######## design 1 ########
design_1/layer_met2.png
(4 px per µm)
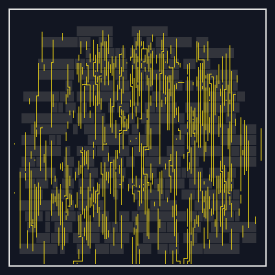

<file path="config.mk">
export PLATFORM = sky130hd
export DESIGN_NAME = wb_arbiter_rr_flat
export DESIGN_NICKNAME = d
export VERILOG_FILES = /design/src/rtl/wb_arbiter_rr_if.sv /design/src/rtl/wb_arbiter_rr.sv /design/src/flat_wrapper.sv
export SDC_FILE = /design/constraint.sdc
export NUM_CORES = 1
export LEC_CHECK = 0
export CORE_MARGIN = 2
export CORE_UTILIZATION = 57
export CTS_CLUSTER_SIZE = 30
export DETAILED_ROUTE_END_ITERATION = 10
export PLACE_DENSITY = 0.8
export SYNTH_ARGS = -nofsm -noshare
export SYNTH_HDL_FRONTEND = slang
export SYNTH_SLANG_ARGS = --single-unit
</file>
<file path="constraint.sdc">
create_clock -name clk -period 3.7 [get_ports clk]
set_input_delay 0.555 -clock clk [delete_from_list [all_inputs] [get_ports clk]]
set_output_delay 0.555 -clock clk [all_outputs]
set_load 0.1 [all_outputs]
</file>
<file path="src/rtl/wb_arbiter_rr_if.sv">
// Wishbone arbiter bundle: per-master request lines plus the shared slave-path signals.
// The arbiter takes the slave modport; the requesting masters and the slave path drive through master.
interface wb_arbiter_rr_if #(
   parameter int NUMM = 3
) ();
   localparam int IW = $clog2(NUMM);

   logic [NUMM-1:0] m_cyc;
   logic [NUMM-1:0] m_stb;
   logic            s_ack;
   logic            s_err;
   logic            s_stall;
   logic            s_cyc;
   logic            s_stb;
   logic [NUMM-1:0] grant;
   logic [IW-1:0]   grant_idx;
   logic            m_stall;
   logic            m_err_inj;
   logic            timeout_evt;

   modport slave (
      input  m_cyc, m_stb, s_ack, s_err, s_stall,
      output s_cyc, s_stb, grant, grant_idx, m_stall, m_err_inj, timeout_evt
   );

   modport master (
      output m_cyc, m_stb, s_ack, s_err, s_stall,
      input  s_cyc, s_stb, grant, grant_idx, m_stall, m_err_inj, timeout_evt
   );
endinterface

</file>
<file path="src/rtl/wb_arbiter_rr.sv">
// Round-robin Wishbone arbiter: one master owns the slave path per cyc tenure, with an
// outstanding-request limit and a watchdog that aborts a silent slave via an injected error.
module wb_arbiter_rr #(
   parameter int NUMM    = 3,
   parameter int MAXOUT  = 4,
   parameter int TIMEOUT = 255
) (
   input logic            clk,
   input logic            rst_n,
   wb_arbiter_rr_if.slave bus
);
   localparam int IW = $clog2(NUMM);
   localparam int OW = $clog2(MAXOUT + 1);

   typedef enum logic [1:0] {IDLE, BUSY, ABORT} state_e;

   state_e          state_q, state_d;
   logic [NUMM-1:0] grant_q, grant_d;
   logic [IW-1:0]   gidx_q, gidx_d;
   logic [IW-1:0]   last_q, last_d;
   logic [OW-1:0]   out_q, out_d;
   logic [15:0]     wdt_q, wdt_d;
   logic            err_inj_q, err_inj_d;

   logic            arb_hit;
   logic [IW-1:0]   arb_idx;
   int              cand;
   logic            own_cyc;
   logic            resp;
   logic            accept;
   logic            out_full;
   logic            expire;
   logic            s_stb_w;
   logic            m_stall_w;

   // Search starts just after the previous winner, so every requester is reached within NUMM grants.
   always_comb begin
      arb_hit = 1'b0;
      arb_idx = '0;
      cand    = 0;
      for (int k = 1; k <= NUMM; k++) begin
         cand = int'(last_q) + k;
         if (cand >= NUMM) cand = cand - NUMM;
         if (!arb_hit && bus.m_cyc[cand[IW-1:0]]) begin
            arb_hit = 1'b1;
            arb_idx = cand[IW-1:0];
         end
      end
   end

   assign own_cyc   = bus.m_cyc[gidx_q];
   assign resp      = bus.s_ack | bus.s_err;
   assign out_full  = (out_q == OW'(MAXOUT));
   assign s_stb_w   = (state_q == BUSY) & bus.m_stb[gidx_q];
   assign m_stall_w = (state_q == ABORT) | ((state_q == BUSY) & (bus.s_stall | out_full));
   assign accept    = s_stb_w & ~m_stall_w;
   // A response in the expiry cycle counts as progress and suppresses the abort.
   assign expire    = (out_q != '0) & ~resp & (wdt_q == 16'(TIMEOUT - 1));

   assign bus.s_cyc       = (state_q == BUSY) & own_cyc;
   assign bus.s_stb       = s_stb_w;
   assign bus.m_stall     = m_stall_w;
   assign bus.grant       = grant_q;
   assign bus.grant_idx   = gidx_q;
   assign bus.m_err_inj   = err_inj_q;
   assign bus.timeout_evt = err_inj_q;

   always_comb begin
      state_d   = state_q;
      grant_d   = grant_q;
      gidx_d    = gidx_q;
      last_d    = last_q;
      out_d     = out_q;
      wdt_d     = wdt_q;
      err_inj_d = 1'b0;
      case (state_q)
         IDLE: begin
            out_d = '0;
            wdt_d = '0;
            if (arb_hit) begin
               state_d = BUSY;
               grant_d = NUMM'(1) << arb_idx;
               gidx_d  = arb_idx;
               last_d  = arb_idx;
            end
         end
         BUSY, ABORT: begin
            if (!own_cyc) begin
               // Owner ended its tenure: drop in-flight responses and hand off directly.
               out_d = '0;
               wdt_d = '0;
               if (arb_hit) begin
                  state_d = BUSY;
                  grant_d = NUMM'(1) << arb_idx;
                  gidx_d  = arb_idx;
                  last_d  = arb_idx;
               end else begin
                  state_d = IDLE;
                  grant_d = '0;
               end
            end else if (state_q == ABORT) begin
               out_d = '0;
               wdt_d = '0;
            end else if (expire) begin
               state_d   = ABORT;
               err_inj_d = 1'b1;
               out_d     = '0;
               wdt_d     = '0;
            end else begin
               wdt_d = ((out_q == '0) || resp) ? 16'd0 : wdt_q + 16'd1;
               case ({accept, resp && (out_q != '0)})
                  2'b10:   out_d = out_q + OW'(1);
                  2'b01:   out_d = out_q - OW'(1);
                  default: out_d = out_q;
               endcase
            end
         end
         default: state_d = IDLE;
      endcase
   end

   always_ff @(posedge clk or negedge rst_n) begin
      if (!rst_n) begin
         state_q   <= IDLE;
         grant_q   <= '0;
         gidx_q    <= '0;
         last_q    <= IW'(NUMM - 1);
         out_q     <= '0;
         wdt_q     <= '0;
         err_inj_q <= 1'b0;
      end else begin
         state_q   <= state_d;
         grant_q   <= grant_d;
         gidx_q    <= gidx_d;
         last_q    <= last_d;
         out_q     <= out_d;
         wdt_q     <= wdt_d;
         err_inj_q <= err_inj_d;
      end
   end
endmodule

</file>
<file path="src/flat_wrapper.sv">
// flat-port wrapper written by rule: the top's interface ports become plain ports
module wb_arbiter_rr_flat 
#(
   parameter int NUMM    = 3,
   parameter int MAXOUT  = 4,
   parameter int TIMEOUT = 255
)
  (clk, rst_n, bus_m_cyc, bus_m_stb, bus_s_ack, bus_s_err, bus_s_stall, bus_s_cyc, bus_s_stb, bus_grant, bus_grant_idx, bus_m_stall, bus_m_err_inj, bus_timeout_evt);
  wb_arbiter_rr_if #(.NUMM(NUMM)) bus_i ();
  input logic clk;
  input logic rst_n;
  input wire logic [$bits(bus_i.m_cyc)-1:0] bus_m_cyc;
  input wire logic [$bits(bus_i.m_stb)-1:0] bus_m_stb;
  input wire logic [$bits(bus_i.s_ack)-1:0] bus_s_ack;
  input wire logic [$bits(bus_i.s_err)-1:0] bus_s_err;
  input wire logic [$bits(bus_i.s_stall)-1:0] bus_s_stall;
  output wire logic [$bits(bus_i.s_cyc)-1:0] bus_s_cyc;
  output wire logic [$bits(bus_i.s_stb)-1:0] bus_s_stb;
  output wire logic [$bits(bus_i.grant)-1:0] bus_grant;
  output wire logic [$bits(bus_i.grant_idx)-1:0] bus_grant_idx;
  output wire logic [$bits(bus_i.m_stall)-1:0] bus_m_stall;
  output wire logic [$bits(bus_i.m_err_inj)-1:0] bus_m_err_inj;
  output wire logic [$bits(bus_i.timeout_evt)-1:0] bus_timeout_evt;
  assign bus_i.m_cyc = bus_m_cyc;
  assign bus_i.m_stb = bus_m_stb;
  assign bus_i.s_ack = bus_s_ack;
  assign bus_i.s_err = bus_s_err;
  assign bus_i.s_stall = bus_s_stall;
  assign bus_s_cyc = bus_i.s_cyc;
  assign bus_s_stb = bus_i.s_stb;
  assign bus_grant = bus_i.grant;
  assign bus_grant_idx = bus_i.grant_idx;
  assign bus_m_stall = bus_i.m_stall;
  assign bus_m_err_inj = bus_i.m_err_inj;
  assign bus_timeout_evt = bus_i.timeout_evt;
  wb_arbiter_rr #(.NUMM(NUMM), .MAXOUT(MAXOUT), .TIMEOUT(TIMEOUT)) u_core (.clk(clk), .rst_n(rst_n), .bus(bus_i));
endmodule
</file>
######## design 2 ########
<file path="src/rtl/legv8_pkg.sv">
// legv8_pkg: LEGv8 opcodes, writer op codes, offset widths and FSM states shared by encoder and decoder
package legv8_pkg;
    localparam logic [10:0] OP_LDUR = 11'h7C2;
    localparam logic [10:0] OP_STUR = 11'h7C0;
    localparam logic [10:0] OP_ADD  = 11'h458;
    localparam logic [10:0] OP_SUB  = 11'h658;
    localparam logic [10:0] OP_AND  = 11'h450;
    localparam logic [10:0] OP_ORR  = 11'h550;
    localparam logic [7:0]  OP_CBZ  = 8'hB4;
    localparam logic [5:0]  OP_B    = 6'h05;
    localparam int DT_W = 9;
    localparam int CB_W = 19;
    localparam int B_W  = 26;
    typedef enum logic [2:0] {IN_LDUR, IN_STUR, IN_ADD, IN_SUB, IN_AND, IN_ORR, IN_CBZ, IN_B} in_op_t;
    typedef enum logic [2:0] {IDLE, RUN, WRITE, FULL, DONE} state_t;
    // true when the sign-extended imm is representable in w signed bits
    function automatic logic fits(input logic [25:0] imm, input int w);
        logic [25:0] s;
        s = 26'($signed(imm) >>> (w - 1));
        return s == '0 || s == '1;
    endfunction
endpackage

</file>
<file path="src/rtl/legv8_inst_encode.sv">
// legv8_inst_encode: combinational field bundle -> 32-bit LEGv8 word plus immediate range flag
//   op/rd/rn/rm/imm in: writer op code and fields; wdata out: encoded word; range_ok out: imm fits format
module legv8_inst_encode import legv8_pkg::*; (
    input  logic [2:0]  op,
    input  logic [4:0]  rd,
    input  logic [4:0]  rn,
    input  logic [4:0]  rm,
    input  logic [25:0] imm,
    output logic [31:0] wdata,
    output logic        range_ok
);
    logic [10:0] r_op;
    assign r_op = op == IN_ADD ? OP_ADD : op == IN_SUB ? OP_SUB : op == IN_AND ? OP_AND : OP_ORR;
    assign wdata = op == IN_B    ? {OP_B, imm} :
                   op == IN_CBZ  ? {OP_CBZ, imm[18:0], rd} :
                   op == IN_LDUR ? {OP_LDUR, imm[8:0], 2'b00, rn, rd} :
                   op == IN_STUR ? {OP_STUR, imm[8:0], 2'b00, rn, rd} :
                                   {r_op, rm, 6'b0, rn, rd};
    assign range_ok = op == IN_CBZ ? fits(imm, CB_W) :
                      (op == IN_LDUR || op == IN_STUR) ? fits(imm, DT_W) : 1'b1;
endmodule

</file>
<file path="src/rtl/legv8_inst_writer.sv">
// legv8_inst_writer: packs field bundles into LEGv8 words and writes them sequentially into imem
//   start/base_addr/stop: run control; in_valid/in_ready/in_*: field bundle handshake
//   imem_we/imem_addr/imem_wdata: one-cycle registered write; count/done/err: run status
module legv8_inst_writer import legv8_pkg::*; #(
    parameter int ADDR_W = 8
) (
    input  logic              clk,
    input  logic              rst,
    input  logic              start,
    input  logic [ADDR_W-1:0] base_addr,
    input  logic              stop,
    input  logic              in_valid,
    output logic              in_ready,
    input  logic [2:0]        in_op,
    input  logic [4:0]        in_rd,
    input  logic [4:0]        in_rn,
    input  logic [4:0]        in_rm,
    input  logic [25:0]       in_imm,
    output logic              imem_we,
    output logic [ADDR_W-1:0] imem_addr,
    output logic [31:0]       imem_wdata,
    output logic [ADDR_W:0]   count,
    output logic              done,
    output logic              err
);
    localparam logic [ADDR_W:0] LAST = {1'b0, {ADDR_W{1'b1}}};
    state_t state;
    logic stop_q, ok, accept;
    logic [31:0] wdata;
    assign in_ready = state == RUN;
    assign accept = in_valid & in_ready;
    legv8_inst_encode u_enc (
        .op(in_op), .rd(in_rd), .rn(in_rn), .rm(in_rm), .imm(in_imm),
        .wdata(wdata), .range_ok(ok)
    );
    // imem_addr doubles as the write pointer; it advances at the end of each WRITE cycle
    always_ff @(posedge clk or posedge rst) begin
        if (rst) begin
            state      <= IDLE;
            imem_we    <= 1'b0;
            imem_addr  <= '0;
            imem_wdata <= '0;
            count      <= '0;
            done       <= 1'b0;
            err        <= 1'b0;
            stop_q     <= 1'b0;
        end else begin
            imem_we <= 1'b0;
            err     <= 1'b0;
            case (state)
                IDLE, DONE: if (start) begin
                    state     <= RUN;
                    imem_addr <= base_addr;
                    count     <= '0;
                    done      <= 1'b0;
                    stop_q    <= 1'b0;
                end
                RUN: begin
                    err <= accept & ~ok;
                    if (accept && ok) begin
                        state      <= WRITE;
                        imem_we    <= 1'b1;
                        imem_wdata <= wdata;
                        stop_q     <= stop;
                    end else if (stop) begin
                        state <= DONE;
                        done  <= 1'b1;
                    end
                end
                WRITE: begin
                    imem_addr <= imem_addr + ADDR_W'(1);
                    count     <= count + (ADDR_W+1)'(1);
                    if (stop_q || stop) begin
                        state <= DONE;
                        done  <= 1'b1;
                    end else
                        state <= count == LAST ? FULL : RUN;
                end
                FULL: if (stop) begin
                    state <= DONE;
                    done  <= 1'b1;
                end
                default: state <= IDLE;
            endcase
        end
    end
endmodule

</file>
<file path="config.mk">
export PLATFORM = sky130hd
export DESIGN_NAME = legv8_inst_writer
export DESIGN_NICKNAME = d
export VERILOG_FILES = /design/src/rtl/legv8_pkg.sv /design/src/rtl/legv8_inst_encode.sv /design/src/rtl/legv8_inst_writer.sv
export SDC_FILE = /design/constraint.sdc
export NUM_CORES = 1
export LEC_CHECK = 0
export CAP_MARGIN = 25
export CORE_MARGIN = 2
export CORE_UTILIZATION = 30
export CTS_CLUSTER_DIAMETER = 200
export DETAILED_ROUTE_END_ITERATION = 8
export MAX_ROUTING_LAYER = met4
export PLACE_DENSITY = 0.61
export SYNTH_ARGS = -nofsm -noshare
export SYNTH_HDL_FRONTEND = slang
export SYNTH_HIERARCHICAL = 1
export SYNTH_SLANG_ARGS = --single-unit
</file>
<file path="constraint.sdc">
create_clock -name clk -period 1.9 [get_ports clk]
set_clock_uncertainty 0.2 [all_clocks]
set_input_delay 0.19 -clock clk [delete_from_list [all_inputs] [get_ports clk]]
set_output_delay 0.19 -clock clk [all_outputs]
set_load 0.03 [all_outputs]
</file>
design_2/flops_by_reg.png
(4 px per µm)
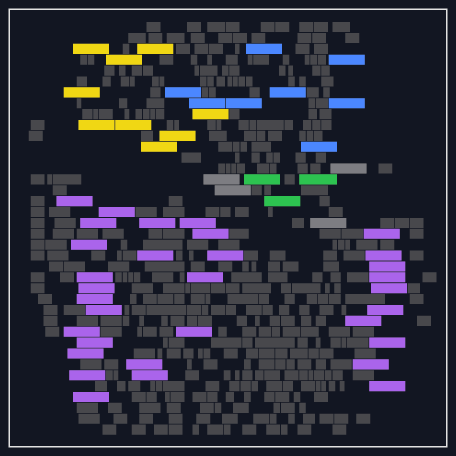
Key: yellow = count [placed flops 9, where upper left]; green = state [placed flops 3]; blue = imem_addr [placed flops 8]; purple = imem_wdata [placed flops 32]
Another 4 sequential cells are not colored.
fin util: 0.474
register share of the cell area: 0.274
combined flip-flop and latch cell area: 1400 µm²

==> summary.txt, design 2 <==
The synthesis and place-and-route flow finished, so here is a summary.

The critical path data required time came out at approximately 1.9 ns. The total track usage is 0.174. The number of flip-flops under the largest register name came out at 32. The critical path ends at state[1].

For flop-to-flop paths, the worst setup slack is around 0.09 ns. The number of warnings in the stage logs is 28. In this run the full chip footprint comes out at roughly 12000 µm². In the final layout, the registers with the most flip-flops are imem_wdata x32, count x9, imem_addr x8.

The count of final hold-check violations is 0. In this run the power density over the cells is around 1200 nW/µm². Once placement completed, the tool counted placed cells totaling ~580. Of the cells placed in the final design, the portion with a size suffix greater than 1 is 0.295. The worst setup path is launched from an input pin. By area, the combinational part of the netlist is dominated by multiplexers.

From left edge to right edge, the die measures 109 µm. Of the post-synthesis cell area, the part taken by muxes is 0.240. The worst setup path category is input pin to flip-flop. The minimum hold slack is around 0.026 ns. In the detailed route, the total length drawn on met3 is about 360 µm.

The wire length on met2 came out at between 4000 and 5000 µm. The global routing usage on met2 is 0.283. The final weighted congestion recorded by global placement is approximately 0.84.

The final count of pins violating max slew came out at 0. The area growth from synthesis to layout is 54.9%. The register ranked first by flip-flop count is imem_wdata. The violation count after the first detailed-routing iteration is 141. The top fanout value on the critical path is 5. The clock tree buffer depth is 2. For the worst reg-to-reg path, the startpoint reported by OpenROAD is state[1].

The fill cell instance count of the final layout came out at slightly above 1000. The number of standard cells in the final layout excluding fillers came out at just under 600. The run finished with clean final reports. The number of global-route vias before repair is between 2000 and 3000. The first-pass iteration count of the detailed router came out at 4. The detailed-route wire length per cell is ~16 µm. The met1 wire length came out at roughly 4400 µm. The clock sink count came out at approximately 56.
==> design 2: cell type report <==
cell class,count,share of cell area
multi-input cells,222,0.360
flip-flops and latches,56,0.274
repair buffers,161,0.309
clock buffers,6,0.0142
inverters,8,0.00586
well taps,140,0.0342
clock inverters,2,0.00318
==> design 2: worst max-delay path, stage by stage <==
cell,delay (ns)
sky130_fd_sc_hd__clkdlybuf4s15_2,0.22
sky130_fd_sc_hd__or2_4,0.26
sky130_fd_sc_hd__a22oi_2,0.19
sky130_fd_sc_hd__o32ai_4,0.12
sky130_fd_sc_hd__and3_4,0.21
sky130_fd_sc_hd__buf_8,0.13
sky130_fd_sc_hd__buf_16,0.13
sky130_fd_sc_hd__buf_4,0.13
sky130_fd_sc_hd__or2_2,0.28
==> design 2: timing repair <==
item                                    in CTS  in global routing
pin swaps                                   11                 13
endpoints found under the setup margin      37                 37
endpoints found under the hold margin        0                  0
gates cloned                                 4                  0
setup buffers                               10                  0
gates resized                               74                 31
==> design 2: where the power goes <==
part           switching (W)  internal [W]  leakage, nW
combinational        0.00181       0.00183         1.60
sequential          0.000372       0.00166        0.700
clock               0.000408      0.000264       0.0414
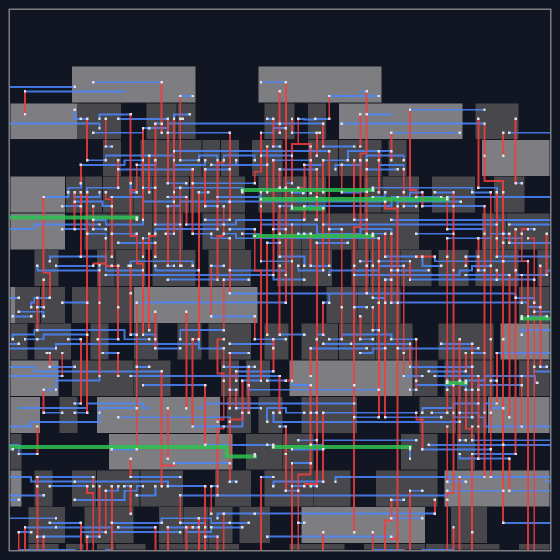
design_1/detail.png
Window x 12 to 52, y 24 to 64 µm. Cells in gray, sequential cells in the stronger gray; small squares are vias.
Key: green = metal 3; red = metal 2; blue = metal 1
Sequential cells in the window: 12. Netlist names of flops here include u_core.wdt_q (10). Most frequent: nand2_1 (15), dfrtp_1 (12), nand3_1 (10). 112 logic cells have their middle in the window.

## Picture notes: design_1/layer_met2.png
The layer carries 2110 µm of wire. The wires run mostly vertical. The longest straight run is 27.2 µm.
M2 GR Usage: 0.404
via count: 1776
Total Routed Length: 4310 µm

==> summary.txt, design 1 <==
The synthesis and place-and-route flow finished, so here is a summary.

The clock slew at the register clock pins of the worst setup and hold paths is roughly 0.15 ns. In the final layout, the fill cell count is 281. The mapped netlist covers just over 2000 µm². The longest clock path from root to sink contains 2 buffers. The largest cell class by area is combinational gates.

For this run, the script counts the antenna cells in the layout as 0. The flow ran to the end, and the final reports show no timing, DRC or antenna violations. The clock sink count came out at 28. The fraction of registers with async set or reset after synthesis came out at 1.00.

The leakage power came out at approximately 0.93 nW. The number of remaining DRC errors came out at 0. TritonCTS built the clock tree. STA lists the endpoint of the worst register-to-register path as u_core.state_q[0]. The port buffer count came out at 20.

The main area contributors are sky130_fd_sc_hd__dfrtp_1 33%, sky130_fd_sc_hd__ha_1 5.5%, sky130_fd_sc_hd__nand2_1 3.5%.
-- design 1: metal layers --
| layer | GRT usage | share of wire | vias up |
|---|---|---|---|
| li1 | - | - | 893 |
| met1 | 0.301 | 0.48 | 851 |
| met2 | 0.404 | 0.49 | 30 |
| met3 | 0.0370 | 0.029 | 2 |
| met4 | 0.0462 | 0.0056 | 0 |
| met5 | 0 | 0 | - |
-- design 1: stage by stage --
stage | instances | worst slack, ns
after floorplan | 225 | 0.863
after global placement | 285 | 0.820
after detailed placement | 285 | 0.742
after CTS | 289 | 0.726
after global routing | 289 | 0.426
final | 289 | 0.702
-- design 1: sequential cells by signal, indices dropped and copies added (netlist names) --
register              flops
u_core.state_q            2
u_core.bus.m_err_inj      1
u_core.bus.grant          3
u_core.wdt_q             16
u_core.last_q             1
u_core.bus.grant_idx      2
u_core.out_q              3
-- design 1: kinds of logic (layout without fill, tap and decap cells) --
group                    Yosys count  count (layout)  synth area share
AND/OR/NAND/NOR                   85              85             0.237
AND-OR/OR-AND                     65              65             0.244
flip-flops                        28              28             0.344
buffers and inverters             27              45            0.0577
adder cells (fa/ha/maj)           10              10            0.0651
multiplexers                       7               7            0.0387
XOR/XNOR                           3               3            0.0129

######## design 3 ########
design_3/layer_met2.png
(3 px per µm)
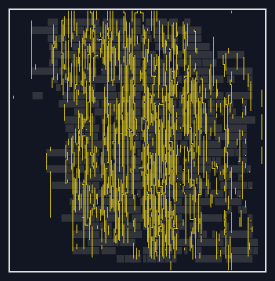

$ cat src/rtl/bin2bcd_conv.sv
// Sequential binary-to-BCD converter (shift-and-add-3, one input bit per clock).
// Accepts one word per handshake and holds packed BCD digits plus a saturation flag.
module bin2bcd_conv #(
    parameter int WIDTH  = 16,
    parameter int DIGITS = 4
) (
    input  logic                  clk,
    input  logic                  rst,
    input  logic [WIDTH-1:0]      bin,
    input  logic                  in_valid,
    output logic                  in_ready,
    output logic [4*DIGITS-1:0]   bcd,
    output logic                  ovf,
    output logic                  out_valid
);

    localparam int CW = $clog2(WIDTH + 1);
    localparam int BW = 4 * DIGITS;
    localparam logic [BW-1:0] ALL_NINES = {DIGITS{4'h9}};

    localparam logic [1:0] S_IDLE = 2'd0;
    localparam logic [1:0] S_CONV = 2'd1;
    localparam logic [1:0] S_DONE = 2'd2;

    if (WIDTH < 4 || WIDTH > 32) begin : g_bad_width
        $error("bin2bcd_conv: WIDTH must be in 4..32");
    end
    if (DIGITS < 1 || DIGITS > 10) begin : g_bad_digits
        $error("bin2bcd_conv: DIGITS must be in 1..10");
    end

    logic [1:0]       state_q,     state_d;
    logic [WIDTH-1:0] shift_q,     shift_d;
    logic [BW-1:0]    scratch_q,   scratch_d;
    logic [CW-1:0]    cnt_q,       cnt_d;
    logic             sticky_q,    sticky_d;
    logic [BW-1:0]    bcd_q,       bcd_d;
    logic             ovf_q,       ovf_d;
    logic             out_valid_q, out_valid_d;
    logic [BW-1:0]    adj;

    // Add-3 correction is strictly per digit; no carry crosses a digit boundary.
    always_comb begin
        adj = scratch_q;
        for (int d = 0; d < DIGITS; d++) begin
            if (scratch_q[4*d +: 4] >= 4'd5) begin
                adj[4*d +: 4] = scratch_q[4*d +: 4] + 4'd3;
            end
        end
    end

    always_comb begin
        // NOTE: every next-state signal gets its hold value first, so no path can infer a latch.
        state_d     = state_q;
        shift_d     = shift_q;
        scratch_d   = scratch_q;
        cnt_d       = cnt_q;
        sticky_d    = sticky_q;
        bcd_d       = bcd_q;
        ovf_d       = ovf_q;
        out_valid_d = 1'b0;

        case (state_q)
            S_IDLE: begin
                if (in_valid) begin
                    shift_d   = bin;
                    scratch_d = '0;
                    sticky_d  = 1'b0;
                    cnt_d     = '0;
                    state_d   = S_CONV;
                end
            end
            S_CONV: begin
                // The bit pushed out of the top digit means the value no longer fits.
                scratch_d = {adj[BW-2:0], shift_q[WIDTH-1]};
                shift_d   = {shift_q[WIDTH-2:0], 1'b0};
                sticky_d  = sticky_q | adj[BW-1];
                cnt_d     = cnt_q + CW'(1);
                if (cnt_q == CW'(WIDTH - 1)) begin
                    state_d = S_DONE;
                end
            end
            S_DONE: begin
                bcd_d       = sticky_q ? ALL_NINES : scratch_q;
                ovf_d       = sticky_q;
                out_valid_d = 1'b1;
                state_d     = S_IDLE;
            end
            default: begin
                state_d = S_IDLE;
            end
        endcase
    end

    // NOTE: state registers use non-blocking assignments so every flop samples pre-edge values.
    always_ff @(posedge clk or negedge rst) begin
        if (!rst) begin
            state_q     <= S_IDLE;
            shift_q     <= '0;
            scratch_q   <= '0;
            cnt_q       <= '0;
            sticky_q    <= 1'b0;
            bcd_q       <= '0;
            ovf_q       <= 1'b0;
            out_valid_q <= 1'b0;
        end else begin
            state_q     <= state_d;
            shift_q     <= shift_d;
            scratch_q   <= scratch_d;
            cnt_q       <= cnt_d;
            sticky_q    <= sticky_d;
            bcd_q       <= bcd_d;
            ovf_q       <= ovf_d;
            out_valid_q <= out_valid_d;
        end
    end

    assign in_ready  = (state_q == S_IDLE);
    assign bcd       = bcd_q;
    assign ovf       = ovf_q;
    assign out_valid = out_valid_q;

endmodule

$ cat config.mk
export PLATFORM = sky130hd
export DESIGN_NAME = bin2bcd_conv
export DESIGN_NICKNAME = d
export VERILOG_FILES = /design/src/rtl/bin2bcd_conv.sv
export SDC_FILE = /design/constraint.sdc
export NUM_CORES = 1
export LEC_CHECK = 0
export ABC_AREA = 0
export CORE_AREA = 2 2 83 85
export DETAILED_ROUTE_END_ITERATION = 10
export DIE_AREA = 0 0 85 87
export PLACE_DENSITY = 0.72
export SLEW_MARGIN = 10
export SYNTH_ARGS = -nofsm -noshare
export SYNTH_HDL_FRONTEND = slang
export SYNTH_SLANG_ARGS = --single-unit
$ cat constraint.sdc
create_clock -name clk -period 1.2 [get_ports clk]
set_input_delay 0.24 -clock clk [delete_from_list [all_inputs] [get_ports clk]]
set_output_delay 0.24 -clock clk [all_outputs]
set_load 0.02 [all_outputs]
######## design 4 ########
**src/rtl/video_timing_detector.sv**
```systemverilog
// video_timing_detector: recovers pixel coordinates, measures incoming line/frame geometry and flags stable timing
module video_timing_detector #(
   parameter bit SYNC_ACTIVE_LOW = 1'b1,
   parameter int LOCK_FRAMES     = 3,
   parameter int TIMEOUT         = 4095
) (
   input  logic        pixclk,
   input  logic        rst,
   input  logic        VDE,
   input  logic [1:0]  CD,
   output logic        pix_valid,
   output logic [10:0] pix_x,
   output logic [9:0]  pix_y,
   output logic [10:0] h_total,
   output logic [10:0] h_active,
   output logic [9:0]  v_total,
   output logic [9:0]  v_active,
   output logic        locked,
   output logic        timing_err
);
   localparam int WDW = $clog2(TIMEOUT + 1);
   localparam logic [WDW-1:0] WD_MAX  = WDW'(TIMEOUT);
   localparam logic [WDW-1:0] WD_FIRE = WDW'(TIMEOUT - 1);

   typedef enum logic [1:0] {SEARCH, CHECK, LOCKED} state_t;

   logic           r_vde, r_hs, r_vs;
   logic           r_vde_d, r_hs_d, r_vs_d;
   logic [10:0]    r_hcnt, r_acnt, r_pix_x, r_h_total, r_h_active;
   logic [9:0]     r_vcnt, r_lcnt, r_pix_y, r_v_total, r_v_active;
   logic           r_h_seen, r_a_seen, r_v_seen;
   logic [WDW-1:0] r_wd;
   state_t         r_state;
   logic [3:0]     r_match;
   logic [10:0]    r_s_ht, r_s_ha;
   logic [9:0]     r_s_vt, r_s_va;
   logic           r_locked, r_err;

   logic           w_hs_le, w_vs_le, w_vde_fe, w_to, w_match;
   logic [9:0]     w_vcnt_inc, w_lcnt_inc;
   logic [10:0]    w_h_total_n, w_h_active_n;
   logic [9:0]     w_v_total_n, w_v_active_n;

   assign w_hs_le  = r_hs & ~r_hs_d;
   assign w_vs_le  = r_vs & ~r_vs_d;
   assign w_vde_fe = r_vde_d & ~r_vde;
   assign w_to     = ~w_hs_le && (r_wd == WD_FIRE);

   // A coincident hs edge is counted before the vs latch so the latched line count includes it
   assign w_vcnt_inc = (w_hs_le && r_vcnt != 10'h3ff) ? r_vcnt + 10'd1 : r_vcnt;
   assign w_lcnt_inc = (w_vde_fe && r_lcnt != 10'h3ff) ? r_lcnt + 10'd1 : r_lcnt;

   // Measurements are only latched once a complete interval has been seen since reset
   assign w_h_total_n  = (w_hs_le && r_h_seen) ? r_hcnt : r_h_total;
   assign w_h_active_n = (w_vde_fe && r_a_seen) ? r_acnt : r_h_active;
   assign w_v_total_n  = (w_vs_le && r_v_seen) ? w_vcnt_inc : r_v_total;
   assign w_v_active_n = (w_vs_le && r_v_seen) ? w_lcnt_inc : r_v_active;

   assign w_match = (w_h_total_n == r_s_ht) && (w_h_active_n == r_s_ha) &&
                    (w_v_total_n == r_s_vt) && (w_v_active_n == r_s_va);

   assign pix_valid  = r_vde;
   assign pix_x      = r_pix_x;
   assign pix_y      = r_pix_y;
   assign h_total    = r_h_total;
   assign h_active   = r_h_active;
   assign v_total    = r_v_total;
   assign v_active   = r_v_active;
   assign locked     = r_locked;
   assign timing_err = r_err;

   // Register decoded inputs once and keep a delayed copy for edge detection; reset looks like idle
   always_ff @(posedge pixclk) begin
      if (rst) begin
         r_vde   <= 1'b0;
         r_hs    <= 1'b0;
         r_vs    <= 1'b0;
         r_vde_d <= 1'b0;
         r_hs_d  <= 1'b0;
         r_vs_d  <= 1'b0;
      end else begin
         r_vde   <= VDE;
         r_hs    <= CD[0] ^ SYNC_ACTIVE_LOW;
         r_vs    <= CD[1] ^ SYNC_ACTIVE_LOW;
         r_vde_d <= r_vde;
         r_hs_d  <= r_hs;
         r_vs_d  <= r_vs;
      end
   end

   // Horizontal line length, active width and the pixel column aligned with pix_valid
   always_ff @(posedge pixclk) begin
      if (rst) begin
         r_hcnt     <= '0;
         r_acnt     <= '0;
         r_pix_x    <= '0;
         r_h_total  <= '0;
         r_h_active <= '0;
         r_h_seen   <= 1'b0;
         r_a_seen   <= 1'b0;
      end else begin
         r_hcnt     <= w_hs_le ? 11'd1 : (r_hcnt != 11'h7ff) ? r_hcnt + 11'd1 : r_hcnt;
         r_acnt     <= w_vde_fe ? 11'd0 : (r_vde && r_acnt != 11'h7ff) ? r_acnt + 11'd1 : r_acnt;
         r_pix_x    <= !VDE ? r_pix_x : !r_vde ? 11'd0 : (r_pix_x != 11'h7ff) ? r_pix_x + 11'd1 : r_pix_x;
         r_h_total  <= w_h_total_n;
         r_h_active <= w_h_active_n;
         r_h_seen   <= r_h_seen | w_hs_le;
         r_a_seen   <= r_a_seen | w_vde_fe;
      end
   end

   // Vertical frame length, active line count and the pixel row
   always_ff @(posedge pixclk) begin
      if (rst) begin
         r_vcnt     <= '0;
         r_lcnt     <= '0;
         r_pix_y    <= '0;
         r_v_total  <= '0;
         r_v_active <= '0;
         r_v_seen   <= 1'b0;
      end else begin
         r_vcnt     <= w_vs_le ? 10'd0 : w_vcnt_inc;
         r_lcnt     <= w_vs_le ? 10'd0 : w_lcnt_inc;
         r_pix_y    <= w_vs_le ? 10'd0 : (w_vde_fe && r_pix_y != 10'h3ff) ? r_pix_y + 10'd1 : r_pix_y;
         r_v_total  <= w_v_total_n;
         r_v_active <= w_v_active_n;
         r_v_seen   <= r_v_seen | w_vs_le;
      end
   end

   // Watchdog counts cycles since the last hs edge and parks at TIMEOUT so it fires only once
   always_ff @(posedge pixclk) begin
      if (rst)
         r_wd <= '0;
      else
         r_wd <= w_hs_le ? '0 : (r_wd != WD_MAX) ? r_wd + 1'b1 : r_wd;
   end

   // Lock FSM: compares each frame's measurements against a snapshot, evaluated at vs edges
   always_ff @(posedge pixclk) begin
      if (rst) begin
         r_state  <= SEARCH;
         r_match  <= '0;
         r_s_ht   <= '0;
         r_s_ha   <= '0;
         r_s_vt   <= '0;
         r_s_va   <= '0;
         r_locked <= 1'b0;
         r_err    <= 1'b0;
      end else begin
         r_err <= 1'b0;
         if (w_to) begin
            r_state  <= SEARCH;
            r_match  <= '0;
            r_locked <= 1'b0;
            r_err    <= (r_state == LOCKED);
         end else if (w_vs_le) begin
            if (r_state == SEARCH || !w_match) begin
               r_state  <= CHECK;
               r_match  <= '0;
               r_s_ht   <= w_h_total_n;
               r_s_ha   <= w_h_active_n;
               r_s_vt   <= w_v_total_n;
               r_s_va   <= w_v_active_n;
               r_locked <= 1'b0;
               r_err    <= (r_state == LOCKED);
            end else if (r_state == CHECK) begin
               r_match <= r_match + 4'd1;
               if (int'(r_match) + 1 >= LOCK_FRAMES - 1) begin
                  r_state  <= LOCKED;
                  r_locked <= 1'b1;
               end
            end
         end
      end
   end
endmodule

```
**config.mk**
```make
export PLATFORM = sky130hd
export DESIGN_NAME = video_timing_detector
export DESIGN_NICKNAME = d
export VERILOG_FILES = /design/src/rtl/video_timing_detector.sv
export SDC_FILE = /design/constraint.sdc
export NUM_CORES = 1
export LEC_CHECK = 0
export CAP_MARGIN = 20
export CORE_ASPECT_RATIO = 1.75
export CORE_MARGIN = 2
export CORE_UTILIZATION = 53
export CTS_CLUSTER_DIAMETER = 120
export DETAILED_ROUTE_END_ITERATION = 12
export GPL_TIMING_DRIVEN = 0
export PLACE_DENSITY_LB_ADDON = 0.15
export SLEW_MARGIN = 20
export SYNTH_ARGS = -nofsm -noshare
export SYNTH_HDL_FRONTEND = slang
export SYNTH_SLANG_ARGS = --single-unit
```
**constraint.sdc**
```tcl
create_clock -name pixclk -period 3.8 [get_ports pixclk]
set_input_delay 0.57 -clock pixclk [delete_from_list [all_inputs] [get_ports pixclk]]
set_output_delay 0.57 -clock pixclk [all_outputs]
set_load 0.005 [all_outputs]
```
######## design 5 ########
**config.mk**
```make
export PLATFORM = sky130hd
export DESIGN_NAME = mod_step
export DESIGN_NICKNAME = d
export VERILOG_FILES = /design/src/rtl/mod_n_stream_checker_pkg.sv /design/src/rtl/mod_n_stream_checker_mod_step.sv
export SDC_FILE = /design/constraint.sdc
export NUM_CORES = 1
export LEC_CHECK = 0
export CORE_AREA = 5 5 42 44
export DETAILED_ROUTE_END_ITERATION = 6
export DIE_AREA = 0 0 47 49
export PLACE_DENSITY = 0.36
export SKIP_LAST_GASP = 1
export SYNTH_ARGS = -nofsm -noshare
export SYNTH_HDL_FRONTEND = slang
export SYNTH_SLANG_ARGS = --single-unit
```
**constraint.sdc**
```tcl
create_clock -name vclk -period 1.15
set_clock_uncertainty 0.2 [all_clocks]
set_input_delay 0.1725 -clock vclk [all_inputs]
set_output_delay 0.1725 -clock vclk [all_outputs]
set_load 0.02 [all_outputs]
```
**src/rtl/mod_n_stream_checker_pkg.sv**
```systemverilog
// Shared definitions for the mod-N stream checker: frame state encoding and
// a single-bit modular step used by the checker and its reference models.
package mod_n_stream_checker_pkg;

   typedef enum logic {
      INIT = 1'b0,
      RUN  = 1'b1
   } state_t;

   // One MSB-first step: shift the remainder left, add the new bit, fold once.
   function automatic int modStep(input int r, input logic b, input int divisor);
      int t;
      t = r + r + {31'b0, b};
      return (t >= divisor) ? (t - divisor) : t;
   endfunction

endpackage

```
**src/rtl/mod_n_stream_checker_mod_step.sv**
```systemverilog
// Combinational single-bit remainder step: r_out = (2*r_in + bit_in) mod DIVISOR,
// valid because r_in < DIVISOR keeps the shifted value below 2*DIVISOR.
module mod_step
   import mod_n_stream_checker_pkg::*;
#(
   parameter  int DIVISOR = 5,
   localparam int REM_W   = $clog2(DIVISOR)
) (
   input  logic [REM_W-1:0] r_in,
   input  logic             bit_in,
   output logic [REM_W-1:0] r_out
);

   localparam logic [REM_W:0] DIV_W = (REM_W+1)'(DIVISOR);

   logic [REM_W:0] w_shift;
   logic [REM_W:0] w_diff;

   assign w_shift = {r_in, bit_in};
   assign w_diff  = w_shift - DIV_W;
   assign r_out   = (w_shift >= DIV_W) ? w_diff[REM_W-1:0] : w_shift[REM_W-1:0];

endmodule

```
design_5/layer_met2.png
(6 px per µm)
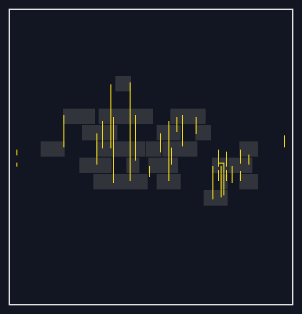
The wires run mostly vertical. The layer carries 124 µm of wire. 27 nets have wire on it. The layer holds 46% of the routed length.
Total Routed Length: 270 µm
M2 GR Usage: 0.0407
via count: 121

==> summary.txt, design 5 <==
The synthesis and place-and-route flow finished, so here is a summary.

The run finished, with violations left. The final reports fail on negative setup slack. The cell kind with the greatest summed area is combinational gates. The count of buffers added on input and output ports is 7. The fraction of the core area covered by cells at the end of the flow is 0.213.

The cell area reported after detailed placement is between 200 and 300 µm². The first-pass GRT wire length is roughly 500 µm. The script logs the ratio of routed vias to standard cells as a little over 3. The number of warnings in the stage logs is about 40.

The clock tree cell share of total cell area came out at 0. The data arrival time at the worst-slack endpoint came out at between 1 and 1.5 ns. The final-layout clock buffer total is 0. The final number of setup-violating endpoints is 3. Per the post-synthesis report, the nets total 18.

The area fraction in xor and xnor cells is 0.108. In the final timing run, aggregate negative setup slack is -0.764 ns. The post-synthesis sequential area ratio came out at 0.

The maximum clock frequency came out at around 670 MHz. The cell-mix breakdown from Yosys lists the compound-gate area share as 0.108. The detailed-route wire length per cell came out at slightly below 7 µm.

The synthesized-area fraction occupied by and/or/nand/nor cells came out at 0.262. In this run the top signal layer used is met3. The first-pass iteration count of the detailed router came out at 1. Per the layout report, the design carries between 150 and 200 filler cells. The worst path setup slack after routing came out at -0.344 ns.
design 5: power breakdown:
group	total [W]	leakage (nW)	switching, W	internal (W)
logic	0.000131	0.123	0.0000566	0.0000742
clock network	0	0	0	0
registers	0	0	0	0
total	0.000131	0.123	0.0000566	0.0000742
design 5: Yosys cell counts:
cell type	n	area [µm²]
sky130_fd_sc_hd__nand2_1	3	11.3
sky130_fd_sc_hd__ha_1	2	25.0
sky130_fd_sc_hd__inv_1	2	7.51
sky130_fd_sc_hd__a21oi_2	1	8.76
sky130_fd_sc_hd__mux2i_1	1	10.0
sky130_fd_sc_hd__nand2b_1	1	6.26
sky130_fd_sc_hd__nor2_1	1	3.75
sky130_fd_sc_hd__xnor2_1	1	8.76
design 5: stage by stage:
| stage | total power [W] | cells | worst slack (ns) | hold slack, ns |
|---|---|---|---|---|
| 6_report | 0.000131 | 39 | -0.344 | 0.550 |
| 3_5_place_dp | 0.000115 | 38 | -1.39 | 1.26 |
| 3_3_place_gp | 0.000113 | 38 | -1.38 | 1.25 |
| 5_1_grt | 0.000142 | 39 | -0.408 | 0.567 |
| 2_1_floorplan | 0.0000604 | 12 | -0.161 | 0.269 |
| 4_1_cts | 0.000123 | 38 | -0.382 | 0.493 |
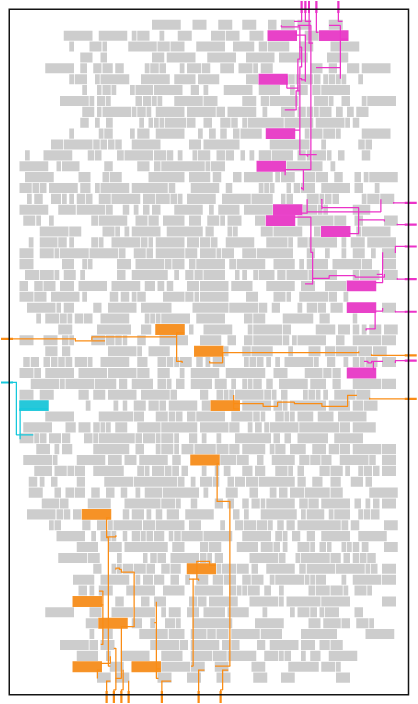
design_4/io_fan.png
(4 px per µm)
Key: orange = v_total [bits 10, direction output, end cells 10, buffers 10, wire 414 µm]; cyan = timing_err [bits 1, direction output, end cells 1, buffers 1, wire 32.8 µm]; magenta = h_active [bits 11, direction output, end cells 11, buffers 11, wire 332 µm]
I/O pin count: 71
input/output buffers: 70

==> summary.txt, design 4 <==
The synthesis and place-and-route flow finished, so here is a summary.

Measured along the x axis, the die boundary spans ~100 µm. The met1 demand-to-capacity share in global routing came out at 0.304. Once synthesis finished, the tally of register bits stood at roughly 180. The per-instance average area after synthesis is slightly above 9 µm². The checks that failed: negative setup slack. The final timing report gives a worst setup slack of -0.228 ns. The commonest register cell is sky130_fd_sc_hd__dfxtp_1. The share of final-layout standard cells stronger than drive strength 1 came out at 0.142. The design draws between 0.004 and 0.005 W. The run finished, with violations left. The endpoint of the lowest-slack register-to-register path is r_s_vt[7]. The wire length after detailed routing came out at 22800 µm. The final number of setup-violating endpoints came out at between 40 and 50. The power drawn by the clock network came out at approximately 0.002 W. Looking at hold timing, the worst path starts from r_v_seen. The post-placement setup slack came out at -0.786 ns.

Per the synth stats, the proportion of register bits with asynchronous set or reset is 0. The placeable core region is about 16000 µm². The area of all placed cells without fillers is approximately 11000 µm². The cell at the slowest stage of the critical path is sky130_fd_sc_hd__or4_4.

The total stage count of the critical path came out at 14. The switching share of total power is 0.243.
==> design 4: logic make-up (layout without fill, tap and decap cells) <==
group / Yosys count / count (layout) / synth area share
fa+ha+maj: 10 / 10 / 0.0148
xor+xnor: 79 / 79 / 0.0828
simple gates: 387 / 387 / 0.237
flops: 175 / 175 / 0.415
buf+inv: 70 / 198 / 0.0413
compound gates: 147 / 147 / 0.111
mux: 63 / 63 / 0.0987
==> design 4: state kept, by name (all words and copies together), names as in the netlist, 10 cells and up <==
register and count:
v_active 10, r_vcnt 10, v_total 10, pix_x 11
r_s_vt 10, r_s_ha 11, r_lcnt 10, h_total 11
r_wd 12, r_s_ht 11, r_s_va 10, r_acnt 11
h_active 11, r_hcnt 11, pix_y 10
==> design 4: area by class of cell <==
| type | instances | area share |
|---|---|---|
| multi-input combinational | 686 | 0.449 |
| sequential | 175 | 0.334 |
| timing repair buffer | 96 | 0.0978 |
| clock buffer | 17 | 0.0404 |
| buffer | 41 | 0.0250 |
| tap | 189 | 0.0225 |
| clock inverter | 15 | 0.0213 |
| inverter | 29 | 0.0103 |
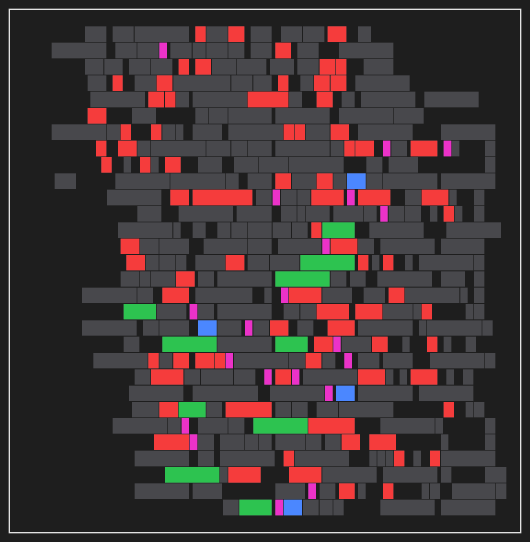
design_3/logic_types.png
(6 px per µm)
Key: green = fa/ha/maj cells [cells 10]; blue = xor and xnor cells [cells 4]; magenta = inv cells [cells 20]; red = aoi and oai cells [cells 81]
Non-Filler Instances: 449
most frequently placed logic cell in the final layout: sky130_fd_sc_hd__dfrtp_1

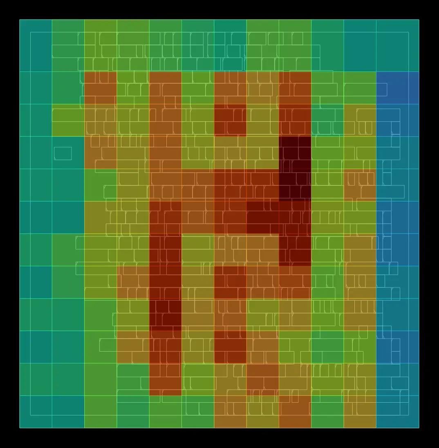
design_3/congestion.png
WL/cell: 17.4 µm
fin util: 0.646
met1 Resource Use GR: 0.263
M2 GR Usage: 0.322
peak-usage layer in the global routing report: met2

## Picture notes: design_3/layer_met2.png
342 nets have wire on it. The wires run mostly vertical. The longest straight run is 34.7 µm.

==> summary.txt, design 3 <==
The synthesis and place-and-route flow finished, so here is a summary.

The checks that failed: negative setup slack. Looking at the gate-level netlist, the highest instance count belongs to sky130_fd_sc_hd__dfrtp_1. The maximum level of the CTS H-tree is 3. The portion of the clock cycle consumed by the worst path in the final layout is 1.14.

Setup slack on the critical path of the routed design comes to -0.170 ns. Note that the worst hold path type here is input pin to async pin. After detailed placement, the total cell area comes to 3610 µm². The wire length after detailed routing is roughly 7800 µm.

The fraction of registers with async set or reset after synthesis is 1.00. The final count of pins violating max slew came out at 0. The mux contribution to synthesized area came out at 0.00794. The net switching power came out at 0.00422 W. The run finished, with violations left. In the final report, the number of endpoints failing setup comes to about 41. The share of power burned in combinational logic came out at 0.543. The measured slew at the worst slew-check pin came out at between 0.3 and 0.4 ns. The clock network latency to the later pin of the worst-skew pair is roughly 0.35 ns. For reference, the top cells by area after synthesis are sky130_fd_sc_hd__dfrtp_1 51%, sky130_fd_sc_hd__nand2_1 5.4%, sky130_fd_sc_hd__ha_1 4.4%. The flip-flop and latch power came out at roughly 0.0031 W. The number of global-route vias before repair is between 2000 and 2500. The largest total area in the synthesized netlist belongs to sky130_fd_sc_hd__dfrtp_1.

Ranking logic cells in the layout by count gives the top entries 56 x sky130_fd_sc_hd__dfrtp_1, 36 x sky130_fd_sc_hd__buf_4, 23 x sky130_fd_sc_hd__o21ai_1.
-- design 3: area by class of cell --
cell class	count	area [µm²]	share of cell area
Sequential cell	58	1450	0.342
Inverter	20	75.1	0.0177
Clock inverter	2	35.0	0.00825
Multi-Input combinational cell	183	1580	0.373
Clock buffer	13	169	0.0398
Tap cell	80	100	0.0236
Timing Repair Buffer	93	828	0.195
-- design 3: how the worst min path moves through the flow --
| stage | start | end | slack, ns | cells past startpoint |
|---|---|---|---|---|
| 6_report | rst | bcd[4] | 0.42 | 3 |
| 5_1_grt | rst | bcd[4] | 0.46 | 3 |
| 4_1_cts | rst | bcd[4] | 0.43 | 3 |
| 3_5_place_dp | rst | bcd[4] | 0.27 | 2 |
| 3_3_place_gp | rst | bcd[7] | 0.27 | 2 |
| 2_1_floorplan | rst | bcd[0] | -0.06 | 0 |
-- design 3: stage by stage --
stage,setup slack [ns],util,setup TNS [ns],std cells
2_1_floorplan,-0.0425,-,-0.154,278
3_3_place_gp,-0.497,0.550,-12.46,419
3_5_place_dp,-0.607,0.550,-13.75,419
4_1_cts,-0.0871,0.603,-2.58,440
5_1_grt,-0.241,0.646,-5.86,449
6_report,-0.170,0.646,-3.65,449

######## design 6 ########
design_6/congestion.png
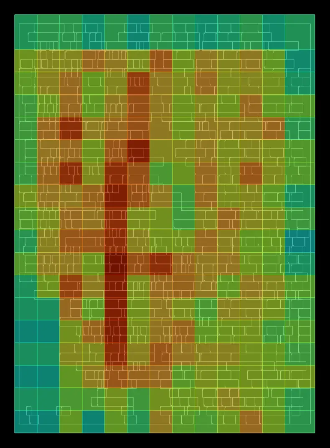

<file path="config.mk">
export PLATFORM = sky130hd
export DESIGN_NAME = wb_dbg_master
export DESIGN_NICKNAME = d
export VERILOG_FILES = /design/src/rtl/wb_dbg_master_pkg.sv /design/src/rtl/wb_dbg_master.sv
export SDC_FILE = /design/constraint.sdc
export NUM_CORES = 1
export LEC_CHECK = 0
export CORE_ASPECT_RATIO = 1.4
export CORE_UTILIZATION = 50
export CTS_CLUSTER_DIAMETER = 30
export DETAILED_ROUTE_END_ITERATION = 10
export GPL_TIMING_DRIVEN = 0
export PLACE_DENSITY = 0.8
export SLEW_MARGIN = 20
export SYNTH_ARGS = -nofsm -noshare
export SYNTH_HDL_FRONTEND = slang
export SYNTH_SLANG_ARGS = --single-unit
</file>
<file path="constraint.sdc">
create_clock -name clk -period 6.8 [get_ports clk]
set_input_delay 1.36 -clock clk [delete_from_list [all_inputs] [get_ports clk]]
set_output_delay 1.36 -clock clk [all_outputs]
set_load 0.005 [all_outputs]
</file>
<file path="src/rtl/wb_dbg_master_pkg.sv">
// wb_dbg_master_pkg: command/response byte codes and FSM states shared by the debug master
package wb_dbg_master_pkg;
  localparam logic [7:0] CMD_WRITE = 8'h01;
  localparam logic [7:0] CMD_READ  = 8'h02;
  localparam logic [7:0] RSP_OK    = 8'h06;
  localparam logic [7:0] RSP_FAIL  = 8'h15;
  typedef enum logic [2:0] {
    S_IDLE = 3'd0,
    S_ADDR = 3'd1,
    S_DATA = 3'd2,
    S_BUS  = 3'd3,
    S_RESP = 3'd4
  } state_t;
  function automatic logic is_cmd(input logic [7:0] b);
    return (b == CMD_WRITE) || (b == CMD_READ);
  endfunction
endpackage

</file>
<file path="src/rtl/wb_dbg_master.sv">
// wb_dbg_master: byte-stream driven Wishbone classic initiator, one single-word cycle per command
module wb_dbg_master
  import wb_dbg_master_pkg::*;
#(
  parameter int timeout   = 1023,
  parameter int cnt_width = 10
) (
  input  logic        clk,
  input  logic        reset,
  input  logic [7:0]  rx_data,
  input  logic        rx_valid,
  output logic        rx_ready,
  output logic [7:0]  tx_data,
  output logic        tx_valid,
  input  logic        tx_ready,
  output logic [31:0] wb_adr_o,
  output logic [31:0] wb_dat_o,
  input  logic [31:0] wb_dat_i,
  output logic [3:0]  wb_sel_o,
  output logic        wb_we_o,
  output logic        wb_cyc_o,
  output logic        wb_stb_o,
  input  logic        wb_ack_i,
  input  logic        wb_err_i,
  input  logic        wb_rty_i,
  output logic        busy
);
  state_t r_state, w_next;
  logic [1:0] r_bcnt;
  logic [2:0] r_idx;
  logic [31:0] r_adr, r_dat, r_rdat;
  logic [7:0] r_tx;
  logic r_we, r_ok, r_cyc;
  logic [cnt_width-1:0] r_tmo;
  logic w_rx_hs, w_tx_hs, w_resp, w_tmo_hit, w_last;
  assign w_rx_hs   = rx_valid & rx_ready;
  assign w_tx_hs   = tx_valid & tx_ready;
  assign w_resp    = wb_ack_i | wb_err_i | wb_rty_i;
  assign w_tmo_hit = (timeout != 0) && (r_tmo == cnt_width'(timeout - 1));
  assign w_last    = r_idx == ((r_ok && !r_we) ? 3'd4 : 3'd0);
  // reset gating keeps rx_ready low while reset is held, like every other output
  assign rx_ready = !reset && (r_state inside {S_IDLE, S_ADDR, S_DATA});
  assign tx_valid = r_state == S_RESP;
  assign busy     = r_state != S_IDLE;
  assign tx_data  = r_tx;
  assign wb_adr_o = r_adr & 32'hFFFF_FFFC;
  assign wb_dat_o = r_dat;
  assign wb_we_o  = r_we;
  assign wb_cyc_o = r_cyc;
  assign wb_stb_o = r_cyc;
  assign wb_sel_o = {4{r_cyc}};
  always_ff @(posedge clk or posedge reset)
    if (reset) r_state <= S_IDLE;
    else r_state <= w_next;
  always_comb begin
    w_next = r_state;
    case (r_state)
      S_IDLE: w_next = (w_rx_hs && is_cmd(rx_data)) ? S_ADDR : S_IDLE;
      S_ADDR: w_next = (w_rx_hs && r_bcnt == 2'd3) ? (r_we ? S_DATA : S_BUS) : S_ADDR;
      S_DATA: w_next = (w_rx_hs && r_bcnt == 2'd3) ? S_BUS : S_DATA;
      S_BUS:  w_next = (w_resp || w_tmo_hit) ? S_RESP : S_BUS;
      S_RESP: w_next = (w_tx_hs && w_last) ? S_IDLE : S_RESP;
      default: w_next = S_IDLE;
    endcase
  end
  always_ff @(posedge clk or posedge reset)
    if (reset) begin
      r_bcnt <= '0;
      r_idx  <= '0;
      r_adr  <= '0;
      r_dat  <= '0;
      r_rdat <= '0;
      r_tx   <= '0;
      r_we   <= 1'b0;
      r_ok   <= 1'b0;
      r_cyc  <= 1'b0;
      r_tmo  <= '0;
    end else begin
      if (w_rx_hs) r_bcnt <= (r_state == S_IDLE) ? 2'd0 : r_bcnt + 2'd1;
      if (r_state == S_IDLE && w_next == S_ADDR) r_we <= rx_data == CMD_WRITE;
      if (r_state == S_ADDR && w_rx_hs) r_adr <= {r_adr[23:0], rx_data};
      if (r_state == S_DATA && w_rx_hs) r_dat <= {r_dat[23:0], rx_data};
      r_cyc <= w_next == S_BUS;
      // saturating so a timeout of 0 can wait indefinitely without wrapping
      r_tmo <= (r_state != S_BUS) ? '0 : ((&r_tmo) ? r_tmo : r_tmo + 1'b1);
      if (r_state == S_BUS && w_next == S_RESP) begin
        r_ok   <= wb_ack_i;
        r_rdat <= wb_dat_i;
        r_tx   <= wb_ack_i ? RSP_OK : RSP_FAIL;
        r_idx  <= '0;
      end else if (w_tx_hs) begin
        r_tx   <= r_rdat[31:24];
        r_rdat <= {r_rdat[23:0], 8'h00};
        r_idx  <= r_idx + 3'd1;
      end
    end
endmodule

</file>
######## design 7 ########
===== config.mk =====
export PLATFORM = sky130hd
export DESIGN_NAME = poly_note_player
export DESIGN_NICKNAME = d
export VERILOG_FILES = /design/src/rtl/poly_note_player_pkg.sv /design/src/rtl/frequency_rom.sv /design/src/rtl/note_voice.sv /design/src/rtl/sine_reader.sv /design/src/rtl/poly_note_player.sv
export SDC_FILE = /design/constraint.sdc
export NUM_CORES = 1
export LEC_CHECK = 0
export CAP_MARGIN = 25
export CORE_MARGIN = 1
export CORE_UTILIZATION = 58
export CTS_CLUSTER_DIAMETER = 120
export DETAILED_ROUTE_END_ITERATION = 10
export PLACE_DENSITY = 0.78
export SLEW_MARGIN = 20
export SYNTH_ARGS = -nofsm -noshare
export SYNTH_HDL_FRONTEND = slang
export SYNTH_SLANG_ARGS = --single-unit

===== constraint.sdc =====
create_clock -name clk -period 4.8 [get_ports clk]
set_clock_uncertainty 0.1 [all_clocks]
set_input_delay 0.72 -clock clk [delete_from_list [all_inputs] [get_ports clk]]
set_output_delay 0.72 -clock clk [all_outputs]
set_load 0.01 [all_outputs]

===== src/rtl/poly_note_player_pkg.sv =====
// poly_note_player_pkg: shared widths, voice state encoding and the pitch/sine tables
package poly_note_player_pkg;
  localparam int NOTE_W_DEF = 6;
  localparam int DUR_W_DEF = 6;
  localparam int SAMPLE_W_DEF = 16;
  localparam int SINE_W = 16;
  localparam int STEP_W = 16;
  localparam int PHASE_W = 18;
  localparam int REST_NOTE = 0;
  typedef enum logic {V_IDLE, V_PLAYING} voice_state_t;
  // Equal-tempered semitone steps for the lowest octave; higher octaves double by shifting.
  function automatic logic [STEP_W-1:0] note_step(input logic [31:0] n);
    logic [STEP_W-1:0] b;
    case (n % 32'd12)
      32'd0: b = 16'd1000;
      32'd1: b = 16'd1059;
      32'd2: b = 16'd1122;
      32'd3: b = 16'd1189;
      32'd4: b = 16'd1260;
      32'd5: b = 16'd1335;
      32'd6: b = 16'd1414;
      32'd7: b = 16'd1498;
      32'd8: b = 16'd1587;
      32'd9: b = 16'd1682;
      32'd10: b = 16'd1782;
      default: b = 16'd1888;
    endcase
    return n == 32'(REST_NOTE) ? '0 : b << (n / 32'd12);
  endfunction
  // First quadrant of a 64-point sine, amplitude 16383.
  function automatic logic signed [SINE_W-1:0] quarter_sine(input logic [4:0] k);
    case (k)
      5'd0: return 16'sd0;
      5'd1: return 16'sd1606;
      5'd2: return 16'sd3196;
      5'd3: return 16'sd4756;
      5'd4: return 16'sd6270;
      5'd5: return 16'sd7723;
      5'd6: return 16'sd9102;
      5'd7: return 16'sd10393;
      5'd8: return 16'sd11585;
      5'd9: return 16'sd12664;
      5'd10: return 16'sd13622;
      5'd11: return 16'sd14449;
      5'd12: return 16'sd15136;
      5'd13: return 16'sd15678;
      5'd14: return 16'sd16068;
      5'd15: return 16'sd16304;
      default: return 16'sd16383;
    endcase
  endfunction
  // Full period from the quarter table by mirroring (bit 4) and negating (bit 5).
  function automatic logic signed [SINE_W-1:0] sine_lut(input logic [5:0] idx);
    logic [4:0] k;
    logic signed [SINE_W-1:0] m;
    k = idx[4] ? 5'd16 - {1'b0, idx[3:0]} : {1'b0, idx[3:0]};
    m = quarter_sine(k);
    return idx[5] ? -m : m;
  endfunction
endpackage


===== src/rtl/frequency_rom.sv =====
// frequency_rom: note index to phase step, one-cycle registered read
module frequency_rom
  import poly_note_player_pkg::*;
#(
  parameter int NOTE_W = NOTE_W_DEF
) (
  input  logic              clk,
  input  logic [NOTE_W-1:0] note,
  output logic [STEP_W-1:0] step_size
);
  // registered table read
  always_ff @(posedge clk) step_size <= note_step(32'(note));
endmodule


===== src/rtl/note_voice.sv =====
// note_voice: one timed note with done flag, pitch lookup and gated sine output
module note_voice
  import poly_note_player_pkg::*;
#(
  parameter int NOTE_W = NOTE_W_DEF,
  parameter int DUR_W = DUR_W_DEF
) (
  input  logic                     clk,
  input  logic                     rst,
  input  logic                     load,
  input  logic [NOTE_W-1:0]        note_in,
  input  logic [DUR_W-1:0]         dur_in,
  input  logic                     beat,
  input  logic                     play_enable,
  input  logic                     sample_req,
  output logic                     done,
  output logic signed [SINE_W-1:0] sample,
  output logic                     sample_ready
);
  voice_state_t state, state_n;
  logic [NOTE_W-1:0] note, note_n;
  logic [DUR_W-1:0] rem, rem_n;
  logic done_n;
  logic [STEP_W-1:0] step;
  logic signed [SINE_W-1:0] raw;
  logic tick;
  assign tick = state == V_PLAYING && beat && play_enable;
  // next state: a load always wins over a same-cycle final beat
  always_comb begin
    state_n = state;
    note_n = note;
    rem_n = rem;
    done_n = done;
    if (load) begin
      note_n = note_in;
      rem_n = dur_in;
      state_n = dur_in != '0 ? V_PLAYING : V_IDLE;
      done_n = dur_in == '0;
    end else if (tick) begin
      rem_n = rem - 1'b1;
      state_n = rem == DUR_W'(1) ? V_IDLE : state;
      done_n = rem == DUR_W'(1);
    end
  end
  // state register
  always_ff @(posedge clk) begin
    if (rst) begin
      state <= V_IDLE;
      note <= '0;
      rem <= '0;
      done <= 1'b1;
    end else begin
      state <= state_n;
      note <= note_n;
      rem <= rem_n;
      done <= done_n;
    end
  end
  frequency_rom #(.NOTE_W(NOTE_W)) u_rom (
    .clk       (clk),
    .note      (note),
    .step_size (step)
  );
  sine_reader u_sine (
    .clk           (clk),
    .rst           (rst),
    .step_size     (step),
    .generate_next (sample_req),
    .sample        (raw),
    .sample_ready  (sample_ready)
  );
  assign sample = state == V_PLAYING && note != NOTE_W'(REST_NOTE) ? raw : '0;
endmodule


===== src/rtl/sine_reader.sv =====
// sine_reader: phase accumulator plus sine table, sample_ready two cycles after a request
module sine_reader
  import poly_note_player_pkg::*;
(
  input  logic                     clk,
  input  logic                     rst,
  input  logic [STEP_W-1:0]        step_size,
  input  logic                     generate_next,
  output logic signed [SINE_W-1:0] sample,
  output logic                     sample_ready
);
  logic [PHASE_W-1:0] phase;
  logic req_d;
  // advance phase on request, read the table from the advanced phase one cycle later
  always_ff @(posedge clk) begin
    if (rst) begin
      phase <= '0;
      req_d <= 1'b0;
      sample_ready <= 1'b0;
      sample <= '0;
    end else begin
      if (generate_next) phase <= phase + PHASE_W'(step_size);
      req_d <= generate_next;
      sample_ready <= req_d;
      if (req_d) sample <= sine_lut(phase[PHASE_W-1 -: 6]);
    end
  end
endmodule


===== src/rtl/poly_note_player.sv =====
// poly_note_player: VOICES timed voices with load decode and a registered averaging mixer
module poly_note_player
  import poly_note_player_pkg::*;
#(
  parameter int VOICES = 4,
  parameter int NOTE_W = NOTE_W_DEF,
  parameter int DUR_W = DUR_W_DEF,
  parameter int SAMPLE_W = SAMPLE_W_DEF,
  localparam int VS_W = VOICES > 1 ? $clog2(VOICES) : 1
) (
  input  logic                       clk,
  input  logic                       reset,
  input  logic                       play_enable,
  input  logic                       load_new_note,
  input  logic [VS_W-1:0]            voice_sel,
  input  logic [NOTE_W-1:0]          note_to_load,
  input  logic [DUR_W-1:0]           duration_to_load,
  input  logic                       beat,
  input  logic                       generate_next_sample,
  output logic [VOICES-1:0]          done_with_note,
  output logic signed [SAMPLE_W-1:0] sample_out,
  output logic                       new_sample_ready
);
  localparam int LG = $clog2(VOICES);
  localparam int SUM_W = SAMPLE_W + LG;
  logic signed [SINE_W-1:0] v_sample [VOICES];
  logic [VOICES-1:0] ready;
  logic signed [SUM_W-1:0] sum;
  logic req;
  assign req = generate_next_sample && play_enable;
  for (genvar v = 0; v < VOICES; v++) begin : g_voice
    note_voice #(.NOTE_W(NOTE_W), .DUR_W(DUR_W)) u_voice (
      .clk          (clk),
      .rst          (reset),
      .load         (load_new_note && voice_sel == VS_W'(v)),
      .note_in      (note_to_load),
      .dur_in       (duration_to_load),
      .beat         (beat),
      .play_enable  (play_enable),
      .sample_req   (req),
      .done         (done_with_note[v]),
      .sample       (v_sample[v]),
      .sample_ready (ready[v])
    );
  end
  // sign-extended sum of all gated voice samples; dividing by VOICES cannot overflow
  always_comb begin
    sum = '0;
    for (int i = 0; i < VOICES; i++) sum = sum + SUM_W'(v_sample[i]);
  end
  // register the mix when the readers deliver, unless paused
  always_ff @(posedge clk) begin
    if (reset) begin
      sample_out <= '0;
      new_sample_ready <= 1'b0;
    end else begin
      new_sample_ready <= |ready && play_enable;
      if (|ready && play_enable) sample_out <= SAMPLE_W'(sum >>> LG);
    end
  end
endmodule


######## design 8 ########
**config.mk**
```make
export PLATFORM = sky130hd
export DESIGN_NAME = shadow_registers
export DESIGN_NICKNAME = d
export VERILOG_FILES = /design/src/rtl/cc_regs_pkg.sv /design/src/rtl/shadow_register_cell.sv /design/src/rtl/shadow_registers.sv
export SDC_FILE = /design/constraint.sdc
export NUM_CORES = 2
export LEC_CHECK = 0
export ABC_AREA = 1
export ABC_CLOCK_PERIOD_IN_PS = 142700
export CORE_AREA = 8 8 410 412
export DETAILED_ROUTE_END_ITERATION = 10
export DIE_AREA = 0 0 418 420
export MAX_ROUTING_LAYER = met4
export PLACE_DENSITY = 0.77
export SLEW_MARGIN = 20
export SYNTH_ARGS = -nofsm -noshare
export SYNTH_HDL_FRONTEND = slang
export SYNTH_SLANG_ARGS = --single-unit
```
**constraint.sdc**
```tcl
create_clock -name clk -period 142.7 [get_ports clk]
set_input_delay 42.81 -clock clk [delete_from_list [all_inputs] [get_ports clk]]
set_output_delay 42.81 -clock clk [all_outputs]
set_load 0.05 [all_outputs]
```
**src/rtl/cc_regs_pkg.sv**
```systemverilog
// rtl/cc_regs_pkg.sv - shared defaults for the shadow register bank
//
// Purpose: default bus widths, default register count and the byte-count
// helper used by shadow_registers and shadow_register_cell.
// Ports: none (package).
package cc_regs_pkg;

  localparam int CC_ADDR_WIDTH = 8;
  localparam int CC_DATA_WIDTH = 16;
  localparam int CC_NUM_REGS   = 64;
  localparam int CC_NUM_BYTES  = CC_DATA_WIDTH / 8;

  // Number of byte lanes in a word of the given width.
  function automatic int bytes_of(input int data_width);
    return data_width / 8;
  endfunction

endpackage

```
**src/rtl/shadow_register_cell.sv**
```systemverilog
// rtl/shadow_register_cell.sv - one staged register: shadow, live and dirty
//
// Purpose: holds the shadow (staged) word, the live (applied) word and the
// dirty flag for a single register.
// Ports:
//   clk, reset  - clock, asynchronous active-high reset
//   we          - write strobe for this register
//   be          - byte enables for the write
//   wdata       - write data
//   immediate   - register bypasses staging (live follows shadow on write)
//   commit      - copy shadow to live and clear dirty
//   shadow      - current shadow word
//   live        - current live word
//   dirty       - shadow holds data not yet committed
module shadow_register_cell
  import cc_regs_pkg::*;
#(
  parameter int DATA_WIDTH = CC_DATA_WIDTH
) (
  input  logic                    clk,
  input  logic                    reset,
  input  logic                    we,
  input  logic [DATA_WIDTH/8-1:0] be,
  input  logic [DATA_WIDTH-1:0]   wdata,
  input  logic                    immediate,
  input  logic                    commit,
  output logic [DATA_WIDTH-1:0]   shadow,
  output logic [DATA_WIDTH-1:0]   live,
  output logic                    dirty
);

  localparam int NUM_BYTES = bytes_of(DATA_WIDTH);

  logic [DATA_WIDTH-1:0] r_shadow;
  logic [DATA_WIDTH-1:0] r_live;
  logic                  r_dirty;
  logic [DATA_WIDTH-1:0] w_merged;

  always_comb begin
    w_merged = r_shadow;
    for (int k = 0; k < NUM_BYTES; k++) begin
      if (be[k]) begin
        w_merged[8*k +: 8] = wdata[8*k +: 8];
      end
    end
  end

  // The write is applied after the commit so that a same-edge write and
  // commit publishes the old shadow and leaves the new data staged.
  always_ff @(posedge clk or posedge reset) begin
    if (reset) begin
      r_shadow <= '0;
      r_live   <= '0;
      r_dirty  <= 1'b0;
    end else begin
      if (commit) begin
        r_live  <= r_shadow;
        r_dirty <= 1'b0;
      end
      if (we) begin
        r_shadow <= w_merged;
        if (immediate) begin
          r_live  <= w_merged;
          r_dirty <= 1'b0;
        end else begin
          r_dirty <= 1'b1;
        end
      end
    end
  end

  assign shadow = r_shadow;
  assign live   = r_live;
  assign dirty  = r_dirty;

endmodule

```
**src/rtl/shadow_registers.sv**
```systemverilog
// rtl/shadow_registers.sv - bank of frame-sync committed shadow registers
//
// Purpose: register bank where writes land in a shadow copy and become
// visible on values_out only after a commit strobe (unless the register is
// marked immediate).
// Ports:
//   clk, reset         - clock, asynchronous active-high reset
//   en, rd, wr         - access enable, read request, write request
//   be, addr, wdata    - byte enables, register address, write data
//   rdata, rvalid      - read data (0 when idle), one-cycle valid strobe
//   commit             - frame-sync commit strobe
//   commit_done        - one-cycle acknowledge after each commit
//   pending            - some register is staged but not committed
//   values_out         - all live words, register i at [DW*(i+1)-1:DW*i]
module shadow_registers
  import cc_regs_pkg::*;
#(
  parameter int                  ADDR_WIDTH     = CC_ADDR_WIDTH,
  parameter int                  DATA_WIDTH     = CC_DATA_WIDTH,
  parameter int                  NUM_REGS       = CC_NUM_REGS,
  parameter logic [NUM_REGS-1:0] IMMEDIATE_MASK = '0
) (
  input  logic                           clk,
  input  logic                           reset,
  input  logic                           en,
  input  logic                           rd,
  input  logic                           wr,
  input  logic [DATA_WIDTH/8-1:0]        be,
  input  logic [ADDR_WIDTH-1:0]          addr,
  input  logic [DATA_WIDTH-1:0]          wdata,
  output logic [DATA_WIDTH-1:0]          rdata,
  output logic                           rvalid,
  input  logic                           commit,
  output logic                           commit_done,
  output logic                           pending,
  output logic [DATA_WIDTH*NUM_REGS-1:0] values_out
);

  logic                  w_rd;
  logic                  w_wr;
  logic [NUM_REGS-1:0]   w_we;
  logic [NUM_REGS-1:0]   w_dirty;
  logic [DATA_WIDTH-1:0] w_shadow [NUM_REGS];
  logic [DATA_WIDTH-1:0] w_live   [NUM_REGS];
  logic [DATA_WIDTH-1:0] w_rd_data;

  logic [DATA_WIDTH-1:0] r_rdata;
  logic                  r_rvalid;
  logic                  r_commit_done;

  // A combined read+write is treated as a read only.
  assign w_rd = en & rd;
  assign w_wr = en & wr & ~rd;

  // Out-of-range addresses match no cell, so those writes simply vanish.
  for (genvar i = 0; i < NUM_REGS; i++) begin : g_reg
    assign w_we[i] = w_wr & (addr == ADDR_WIDTH'(i));

    shadow_register_cell #(
      .DATA_WIDTH (DATA_WIDTH)
    ) u_cell (
      .clk       (clk),
      .reset     (reset),
      .we        (w_we[i]),
      .be        (be),
      .wdata     (wdata),
      .immediate (IMMEDIATE_MASK[i]),
      .commit    (commit),
      .shadow    (w_shadow[i]),
      .live      (w_live[i]),
      .dirty     (w_dirty[i])
    );

    assign values_out[DATA_WIDTH*i +: DATA_WIDTH] = w_live[i];
  end

  // Read mux over shadow words; an unmatched address reads as 0.
  always_comb begin
    w_rd_data = '0;
    for (int i = 0; i < NUM_REGS; i++) begin
      if (addr == ADDR_WIDTH'(i)) begin
        w_rd_data = w_shadow[i];
      end
    end
  end

  always_ff @(posedge clk or posedge reset) begin
    if (reset) begin
      r_rdata       <= '0;
      r_rvalid      <= 1'b0;
      r_commit_done <= 1'b0;
    end else begin
      r_rvalid      <= w_rd;
      r_rdata       <= w_rd ? w_rd_data : '0;
      r_commit_done <= commit;
    end
  end

  assign rdata       = r_rdata;
  assign rvalid      = r_rvalid;
  assign commit_done = r_commit_done;
  assign pending     = |w_dirty;

endmodule

```
######## design 9 ########
**config.mk**
```make
export PLATFORM = sky130hd
export DESIGN_NAME = fifo_frame_reader
export DESIGN_NICKNAME = d
export VERILOG_FILES = /design/src/rtl/fifo_frame_reader.sv
export SDC_FILE = /design/constraint.sdc
export NUM_CORES = 1
export LEC_CHECK = 0
export ABC_AREA = 1
export CORE_AREA = 2 2 64 66
export CTS_CLUSTER_DIAMETER = 200
export DETAILED_ROUTE_END_ITERATION = 10
export DIE_AREA = 0 0 66 68
export SETUP_SLACK_MARGIN = 0.3
export SLEW_MARGIN = 20
export SYNTH_ARGS = -nofsm -noshare
export SYNTH_HDL_FRONTEND = slang
export SYNTH_SLANG_ARGS = --single-unit
```
**constraint.sdc**
```tcl
create_clock -name clk_i -period 2.5 [get_ports clk_i]
set_input_delay 0.5 -clock clk_i [delete_from_list [all_inputs] [get_ports clk_i]]
set_output_delay 0.5 -clock clk_i [all_outputs]
set_load 0.05 [all_outputs]
```
**src/rtl/fifo_frame_reader.sv**
```systemverilog
// Read-side frame consumer: pops FRAME_LEN samples from the sample FIFO and
// streams them out on a registered valid/ready port, aborting stalled frames.
module fifo_frame_reader #(
  parameter int DATA_SIZE = 4,
  parameter int FRAME_LEN = 4,
  parameter int TIMEOUT   = 8
) (
  input  logic                 clk_i,
  input  logic                 rst_i,
  input  logic                 start_i,
  input  logic                 fifo_empty_i,
  input  logic [DATA_SIZE-1:0] fifo_data_i,
  output logic                 fifo_inc_o,
  output logic [DATA_SIZE-1:0] data_o,
  output logic                 valid_o,
  input  logic                 ready_i,
  output logic                 last_o,
  output logic                 busy_o,
  output logic                 done_o,
  output logic                 timeout_o,
  output logic [1:0]           dbg_state_o
);

  typedef enum logic [1:0] {IDLE = 2'd0, COLLECT = 2'd1, DRAIN = 2'd2} state_t;

  localparam int RW = $clog2(FRAME_LEN + 1);
  localparam int IW = (TIMEOUT > 0) ? $clog2(TIMEOUT + 1) : 1;
  localparam logic [RW-1:0] FRAME_INIT = RW'(FRAME_LEN);
  localparam logic [IW-1:0] IDLE_LAST  = IW'((TIMEOUT > 0) ? TIMEOUT - 1 : 0);
  localparam logic [IW-1:0] IDLE_MAX   = '1;

  state_t               r_state;
  logic [RW-1:0]        r_remaining;
  logic [IW-1:0]        r_idle_cnt;
  logic [DATA_SIZE-1:0] r_data;
  logic                 r_valid;
  logic                 r_last;
  logic                 r_busy;
  logic                 r_done;
  logic                 r_timeout;

  logic w_pop;
  logic w_hs;
  logic w_idle;

  // Output stream: a sample transfers on any edge where valid_o & ready_i;
  // valid_o never drops and data_o/last_o never change until that happens.
  assign w_hs   = r_valid & ready_i;
  assign w_pop  = !rst_i && (r_state == COLLECT) && !fifo_empty_i &&
                  (!r_valid || ready_i) && (r_remaining != '0);
  assign w_idle = fifo_empty_i & !r_valid;

  assign fifo_inc_o  = w_pop;
  assign data_o      = r_data;
  assign valid_o     = r_valid;
  assign last_o      = r_last;
  assign busy_o      = r_busy;
  assign done_o      = r_done;
  assign timeout_o   = r_timeout;
  assign dbg_state_o = r_state;

  always_ff @(posedge clk_i) begin
    if (rst_i) begin
      r_state     <= IDLE;
      r_remaining <= '0;
      r_idle_cnt  <= '0;
      r_data      <= '0;
      r_valid     <= 1'b0;
      r_last      <= 1'b0;
      r_busy      <= 1'b0;
      r_done      <= 1'b0;
      r_timeout   <= 1'b0;
    end else begin
      r_done <= 1'b0;
      case (r_state)
        IDLE: begin
          if (start_i) begin
            r_state     <= COLLECT;
            r_remaining <= FRAME_INIT;
            r_idle_cnt  <= '0;
            r_timeout   <= 1'b0;
            r_busy      <= 1'b1;
          end
        end
        COLLECT: begin
          if (w_pop) begin
            r_data      <= fifo_data_i;
            r_valid     <= 1'b1;
            r_last      <= (r_remaining == RW'(1));
            r_remaining <= r_remaining - RW'(1);
            r_idle_cnt  <= '0;
            if (r_remaining == RW'(1)) r_state <= DRAIN;
          end else begin
            if (w_hs) begin
              r_valid <= 1'b0;
              r_last  <= 1'b0;
            end
            // Only counts while nothing is pending, so an abort never drops a sample.
            if ((TIMEOUT > 0) && w_idle) begin
              if (r_idle_cnt == IDLE_LAST) begin
                r_state   <= IDLE;
                r_timeout <= 1'b1;
                r_busy    <= 1'b0;
              end else if (r_idle_cnt != IDLE_MAX) begin
                r_idle_cnt <= r_idle_cnt + IW'(1);
              end
            end
          end
        end
        DRAIN: begin
          if (w_hs && r_last) begin
            r_valid <= 1'b0;
            r_last  <= 1'b0;
            r_state <= IDLE;
            r_busy  <= 1'b0;
            r_done  <= 1'b1;
          end
        end
        default: r_state <= IDLE;
      endcase
    end
  end

endmodule

```
design_9/logic_types.png
(6 px per µm)
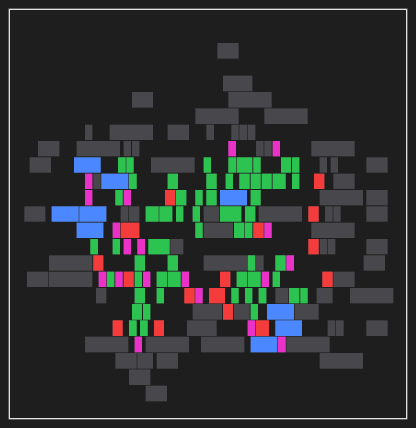
Key: magenta = inv cells [cells 19]; blue = fa/ha/maj cells [cells 9]; green = nand cells [cells 57, where center]; red = aoi and oai cells [cells 16]
Non-Filler Instances: 222
most frequently placed logic cell in the final layout: sky130_fd_sc_hd__nand2_1

==> summary.txt, design 9 <==
The synthesis and place-and-route flow finished, so here is a summary.

The portion of the clock cycle consumed by the worst path in the final layout came out at 0.824. The dominant kind of combinational cell is simple AND/OR/NAND/NOR gates. Input and output buffers added on the ports amount to 20. The kind of start point of the critical path is an input pin. The number of warnings in the stage logs is 32. The post-CTS setup repair buffer count came out at 0. The most used flip-flop cell after synthesis is sky130_fd_sc_hd__dfxtp_1. The number of ports placed on the die boundary is 21. The vertical die dimension is around 70 µm.

The worst-case IR drop observed on VDD is around 0.26 mV. Yosys stat counts between 100 and 150 cells in the synthesized netlist. The pin count of the biggest net entering global routing is 14. For this run, asynchronously set or reset flops after synthesis account for 0. Leaving out fill and tap cells, the most frequent cells in the layout are 30 x sky130_fd_sc_hd__nand2_1, 20 x sky130_fd_sc_hd__nor2_1, 19 x sky130_fd_sc_hd__nand3_1, 19 x sky130_fd_sc_hd__clkdlybuf4s50_1.

The gate count of the mapped netlist is around 150. The summed standard-cell area reported by yosys is around 1000 µm². The count of instances resized after the clock tree is built came out at 0.

The switching share of total power came out at 0.367. The share of final-layout standard cells stronger than drive strength 1 came out at 0.110. The flip-flop and latch power is between 0.0003 and 0.0004 W.

The die footprint came out at roughly 4500 µm². The synthesized-area fraction occupied by and/or/nand/nor cells came out at 0.361. The run finished with clean final reports. The total grt overflow came out at 0. Per the post-synthesis stats, the area per cell is about 7 µm². In the power breakdown, the biggest contributor is registers.

Setup total negative slack on the finished layout was measured at 0 ns. The slowest stage of the critical path belongs to the cell sky130_fd_sc_hd__clkdlybuf4s50_1. The count of final hold-check violations came out at 0. The finished layout reports a core utilization of 0.354.

The kind of end point of the critical path is a primary output. Of the post-synthesis cell area, the part taken by muxes is 0. Counting I/O delays and the setup requirement, the final critical path takes 2.06 ns.
design 9: worst max path at each step:
stage	slack, ns	from	endpoint
final	0.44	rst_i	fifo_inc_o
after global routing	0.35	rst_i	fifo_inc_o
after CTS	0.42	rst_i	fifo_inc_o
after detailed placement	0.43	rst_i	fifo_inc_o
after global placement	0.43	rst_i	fifo_inc_o
after floorplan	0.43	dbg_state_o[0]	fifo_inc_o
design 9: final cells by class:
cell class	count	area share
multi-input cells	108	0.427
flip-flops and latches	18	0.264
repair buffers	23	0.170
inverters	19	0.0522
well taps	50	0.0458
clock buffers	4	0.0403
design 9: metal layers:
metal  wire (µm)  global-route usage
met5           0                   0
met4          59              0.0689
met2         985               0.187
met1        1050               0.133
met3         110              0.0280
design 9: registers in the layout, summed over array words and instances (netlist names):
register and flops:
last_o 1, dbg_state_o 2, r_remaining 3, data_o 4, busy_o 1, r_idle_cnt 4, timeout_o 1, valid_o 1
done_o 1
design 9: worst max-delay path: cells and delay by family:
kind / cells / cell delay [ns]
buf+inv: 3 / 0.76
simple gates: 2 / 0.29
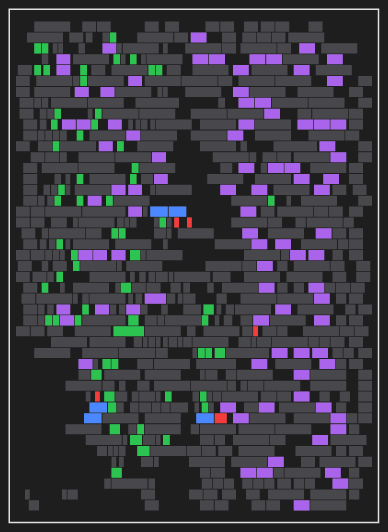
design_6/logic_types.png
(4 px per µm)
Key: purple = mux cells [cells 89, where spread over the die]; green = aoi and oai cells [cells 61]; blue = fa/ha/maj cells [cells 5]; red = inv cells [cells 5]
multi-input logic portion of the cell area: 0.267
Non-Filler Instances: 776
most frequently placed logic cell in the final layout: sky130_fd_sc_hd__clkdlybuf4s50_1

## Picture notes: design_6/congestion.png
fin util: 0.712
M2 GR Usage: 0.393

==> summary.txt, design 6 <==
The synthesis and place-and-route flow finished, so here is a summary.

The number of warnings in the stage logs is 28. The share of power burned in combinational logic is 0.088. Ranked by power, first place goes to clock. The minimum hold slack came out at ~0.48 ns. The clock tree cell share of total cell area is 0.0827. The number of inserted diodes came out at 0. The summed standard-cell area reported by yosys is around 5700 µm². For reference, the critical path cell chain is clkdlybuf4s50_1, inv_6, and2_1, clkdlybuf4s50_1. The per-instance average area after synthesis came out at approximately 12 µm².

The flow measured a signed area growth from synthesis to layout of 37.4%. After global routing the overflow that remains totals 0. The arrival time of data at the worst endpoint is listed as roughly 3.2 ns.

The run finished with clean final reports. The commonest register cell is sky130_fd_sc_hd__dfrtp_1. The cell at the slowest stage of the critical path is sky130_fd_sc_hd__inv_6. The pin count of the biggest net entering global routing is 77.

The horizontal die dimension is 91.9 µm. The count of inverters other than clock inverters in the layout came out at 5. After floorplanning, the core was sized to cover 10900 µm². The flip-flop and latch power came out at ~0.0008 W. The slack of the worst reg-to-reg path is a little under 5 ns.
design 6: cells by family after synthesis:
family / Yosys count / share of synthesized area
AOI/OAI and AO/OA: 65 / 0.0683
muxes: 89 / 0.172
xor gates and xnor gates: 8 / 0.0124
other: 1 / 0.000662
DFF: 125 / 0.552
and+or+nand+nor: 116 / 0.102
adders and majority gates: 5 / 0.0110
buffers and inverters: 67 / 0.0813
design 6: sequential cells by signal, summed over array words and instances (netlist names), 2 cells and up:
register / cells
tx_data: 8
r_adr: 32
r_tmo: 10
r_bcnt: 2
wb_dat_o: 32
r_idx: 3
r_rdat: 32
r_state: 3
design 6: per-layer routing:
layer  routed length (µm)  vias to the layer above
met5                    0                        -
met4                  174                        0
met3                  662                       16
met2                 6430                      153
met1                 4980                     1998
li1                     -                     1932
design 6: per-stage QoR:
| stage | power, W | TNS (ns) | instance area (µm²) | instances |
|---|---|---|---|---|
| after floorplan | 0.000894 | 0 | 5670 | 477 |
| after global placement | 0.000978 | -0.739 | 7100 | 744 |
| after detailed placement | 0.000989 | 0 | 7140 | 745 |
| after CTS | 0.00197 | 0 | 7780 | 776 |
| after global routing | 0.00202 | 0 | 7780 | 776 |
| final | 0.00195 | 0 | 7780 | 776 |
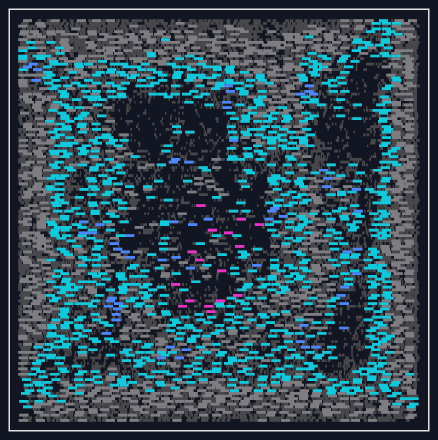
design_8/flops_by_reg.png
(1 px per µm)
Key: magenta = rdata [placed flops 16, where center]; cyan = g_reg.u_cell.shadow [placed flops 1024, where spread over the die]; blue = g_reg.u_cell.dirty [placed flops 64]
Another 1026 sequential cells are not colored.

==> summary.txt, design 8 <==
The synthesis and place-and-route flow finished, so here is a summary.

Of the total power, the clock network draws 0.451. The maximum level of the CTS H-tree is 4. The max-cap check violation count came out at 0. The run finished with clean final reports. The number of remaining DRC errors is 0. The most numerous cell type found on the critical path is sky130_fd_sc_hd__nand4_1. The net switching power came out at between 0.0003 and 0.0004 W. The total cells reported by yosys after synthesis is 8393. The final number of setup-violating endpoints came out at 0. The biggest slice of the area belongs to registers. The number of ordinary and repair buffers in the finished layout came out at 1187. The number of sequential cells reported for the layout is between 2000 and 2500. The AND-OR/OR-AND share of the synthesized area came out at 0.0874. The total chip power came out at 0.00130 W.

The number of standard cells in the final layout excluding fillers came out at about 12000. The kind of cell with the highest combined delay on the critical path is simple AND/OR/NAND/NOR gates. Global routing put the most usage on met2. The post-placement setup slack is 92.85 ns. The switching share of total power came out at 0.249. The number of buffers inserted by hold repair at cts is 0.

The register share of the cell area is 0.504. The post-synthesis instance area is approximately 86000 µm². The number of inserted diodes is 27. The share of power burned in combinational logic is 0.071. The global route stage reports its total congestion overflow as 0. The placeable core region is 162000 µm². The detailed router reports a met3 wire length of about 38000 µm.

The number of global-route vias before repair was between 60000 and 70000.
-- design 8: how the worst max path moves through the flow --
stage | start | endpoint | cells past startpoint
floorplan | reset | commit_done | 1
detailed placement | addr[4] | rdata[13] | 40
CTS | addr[4] | rdata[11] | 40
global placement | addr[5] | rdata[6] | 37
global route | addr[4] | rdata[8] | 40
finish | addr[4] | rdata[11] | 40
-- design 8: cell usage after synthesis (18+ instances only) --
cell type	number	share of area
sky130_fd_sc_hd__a21oi_1	313	0.018
sky130_fd_sc_hd__buf_1	26	0.0011
sky130_fd_sc_hd__clkbuf_1	433	0.019
sky130_fd_sc_hd__clkinv_1	24	0.0011
sky130_fd_sc_hd__dfrtp_1	2130	0.62
sky130_fd_sc_hd__inv_1	465	0.020
sky130_fd_sc_hd__mux2_2	790	0.10
sky130_fd_sc_hd__nand2_1	2061	0.090
sky130_fd_sc_hd__nand3_1	80	0.0047
sky130_fd_sc_hd__nand4_1	190	0.014
sky130_fd_sc_hd__nor2_1	577	0.025
sky130_fd_sc_hd__o21ai_0	1090	0.064
sky130_fd_sc_hd__o21ai_1	18	0.0011
sky130_fd_sc_hd__o22ai_1	58	0.0042
sky130_fd_sc_hd__or2_2	62	0.0045
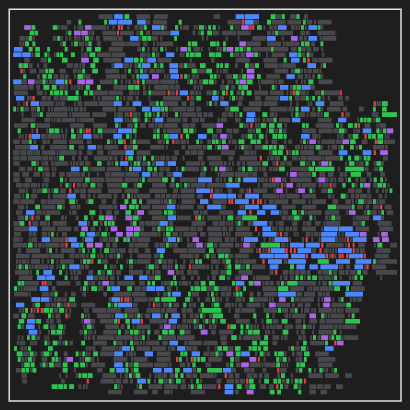
design_7/logic_types.png
(2 px per µm)
Key: green = aoi and oai cells [cells 679, where spread over the die]; red = inv cells [cells 111]; blue = fa/ha/maj cells [cells 178, where spread over the die]; purple = mux cells [cells 73, where spread over the die]

==> summary.txt, design 7 <==
The synthesis and place-and-route flow finished, so here is a summary.

The worst setup path is captured at a flip-flop. The most critical setup path has its startpoint at g_voice[2].u_voice.note[0]. The slack of the worst reg-to-reg path came out at 0.09 ns. For reference, the critical path cell chain is inv_1, ha_1, and3_1, nor2b_1, buf_4, buf_4, nand2_1, fa_1, inv_1, fa_1, ha_4, a21o_1, nand2_2, a31oi_4, a221oi_2, buf_4, nor2_1, a2111oi_4, buf_4, xnor2_1, nand2_1, a21oi_1. The total track usage is 0.294. The critical path endpoint has a required time of roughly 5.2 ns.

The cell area reported after detailed placement is about 23000 µm². The maximum level of the CTS H-tree came out at 2. The number of remaining DRC errors came out at 0. The detailed-route wire length per cell came out at approximately 17 µm.

The number of standard cells in the final layout excluding fillers is 3320. The combinational gate area came out at ~15000 µm². The flow ran to the end, and the final reports show no timing, DRC or antenna violations. The met3 wire length is roughly 3700 µm.

The final count of pins violating max slew came out at 0. For this run, the detailed router's first-pass iteration total came to 6. In this run the tools logged warnings totalling 67.

The max-cap check violation count came out at 0. The chip occupies 38100 µm². The floorplan step set the die width to around 200 µm. The number of clock buffers inserted by TritonCTS came out at 34.
==> design 7: cell type report <==
type / count / share of cell area
clock buffers: 39 / 0.0380
repair buffers: 143 / 0.0492
multi-input cells: 2262 / 0.631
well taps: 468 / 0.0244
flip-flops and latches: 275 / 0.230
inverters: 111 / 0.0174
clock inverters: 22 / 0.0101
==> design 7: state kept, by name, indices dropped and copies added (netlist names) <==
signal,count
g_voice.u_voice.u_sine.sample,64
g_voice.u_voice.state,4
sample_out,16
g_voice.u_voice.u_sine.req_d,1
g_voice.u_voice.u_sine.sample_ready,1
g_voice.u_voice.done,4
new_sample_ready,1
g_voice.u_voice.u_rom.step_size,64
g_voice.u_voice.u_sine.phase,72
g_voice.u_voice.rem,24
g_voice.u_voice.note,24
==> design 7: logic make-up after synthesis <==
logic type	Yosys count
flip-flops	275
multiplexers	73
XOR/XNOR	139
AND/OR/NAND/NOR	1060
adder cells (fa/ha/maj)	178
buffers and inverters	299
AND-OR/OR-AND	811
==> design 7: timing repair <==
item	in CTS	in global routing
pin swaps	0	14
setup endpoints to repair	4	5
buffers inserted	0	8
resized	5	24
cloned	0	1

######## design 10 ########
--- config.mk ---
export PLATFORM = sky130hd
export DESIGN_NAME = i2c_pad_bridge
export DESIGN_NICKNAME = d
export VERILOG_FILES = /design/src/rtl/i2c_pad_pkg.sv /design/src/rtl/i2c_line_filter.sv /design/src/rtl/i2c_pad_bridge.sv
export SDC_FILE = /design/constraint.sdc
export NUM_CORES = 1
export LEC_CHECK = 0
export CAP_MARGIN = 15
export CORE_MARGIN = 4
export CORE_UTILIZATION = 40
export CTS_CLUSTER_DIAMETER = 30
export DETAILED_ROUTE_END_ITERATION = 8
export PLACE_DENSITY = 0.76
export SETUP_SLACK_MARGIN = 0.15
export SYNTH_ARGS = -nofsm -noshare
export SYNTH_HDL_FRONTEND = slang
export SYNTH_SLANG_ARGS = --single-unit
--- constraint.sdc ---
create_clock -name wb_clk_i -period 1 [get_ports wb_clk_i]
set_input_delay 0.25 -clock wb_clk_i [delete_from_list [all_inputs] [get_ports wb_clk_i]]
set_output_delay 0.25 -clock wb_clk_i [all_outputs]
set_load 0.01 [all_outputs]
--- src/rtl/i2c_pad_pkg.sv ---
// i2c_pad_pkg: shared types and helpers for the I2C pad bridge.
// Holds the bus-state enum and the pad-index mapping helpers.
// Pad mapping: pad [2k] carries SCL of channel k, pad [2k+1] carries SDA.
package i2c_pad_pkg;

   typedef enum logic [0:0] {
      BUS_IDLE = 1'b0,
      BUS_BUSY = 1'b1
   } bus_state_t;

   function automatic int scl_idx(input int k);
      return k + k;
   endfunction

   function automatic int sda_idx(input int k);
      return k + k + 32'sd1;
   endfunction

endpackage

--- src/rtl/i2c_line_filter.sv ---
// i2c_line_filter: two-flop synchroniser followed by a counter glitch filter.
// Pulses shorter than FILT_LEN clocks are rejected.
// A stable input change reaches filt after 2+FILT_LEN clock edges.
// FILT_LEN=0 leaves only the synchroniser.
// Everything resets to 1, which is the idle bus level.
module i2c_line_filter #(
   parameter int FILT_LEN = 3
) (
   input  logic clk,
   input  logic rst,
   input  logic pad,
   output logic filt
);

   logic s1_r;
   logic s2_r;

   // Bring the asynchronous pad level into the clock domain
   always_ff @(posedge clk or posedge rst) begin
      if (rst) begin
         s1_r <= 1'b1;
         s2_r <= 1'b1;
      end else begin
         s1_r <= pad;
         s2_r <= s1_r;
      end
   end

   generate
      if (FILT_LEN == 0) begin : g_nofilt
         assign filt = s2_r;
      end else begin : g_filt
         localparam int CW = $clog2(FILT_LEN + 32'sd1);
         localparam logic [CW-1:0] CNT_LAST = CW'(FILT_LEN - 32'sd1);
         localparam logic [CW-1:0] CNT_ONE  = CW'(32'd1);

         logic [CW-1:0] cnt_r;
         logic          filt_r;

         // Accept a new level only after it has persisted FILT_LEN clocks
         always_ff @(posedge clk or posedge rst) begin
            if (rst) begin
               cnt_r  <= '0;
               filt_r <= 1'b1;
            end else if (s2_r == filt_r) begin
               cnt_r  <= '0;
            end else if (cnt_r == CNT_LAST) begin
               filt_r <= s2_r;
               cnt_r  <= '0;
            end else begin
               cnt_r  <= cnt_r + CNT_ONE;
            end
         end

         assign filt = filt_r;
      end
   endgenerate

endmodule

--- src/rtl/i2c_pad_bridge.sv ---
// i2c_pad_bridge: N-channel bridge between I2C masters and GPIO pads.
// Per line: synchroniser, glitch filter and open-drain or push-pull pad drive.
// Per channel: START/STOP detection and a bus-busy FSM.
// Optional build macro I2C_PAD_TIMEOUT_EN adds a per-channel SCL stuck-low
// timeout with a sticky IRQ. When the macro is undefined, timeout_irq is
// tied to 0 and irq_clr is ignored.
module i2c_pad_bridge
   import i2c_pad_pkg::*;
#(
   parameter int N_CH        = 2,
   parameter int FILT_LEN    = 3,
   parameter int OPEN_DRAIN  = 1,
   parameter int TIMEOUT_CYC = 4096
) (
   input  logic              wb_clk_i,
   input  logic              wb_rst_i,
   input  logic [N_CH-1:0]   m_scl_o,
   input  logic [N_CH-1:0]   m_scl_oen,
   input  logic [N_CH-1:0]   m_sda_o,
   input  logic [N_CH-1:0]   m_sda_oen,
   output logic [N_CH-1:0]   m_scl_i,
   output logic [N_CH-1:0]   m_sda_i,
   input  logic [2*N_CH-1:0] pad_in,
   output logic [2*N_CH-1:0] pad_out,
   output logic [2*N_CH-1:0] pad_oeb,
   output logic [N_CH-1:0]   start_det,
   output logic [N_CH-1:0]   stop_det,
   output logic [N_CH-1:0]   bus_busy,
   output logic [N_CH-1:0]   timeout_irq,
   input  logic [N_CH-1:0]   irq_clr
);

   for (genvar k = 0; k < N_CH; k++) begin : g_ch
      localparam int SCL_I = scl_idx(k);
      localparam int SDA_I = sda_idx(k);

      logic       scl_s;
      logic       sda_s;
      logic       scl_d_r;
      logic       sda_d_r;
      logic       start_s;
      logic       stop_s;
      logic       start_r;
      logic       stop_r;
      bus_state_t state_r;
      bus_state_t state_nxt_s;

      i2c_line_filter #(.FILT_LEN(FILT_LEN)) u_scl_filt (
         .clk  (wb_clk_i),
         .rst  (wb_rst_i),
         .pad  (pad_in[SCL_I]),
         .filt (scl_s)
      );

      i2c_line_filter #(.FILT_LEN(FILT_LEN)) u_sda_filt (
         .clk  (wb_clk_i),
         .rst  (wb_rst_i),
         .pad  (pad_in[SDA_I]),
         .filt (sda_s)
      );

      assign m_scl_i[k] = scl_s;
      assign m_sda_i[k] = sda_s;

      // Pad drive: open drain only ever pulls low; push-pull follows the master
      if (OPEN_DRAIN != 0) begin : g_od
         assign pad_out[SCL_I] = 1'b0;
         assign pad_out[SDA_I] = 1'b0;
         assign pad_oeb[SCL_I] = ~(m_scl_oen[k] & ~m_scl_o[k]);
         assign pad_oeb[SDA_I] = ~(m_sda_oen[k] & ~m_sda_o[k]);
      end else begin : g_pp
         assign pad_out[SCL_I] = m_scl_o[k];
         assign pad_out[SDA_I] = m_sda_o[k];
         assign pad_oeb[SCL_I] = ~m_scl_oen[k];
         assign pad_oeb[SDA_I] = ~m_sda_oen[k];
      end

      // SDA may only change while SCL is high both now and one clock ago.
      // This keeps simultaneous SCL/SDA edges from being decoded as events.
      assign start_s = scl_s & scl_d_r &  sda_d_r & ~sda_s;
      assign stop_s  = scl_s & scl_d_r & ~sda_d_r &  sda_s;

      // Bus FSM next state; a repeated START keeps the bus busy
      always_comb begin
         state_nxt_s = state_r;
         case (state_r)
            BUS_IDLE: begin
               if (start_s) state_nxt_s = BUS_BUSY;
               else         state_nxt_s = BUS_IDLE;
            end
            BUS_BUSY: begin
               if (stop_s)  state_nxt_s = BUS_IDLE;
               else         state_nxt_s = BUS_BUSY;
            end
            default: state_nxt_s = BUS_IDLE;
         endcase
      end

      // Delayed line copies, registered event pulses and FSM state
      always_ff @(posedge wb_clk_i or posedge wb_rst_i) begin
         if (wb_rst_i) begin
            scl_d_r <= 1'b1;
            sda_d_r <= 1'b1;
            start_r <= 1'b0;
            stop_r  <= 1'b0;
            state_r <= BUS_IDLE;
         end else begin
            scl_d_r <= scl_s;
            sda_d_r <= sda_s;
            start_r <= start_s;
            stop_r  <= stop_s;
            state_r <= state_nxt_s;
         end
      end

      assign start_det[k] = start_r;
      assign stop_det[k]  = stop_r;
      assign bus_busy[k]  = (state_r == BUS_BUSY);

`ifdef I2C_PAD_TIMEOUT_EN
      localparam int TW = $clog2(TIMEOUT_CYC + 32'sd1);
      localparam logic [TW-1:0] TO_MAX  = TW'(TIMEOUT_CYC);
      localparam logic [TW-1:0] TO_LAST = TW'(TIMEOUT_CYC - 32'sd1);
      localparam logic [TW-1:0] TO_ONE  = TW'(32'd1);

      logic [TW-1:0] to_cnt_r;
      logic          irq_r;
      logic          to_set_s;

      // Raised on the clock the count reaches TIMEOUT_CYC.
      // It stays asserted while saturated so that it overrides a clear.
      assign to_set_s = ~scl_s & (to_cnt_r >= TO_LAST);

      // Count SCL-low clocks, saturating until SCL is released
      always_ff @(posedge wb_clk_i or posedge wb_rst_i) begin
         if (wb_rst_i) begin
            to_cnt_r <= '0;
         end else if (scl_s) begin
            to_cnt_r <= '0;
         end else if (to_cnt_r != TO_MAX) begin
            to_cnt_r <= to_cnt_r + TO_ONE;
         end else begin
            to_cnt_r <= to_cnt_r;
         end
      end

      // Sticky timeout flag; a set in the same clock beats a clear
      always_ff @(posedge wb_clk_i or posedge wb_rst_i) begin
         if (wb_rst_i) begin
            irq_r <= 1'b0;
         end else if (to_set_s) begin
            irq_r <= 1'b1;
         end else if (irq_clr[k]) begin
            irq_r <= 1'b0;
         end else begin
            irq_r <= irq_r;
         end
      end

      assign timeout_irq[k] = irq_r;
`else
      logic unused_cfg_s;
      assign unused_cfg_s   = ^{irq_clr[k], TIMEOUT_CYC[0]};
      assign timeout_irq[k] = 1'b0;
`endif
   end

endmodule

######## design 11 ########
<file path="src/rtl/vga_fb_arbiter.sv">
// vga_fb_arbiter
// Shares one single-port framebuffer RAM between CPU writes and the
// once-per-line fetch that copies one framebuffer row into the idle bank
// of a double-buffered line buffer during horizontal blank.
//
// Ports
//   clk_50     system clock, rising edge
//   rst_n      synchronous active-low reset
//   h_cnt      VGA horizontal counter (advances every second clk_50)
//   v_cnt      VGA vertical counter
//   wr_req     CPU write request, held with wr_addr/wr_data until wr_ack
//   wr_addr    CPU framebuffer address
//   wr_data    CPU write data
//   wr_ack     one-cycle pulse in the cycle the write hits the RAM
//   ram_addr   framebuffer RAM address
//   ram_we     framebuffer RAM write enable
//   ram_wdata  framebuffer RAM write data
//   ram_rdata  framebuffer RAM read data (one cycle latency)
//   lb_we      line-buffer write enable
//   lb_addr    line-buffer address {bank, column}
//   lb_wdata   line-buffer write data
//   disp_bank  line-buffer bank currently scanned out
//   busy       arbiter not idle
//   fetch_err  sticky: a line trigger arrived while a fetch was running
//
// state | meaning
// IDLE  | waiting for a line trigger or a CPU write
// WRITE | CPU write presented to the RAM for one cycle
// FETCH | one RAM read per cycle, columns 0..FB_WIDTH-1
// DRAIN | last read data lands in the line buffer

module vga_fb_arbiter #(
    parameter int FB_WIDTH  = 160,
    parameter int FB_HEIGHT = 144,
    parameter int V_SCALE   = 3,
    parameter int V_TOP     = 24,
    parameter int FETCH_H   = 640
) (
    input  logic        clk_50,
    input  logic        rst_n,
    input  logic [9:0]  h_cnt,
    input  logic [9:0]  v_cnt,
    input  logic        wr_req,
    input  logic [14:0] wr_addr,
    input  logic [7:0]  wr_data,
    output logic        wr_ack,
    output logic [14:0] ram_addr,
    output logic        ram_we,
    output logic [7:0]  ram_wdata,
    input  logic [7:0]  ram_rdata,
    output logic        lb_we,
    output logic [8:0]  lb_addr,
    output logic [7:0]  lb_wdata,
    output logic        disp_bank,
    output logic        busy,
    output logic        fetch_err
);

    localparam int REP_W = (V_SCALE > 1) ? $clog2(V_SCALE) : 1;

    // The fetch for display line v happens during the blank of line v-1,
    // hence the window is shifted up by one line.
    localparam logic [9:0]       V_FIRST  = 10'(V_TOP - 1);
    localparam logic [9:0]       V_LAST   = 10'(V_TOP + FB_HEIGHT * V_SCALE - 2);
    localparam logic [9:0]       FETCH_HC = 10'(FETCH_H);
    localparam logic [7:0]       COL_LAST = 8'(FB_WIDTH - 1);
    localparam logic [14:0]      ROW_STEP = 15'(FB_WIDTH);
    localparam logic [REP_W-1:0] REP_LAST = REP_W'(V_SCALE - 1);

    typedef enum logic [1:0] {
        ST_IDLE  = 2'd0,
        ST_WRITE = 2'd1,
        ST_FETCH = 2'd2,
        ST_DRAIN = 2'd3
    } state_t;

    state_t           state_q, state_d;
    logic [9:0]       h_prev_q, h_prev_d;
    logic             pending_q, pending_d;
    logic [7:0]       col_q, col_d;
    logic [14:0]      row_base_q, row_base_d;
    logic [REP_W-1:0] rep_q, rep_d;
    logic             lb_we_q, lb_we_d;
    logic [7:0]       lb_col_q, lb_col_d;
    logic             disp_bank_q, disp_bank_d;
    logic             fetch_err_q, fetch_err_d;

    logic trig;
    logic fetching;

    // h_cnt holds each value for two clocks; comparing against the previous
    // sample yields one trigger per line.
    assign trig = (h_cnt == FETCH_HC) && (h_prev_q != FETCH_HC) &&
                  (v_cnt >= V_FIRST) && (v_cnt <= V_LAST);

    assign fetching = (state_q == ST_FETCH) || (state_q == ST_DRAIN);

    // state register and datapath flops
    always_ff @(posedge clk_50) begin
        if (!rst_n) begin
            state_q     <= ST_IDLE;
            h_prev_q    <= '0;
            pending_q   <= 1'b0;
            col_q       <= '0;
            row_base_q  <= '0;
            rep_q       <= '0;
            lb_we_q     <= 1'b0;
            lb_col_q    <= '0;
            disp_bank_q <= 1'b0;
            fetch_err_q <= 1'b0;
        end else begin
            state_q     <= state_d;
            h_prev_q    <= h_prev_d;
            pending_q   <= pending_d;
            col_q       <= col_d;
            row_base_q  <= row_base_d;
            rep_q       <= rep_d;
            lb_we_q     <= lb_we_d;
            lb_col_q    <= lb_col_d;
            disp_bank_q <= disp_bank_d;
            fetch_err_q <= fetch_err_d;
        end
    end

    // next-state logic
    always_comb begin
        state_d = state_q;
        case (state_q)
            ST_IDLE: begin
                if (trig || pending_q) begin
                    state_d = ST_FETCH;
                end else if (wr_req) begin
                    state_d = ST_WRITE;
                end
            end
            ST_WRITE: begin
                if (trig || pending_q) begin
                    state_d = ST_FETCH;
                end else begin
                    state_d = ST_IDLE;
                end
            end
            ST_FETCH: begin
                if (col_q == COL_LAST) begin
                    state_d = ST_DRAIN;
                end
            end
            ST_DRAIN: begin
                state_d = ST_IDLE;
            end
            default: begin
                state_d = ST_IDLE;
            end
        endcase
    end

    // datapath next values
    always_comb begin
        h_prev_d    = h_cnt;
        pending_d   = pending_q;
        col_d       = '0;
        row_base_d  = row_base_q;
        rep_d       = rep_q;
        lb_we_d     = (state_q == ST_FETCH);
        lb_col_d    = col_q;
        disp_bank_d = disp_bank_q;
        fetch_err_d = fetch_err_q | (trig && fetching);

        // Remember a trigger seen while a write owns the RAM; it is consumed
        // as soon as the FSM enters FETCH.
        if (trig && (state_q == ST_WRITE)) begin
            pending_d = 1'b1;
        end
        if (state_d == ST_FETCH && state_q != ST_FETCH) begin
            pending_d = 1'b0;
        end

        if (state_q == ST_FETCH) begin
            col_d = col_q + 8'd1;
        end

        if (state_q == ST_DRAIN) begin
            disp_bank_d = ~disp_bank_q;
        end

        // Row base advances by accumulation: V_SCALE fetches per row.
        if (v_cnt == 10'd0) begin
            row_base_d = '0;
            rep_d      = '0;
        end else if (state_q == ST_DRAIN) begin
            if (rep_q == REP_LAST) begin
                rep_d      = '0;
                row_base_d = row_base_q + ROW_STEP;
            end else begin
                rep_d = rep_q + REP_W'(1);
            end
        end
    end

    // outputs
    always_comb begin
        busy      = (state_q != ST_IDLE);
        wr_ack    = (state_q == ST_WRITE);
        ram_we    = (state_q == ST_WRITE);
        ram_addr  = '0;
        ram_wdata = '0;
        if (state_q == ST_WRITE) begin
            ram_addr  = wr_addr;
            ram_wdata = wr_data;
        end else if (state_q == ST_FETCH) begin
            ram_addr = row_base_q + {7'd0, col_q};
        end

        // Line-buffer write trails the RAM read by one cycle; fill bank is the
        // one not being displayed.
        lb_we     = lb_we_q;
        lb_addr   = lb_we_q ? {~disp_bank_q, lb_col_q} : 9'd0;
        lb_wdata  = lb_we_q ? ram_rdata : 8'd0;
        disp_bank = disp_bank_q;
        fetch_err = fetch_err_q;
    end

endmodule

</file>
<file path="config.mk">
export PLATFORM = sky130hd
export DESIGN_NAME = vga_fb_arbiter
export DESIGN_NICKNAME = d
export VERILOG_FILES = /design/src/rtl/vga_fb_arbiter.sv
export SDC_FILE = /design/constraint.sdc
export NUM_CORES = 1
export LEC_CHECK = 0
export ABC_AREA = 1
export CAP_MARGIN = 40
export CORE_ASPECT_RATIO = 1.25
export CORE_MARGIN = 2
export CORE_UTILIZATION = 39
export CTS_BUF_LIST = sky130_fd_sc_hd__clkbuf_8
export DETAILED_ROUTE_END_ITERATION = 16
export PLACE_DENSITY_LB_ADDON = 0.05
export SKIP_CTS_REPAIR_TIMING = 1
export SYNTH_ARGS = -nofsm -noshare
export SYNTH_HDL_FRONTEND = slang
export SYNTH_SLANG_ARGS = --single-unit
</file>
<file path="constraint.sdc">
create_clock -name clk_50 -period 1.4 [get_ports clk_50]
set_input_delay 0.14 -clock clk_50 [delete_from_list [all_inputs] [get_ports clk_50]]
set_output_delay 0.14 -clock clk_50 [all_outputs]
set_load 0.03 [all_outputs]
</file>
######## design 12 ########
[config.mk]
export PLATFORM = sky130hd
export DESIGN_NAME = rv32_e_mc_scheduler
export DESIGN_NICKNAME = d
export VERILOG_FILES = /design/src/rtl/rv32_e_mc_scheduler.sv
export SDC_FILE = /design/constraint.sdc
export NUM_CORES = 1
export LEC_CHECK = 0
export CAP_MARGIN = 20
export CORE_MARGIN = 2
export CORE_UTILIZATION = 55
export CTS_BUF_LIST = sky130_fd_sc_hd__clkbuf_8
export DETAILED_ROUTE_END_ITERATION = 6
export GPL_ROUTABILITY_DRIVEN = 0
export GPL_TIMING_DRIVEN = 0
export PLACE_DENSITY = 0.83
export REMOVE_ABC_BUFFERS = 1
export SYNTH_ARGS = -nofsm -noshare
export SYNTH_HDL_FRONTEND = slang
export SYNTH_SLANG_ARGS = --single-unit
[constraint.sdc]
create_clock -name clk_i -period 4.1 [get_ports clk_i]
set_input_delay 0.82 -clock clk_i [delete_from_list [all_inputs] [get_ports clk_i]]
set_output_delay 0.82 -clock clk_i [all_outputs]
set_load 0.01 [all_outputs]
[src/rtl/rv32_e_mc_scheduler.sv]
// rv32_e_mc_scheduler: issue control, int/FP pending-destination scoreboard and
// shared writeback arbitration for the divider (unit 0) and the FPU (unit 1).
// Optional feature macro: RV32_MC_WATCHDOG_EN (per-unit RUN watchdog).
module rv32_e_mc_scheduler #(
   parameter int TIMEOUT_CYCLES = 64,
   parameter int CNT_W          = 7
) (
   input  logic        clk_i,
   input  logic        rst_ni,
   input  logic        issue_valid_i,
   input  logic        issue_unit_i,
   input  logic [4:0]  issue_rd_i,
   input  logic        issue_rd_fp_i,
   input  logic [14:0] src_rs_i,
   input  logic [2:0]  src_fp_i,
   input  logic [2:0]  src_used_i,
   output logic        issue_ready_o,
   output logic        stall_o,
   output logic        div_start_o,
   output logic        fpu_start_o,
   input  logic        div_done_i,
   input  logic        fpu_done_i,
   output logic        div_ack_o,
   output logic        fpu_ack_o,
   input  logic        wb_ready_i,
   output logic        wb_valid_o,
   output logic        wb_sel_o,
   output logic [4:0]  wb_rd_o,
   output logic        wb_fp_o,
   output logic        timeout_err_o
);

   typedef enum logic [1:0] {S_IDLE, S_LAUNCH, S_RUN, S_DONE} state_e;

   if (2**CNT_W <= TIMEOUT_CYCLES) begin : g_cfg_chk
      $error("CNT_W too narrow for TIMEOUT_CYCLES");
   end

   state_e      state_q [2];
   state_e      state_d [2];
   logic [4:0]  rd_q [2];
   logic [4:0]  rd_d [2];
   logic        fp_q [2];
   logic        fp_d [2];
   logic [31:0] sb_int_q, sb_int_d, sb_fp_q, sb_fp_d;
   logic        rr_q, rr_d;
   logic [1:0]  done_in, cand, grant, tmo;
   logic        hz, accept;

   // x0 is hardwired zero, so it is never tracked; f0 is an ordinary register
   function automatic logic sb_hit(logic fp, logic [4:0] r, logic [31:0] si, logic [31:0] sf);
      return fp ? sf[r] : ((r != 5'd0) && si[r]);
   endfunction

   assign done_in = {fpu_done_i, div_done_i};

   // RAW on any used source, WAW on the offered destination
   always_comb begin
      hz = 1'b0;
      for (int s = 0; s < 3; s++)
         if (src_used_i[s] && sb_hit(src_fp_i[s], src_rs_i[5*s +: 5], sb_int_q, sb_fp_q)) hz = 1'b1;
      if (issue_valid_i && sb_hit(issue_rd_fp_i, issue_rd_i, sb_int_q, sb_fp_q)) hz = 1'b1;
   end

   assign accept        = rst_ni & issue_valid_i & ~hz & (state_q[issue_unit_i] == S_IDLE);
   assign issue_ready_o = accept;
   assign stall_o       = rst_ni & hz;
   assign div_start_o   = rst_ni & (state_q[0] == S_LAUNCH);
   assign fpu_start_o   = rst_ni & (state_q[1] == S_LAUNCH);

   // writeback grant; the pointer only moves when both units contend
   always_comb begin
      grant = 2'b00;
      for (int u = 0; u < 2; u++) cand[u] = rst_ni && (state_q[u] == S_DONE) && done_in[u];
      if (wb_ready_i) grant = (cand == 2'b11) ? (rr_q ? 2'b10 : 2'b01) : cand;
   end

   assign wb_valid_o = |grant;
   assign wb_sel_o   = grant[1];
   assign wb_rd_o    = grant[1] ? rd_q[1] : (grant[0] ? rd_q[0] : 5'd0);
   assign wb_fp_o    = grant[1] ? fp_q[1] : (grant[0] & fp_q[0]);
   assign div_ack_o  = grant[0];
   assign fpu_ack_o  = grant[1];

`ifdef RV32_MC_WATCHDOG_EN
   logic [CNT_W-1:0] cnt_q [2];
   logic [CNT_W-1:0] cnt_d [2];
   logic             err_q, err_d;

   // RUN-cycle counters; the 64th RUN cycle without done_i abandons the op
   always_comb begin
      for (int u = 0; u < 2; u++) begin
         cnt_d[u] = cnt_q[u];
         tmo[u]   = 1'b0;
         if (state_q[u] == S_LAUNCH) cnt_d[u] = '0;
         if (state_q[u] == S_RUN) begin
            cnt_d[u] = cnt_q[u] + 1'b1;
            tmo[u]   = !done_in[u] && (cnt_q[u] == CNT_W'(TIMEOUT_CYCLES - 1));
         end
      end
      err_d = err_q | (|tmo);
   end

   // watchdog state, error is sticky until reset
   always_ff @(posedge clk_i) begin
      if (!rst_ni) begin
         for (int u = 0; u < 2; u++) cnt_q[u] <= '0;
         err_q <= 1'b0;
      end else begin
         for (int u = 0; u < 2; u++) cnt_q[u] <= cnt_d[u];
         err_q <= err_d;
      end
   end

   assign timeout_err_o = rst_ni & err_q;
`else
   assign tmo           = 2'b00;
   assign timeout_err_o = 1'b0;
`endif

   // unit FSMs, scoreboard set/clear and round-robin pointer
   always_comb begin
      sb_int_d = sb_int_q;
      sb_fp_d  = sb_fp_q;
      rr_d     = rr_q;
      for (int u = 0; u < 2; u++) begin
         state_d[u] = state_q[u];
         rd_d[u]    = rd_q[u];
         fp_d[u]    = fp_q[u];
         case (state_q[u])
            S_IDLE:   if (accept && (issue_unit_i == 1'(u))) begin
                         state_d[u] = S_LAUNCH;
                         rd_d[u]    = issue_rd_i;
                         fp_d[u]    = issue_rd_fp_i;
                      end
            S_LAUNCH: state_d[u] = S_RUN;
            S_RUN:    if (done_in[u]) state_d[u] = S_DONE;
                      else if (tmo[u]) state_d[u] = S_IDLE;
            S_DONE:   if (grant[u]) state_d[u] = S_IDLE;
            default:  state_d[u] = S_IDLE;
         endcase
         if (grant[u] || tmo[u]) begin
            if (fp_q[u]) sb_fp_d[rd_q[u]]  = 1'b0;
            else         sb_int_d[rd_q[u]] = 1'b0;
         end
      end
      if (accept) begin
         if (issue_rd_fp_i)            sb_fp_d[issue_rd_i]  = 1'b1;
         else if (issue_rd_i != 5'd0)  sb_int_d[issue_rd_i] = 1'b1;
      end
      if (wb_ready_i && (cand == 2'b11)) rr_d = ~rr_q;
   end

   // state registers, synchronous active-low reset
   always_ff @(posedge clk_i) begin
      if (!rst_ni) begin
         for (int u = 0; u < 2; u++) begin
            state_q[u] <= S_IDLE;
            rd_q[u]    <= 5'd0;
            fp_q[u]    <= 1'b0;
         end
         sb_int_q <= '0;
         sb_fp_q  <= '0;
         rr_q     <= 1'b0;
      end else begin
         for (int u = 0; u < 2; u++) begin
            state_q[u] <= state_d[u];
            rd_q[u]    <= rd_d[u];
            fp_q[u]    <= fp_d[u];
         end
         sb_int_q <= sb_int_d;
         sb_fp_q  <= sb_fp_d;
         rr_q     <= rr_d;
      end
   end

endmodule

design_12/logic_types.png
(4 px per µm)
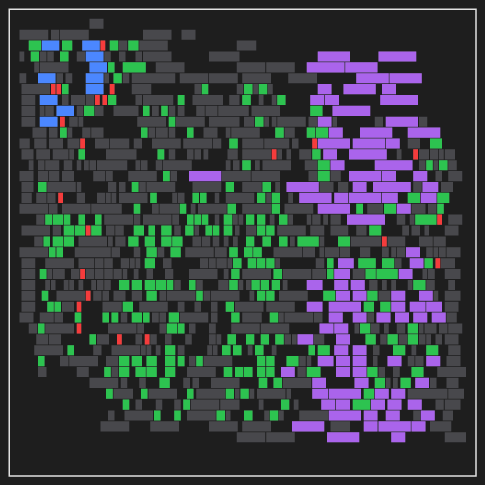
Key: red = inv cells [cells 22]; blue = fa/ha/maj cells [cells 10, where upper left]; green = aoi and oai cells [cells 215]; purple = mux cells [cells 100, where a column on the right]
multi-input logic portion of the cell area: 0.639
most frequently placed logic cell in the final layout: sky130_fd_sc_hd__nand2_1

==> summary.txt, design 12 <==
The synthesis and place-and-route flow finished, so here is a summary.

The slack of the worst reg-to-reg path came out at 1.22 ns. The area growth from synthesis to layout is 9.99%. The number of remaining DRC errors is 0. The violation count after the first detailed-routing iteration came out at about 1100. Per the OpenROAD floorplan log, the area of the core is 12500 µm². The wire length after detailed routing came out at around 23000 µm.

The number of inserted diodes is 0. The top-area cell type share of the netlist area came out at 0.234. TritonCTS built the clock tree. The worst setup path category is input pin to primary output. The number of flip-flops and latches in the synthesized netlist is ~81. The script logs the ratio of routed vias to standard cells as approximately 7.2. OpenSTA lists the critical path startpoint as issue_rd_i[2]. The post-placement setup slack is -1.67 ns. After clock tree synthesis, the flow added hold-fix buffers numbering 0.

The share of power burned in combinational logic is 0.255. The final number of setup-violating endpoints is 0. The ratio of total power to cell area is between 200 and 250 nW/µm². The number of warnings in the stage logs is 33. The clock buffers instantiated in the layout total 9. The first-pass GRT wire length is approximately 36000 µm. The run finished with clean final reports.

The fraction of registers with async set or reset after synthesis is 0. The startpoint identified for the worst hold timing path is sb_int_q[0]. Once routing completed, OpenROAD measured the worst setup slack at 0.149 ns. The count of synthesis-stage warnings from yosys is 0. The post-CTS setup repair buffer count is 8. The clock network latency to the later pin of the worst-skew pair came out at 0.38 ns. The switching share of total power is 0.334. The die footprint came out at roughly 14000 µm².
## design 12: registers in the layout, summed over array words and instances, names as in the netlist
name and cells:
sb_fp_q 32, state_q 4, rr_q 1, sb_int_q 32
rd_q 10, fp_q 2
## design 12: worst max-delay path, stage by stage
cell	delay, ns
sky130_fd_sc_hd__buf_4	0.25
sky130_fd_sc_hd__and3b_1	0.25
sky130_fd_sc_hd__a32o_1	0.23
sky130_fd_sc_hd__a2111oi_2	0.40
sky130_fd_sc_hd__nand3_2	0.22
sky130_fd_sc_hd__o2111a_2	0.37
sky130_fd_sc_hd__buf_4	0.15
sky130_fd_sc_hd__a31oi_1	0.15
sky130_fd_sc_hd__dlygate4sd2_1	0.28
## design 12: power groups by stage
stage / clock, W / sequential (W) / combinational, W
after floorplan: 0 / 0.000846 / 0.000258
after global placement: 0 / 0.000854 / 0.000433
after detailed placement: 0 / 0.000855 / 0.000452
after CTS: 0.000577 / 0.000837 / 0.000468
after global routing: 0.000613 / 0.000841 / 0.000526
final: 0.000581 / 0.000839 / 0.000487
## design 12: routing by layer
layer | global-route usage | share of wire
met1 | 0.472 | 0.39
met2 | 0.538 | 0.44
met3 | 0.0690 | 0.13
met4 | 0.159 | 0.047
met5 | 0 | 0
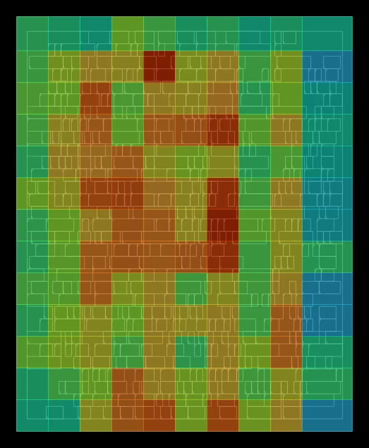
design_11/congestion.png
fin util: 0.721
global-route track usage on met3: 0.0314
peak-usage layer in the global routing report: met2

==> summary.txt, design 11 <==
The synthesis and place-and-route flow finished, so here is a summary.

The flow ran to the end, but the final reports show violations. The final reports fail on negative setup slack. Sequential cells placed in the final layout were counted as between 40 and 50. The cell count of the worst reg-to-reg path came out at 9. Per the finish-stage timing summary, setup violations number 24. The final setup TNS is -5.88 ns. For this design the ratio of total power to cell area is 642 nW/µm².

The total stage count of the critical path is 9. The flip-flop and latch power is between 0.001 and 0.0015 W. For this sky-water flow run, the detailed-routed wirelength per cell is reported as about 12 µm. The worst setup path category is flip-flop to primary output. The die footprint is about 6600 µm².

After its last routability iteration, the placer logged a weighted congestion of 0.864. The wire length on met2 is between 3000 and 4000 µm. Synthesis instantiated 28 different standard cells from the library. The total chip power is roughly 0.0027 W.

The number of warnings in the stage logs came out at 28. Per the STA report, the cell with the highest stage delay on the worst path is sky130_fd_sc_hd__fa_2. The buffer-and-inverter tally for the worst setup path came out at 1. After detailed routing, the met3 layer carries around 340 µm of wire. During I/O placement, the number of pins put on the boundary was about 100. The post-synthesis sequential area ratio is 0.380. The top logic cell by instance count in the layout is sky130_fd_sc_hd__inv_1. TritonCTS built the clock tree.

Row generation in the floorplan step produced 31 rows. The synthesis stats list as the most numerous cell sky130_fd_sc_hd__nand2_1. Once routing completed, OpenROAD measured the worst setup slack at -0.522 ns. The critical path data required time came out at 1.26 ns. The cell count of the worst hold path came out at 3. In the final layout, excluding clock buffers the buffer count is 147.

The clock sink count is around 44.
design 11: sequential cells by signal, summed over array words and instances, names as in the netlist:
register and count:
pending_q 1, col_q 8, lb_we 1, disp_bank 1, fetch_err 1, rep_q 2, row_base_q 10, h_prev_q 10
lb_col_q 8, state_q 2
design 11: kinds of logic (layout without fill, tap and decap cells):
group                    Yosys count  in the layout  share of synthesized area
buffers and inverters             90            240                      0.148
AND/OR/NAND/NOR                  166            166                      0.307
adder cells (fa/ha/maj)            6              6                     0.0356
XOR/XNOR                           3              3                     0.0113
AND-OR/OR-AND                     51             51                      0.118
flip-flops                        44             44                      0.380
design 11: stage by stage:
step / utilization / hold slack (ns) / area [µm²] / std cells
after global placement: 0.632 / 0.434 / 3650 / 557
final: 0.721 / 0.391 / 4160 / 576
after detailed placement: 0.632 / 0.439 / 3650 / 557
after CTS: 0.650 / 0.386 / 3760 / 565
after global routing: 0.721 / 0.413 / 4160 / 576
after floorplan: - / 0.233 / 2430 / 360
design 11: tightest hold or removal path: cells and delay by family:
kind                   cells  cell delay (ns)
AND/OR/NAND/NOR            1             0.06
buffers and inverters      2             0.44
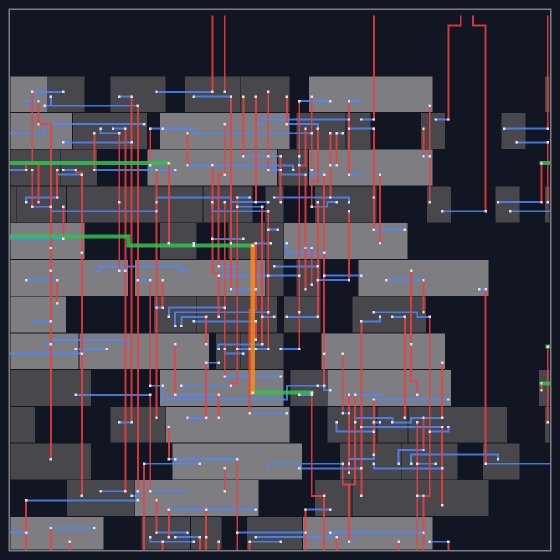
design_10/detail.png
Window x 11 to 51, y 22 to 62 µm. Cells in gray, sequential cells in the stronger gray; small squares are vias.
Key: orange = metal 4; green = metal 3; red = metal 2; blue = metal 1
Sequential cells in the window: 19. 66 logic cells have their middle in the window. Most frequent: dfstp_2 (10), dfrtp_1 (9). Netlist names of flops here include g_ch.u_scl_filt.g_filt.cnt_r (3), g_ch.u_sda_filt.g_filt.cnt_r (3), g_ch.scl_d_r (2).

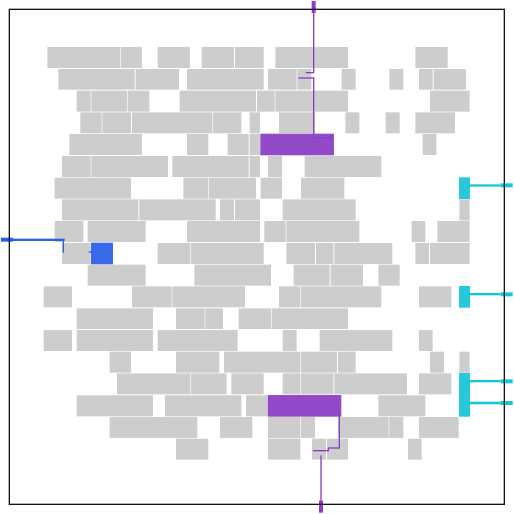
design_10/io_fan.png
(8 px per µm)
Key: cyan = pad_out [bits 4, direction output, end cells 4, buffers 0, wire 16.3 µm]; blue = wb_rst_i [bits 1, direction input, end cells 1, buffers 1, wire 8.20 µm]; purple = bus_busy [bits 2, direction output, end cells 2, buffers 2, wire 33.8 µm]
I/O pin count: 36
input/output buffers: 27

==> summary.txt, design 10 <==
The synthesis and place-and-route flow finished, so here is a summary.

The flow ran to the end, but the final reports show violations. The final reports fail on negative setup slack. Setup repair after global routing could not meet its margin everywhere. The final number of setup-violating endpoints came out at 25. The ratio of total power to cell area is 2920 nW/µm².

The vertical die dimension came out at 61.7 µm. STA classifies the critical path endpoint as a primary output. The layout report lists the multi-input gate area as approximately 460 µm². The cell type with the largest total area after synthesis is sky130_fd_sc_hd__dfstp_2. The kind of start point of the critical path is a flip-flop.

The net count reported at finish is roughly 140. Compared with the post-synthesis result, the final layout area differs by 53.8%. The first-pass iteration count of the detailed router is 2. The initial utilization of the core area, before any placement, comes to 0.418.

Signal routing reaches up to met4. The worst path setup slack after routing is -0.238 ns. Per Yosys stat, the portion of area used by sequential elements is 0.668. The detailed router put a total of ~690 µm of wire on met1. The launch point of the critical path was reported as g_ch[0].u_scl_filt.filt. The count of different cell masters after synthesis is 20. Entering global routing, the biggest net connects 16 pins. The detailed-route wire length per cell came out at 12.3 µm. The die footprint came out at 3810 µm². The script logs the ratio of routed vias to standard cells as approximately 4.5. The cell area reported after detailed placement is approximately 1500 µm². The clock network latency to the later pin of the worst-skew pair is 0.32 ns. The via count came out at between 700 and 800. The met3 routing resource usage after global routing came out at 0.0579. The post-CTS setup repair buffer count is 7.

The largest voltage drop on the vdd net is approximately 2.1 mV. The largest registers in the layout are g_ch.u_scl_filt.g_filt.cnt_r x4, g_ch.u_sda_filt.g_filt.cnt_r x4. The capture point of the worst path is m_scl_i[0]. The top logic cell by instance count in the layout is sky130_fd_sc_hd__dfstp_2. The cell at the slowest stage of the critical path is sky130_fd_sc_hd__dfstp_2. The top-area cell type share of the netlist area came out at 0.364. The post-synthesis instance area is around 1200 µm².
design 10: Yosys cell counts, drive strengths merged:
cell type and n:
o21ai 2, nor2b 3, mux2 3, a31o 1
nor3b 3, nand2 2, dfstp 16, nor2 2
xnor2 4, nand3 2, dfrtp 14, inv 4
buf 16, nor3 7, a21oi 1, nand2b 4
o31ai 2, conb 1
design 10: worst min-delay path, stage by stage:
cell and delay, ns:
sky130_fd_sc_hd__clkdlybuf4s50_1 0.44, sky130_fd_sc_hd__clkinvlp_4 0.12, sky130_fd_sc_hd__buf_12 0.15
design 10: final cells by class:
type	count	area share
timing repair buffer	44	0.226
multi-input combinational	42	0.262
clock inverter	3	0.0226
inverter	4	0.0120
tap	31	0.0219
clock buffer	5	0.0212
sequential	30	0.434
design 10: where the power goes:
| part | leakage [nW] | switching, W | internal, W |
|---|---|---|---|
| Combinational | 0.417 | 0.000869 | 0.00133 |
| Clock | 0.0450 | 0.000397 | 0.000517 |
| Sequential | 0.351 | 0.000345 | 0.00173 |
| Total | 0.813 | 0.00161 | 0.00358 |


==> notes/layouts.md <==
Pictures saved along the way, in no particular order.

Met2 routing.
Plate I
(4 px per µm)
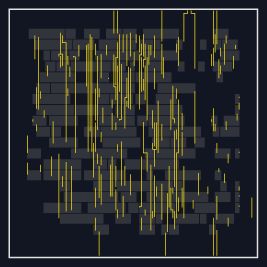
Plate II
(4 px per µm)
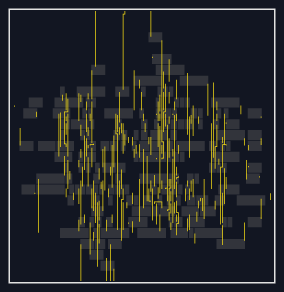
Plate III
(3 px per µm)
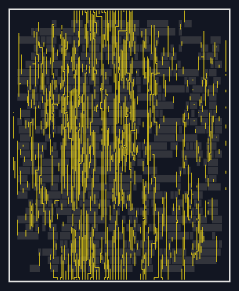
Plate IV
(1.5 px per µm)
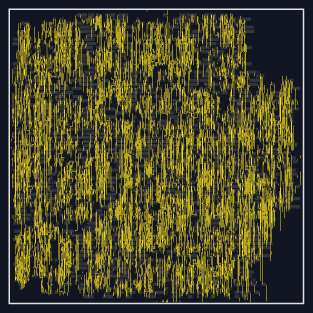
Plate V
(1 px per µm)
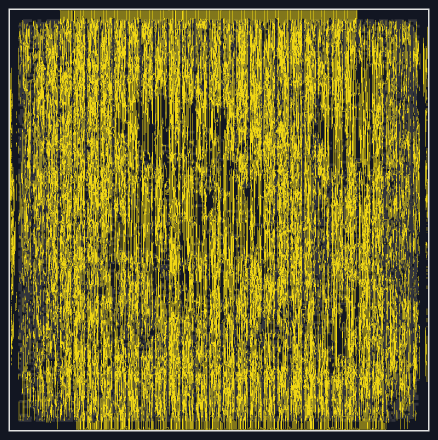
Plate VI
(2 px per µm)
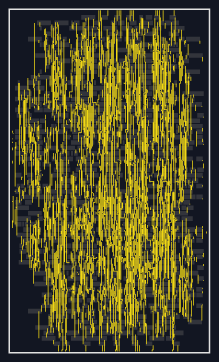
Plate I comes from design 10.
Plate IV comes from design 7.
Plate VI comes from design 4.
Plate III comes from design 11.
Plate II comes from design 9.
Plate V comes from design 8.


==> screenshots <==
Sequential cells colored by netlist name.
(a)
(2 px per µm)
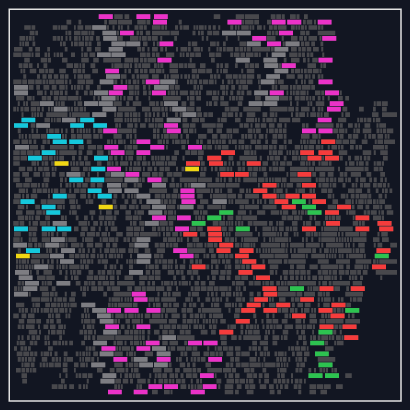
(b)
(6 px per µm)
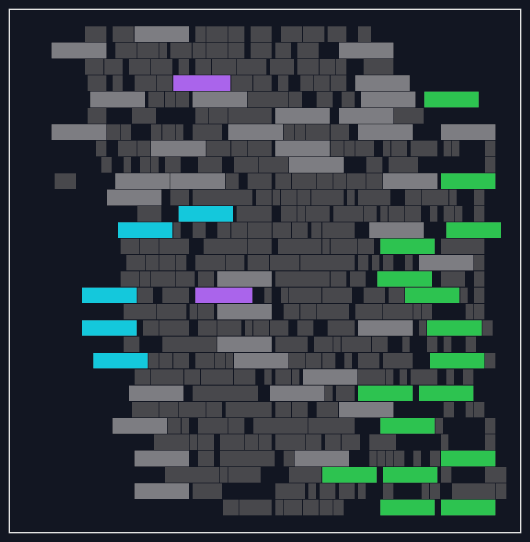
(c)
(4 px per µm)
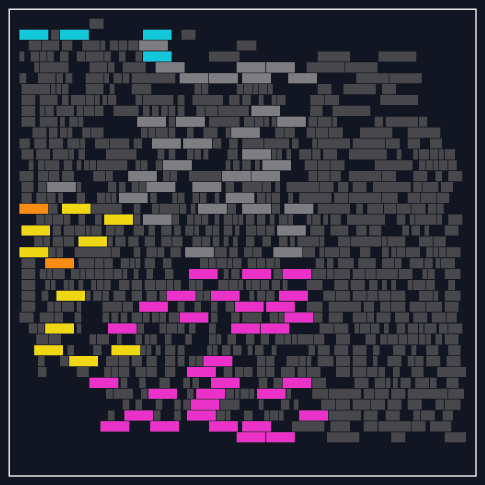
(d)
(4 px per µm)
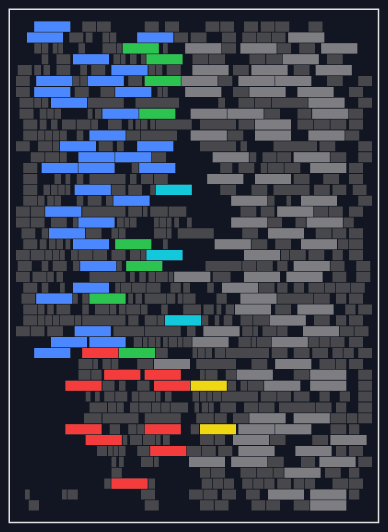
(e)
(8 px per µm)
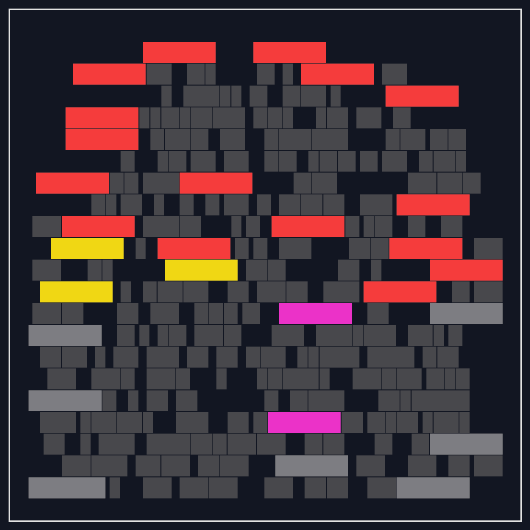
(f)
(6 px per µm)
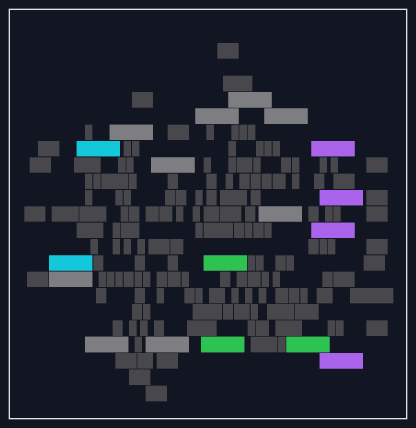
| picture | from |
|---|---|
| (d) | design 6 |
| (a) | design 7 |
| (e) | design 1 |
| (f) | design 9 |
| (c) | design 12 |
| (b) | design 3 |
The one with the most sequential cells is (a).

Key to (c):
Key: orange = fp_q [placed flops 2]; yellow = rd_q [placed flops 10, where middle left]; magenta = sb_fp_q [placed flops 32, where bottom center]; cyan = state_q [placed flops 4, where upper left]

Power is estimated from default activity; no workload was simulated.
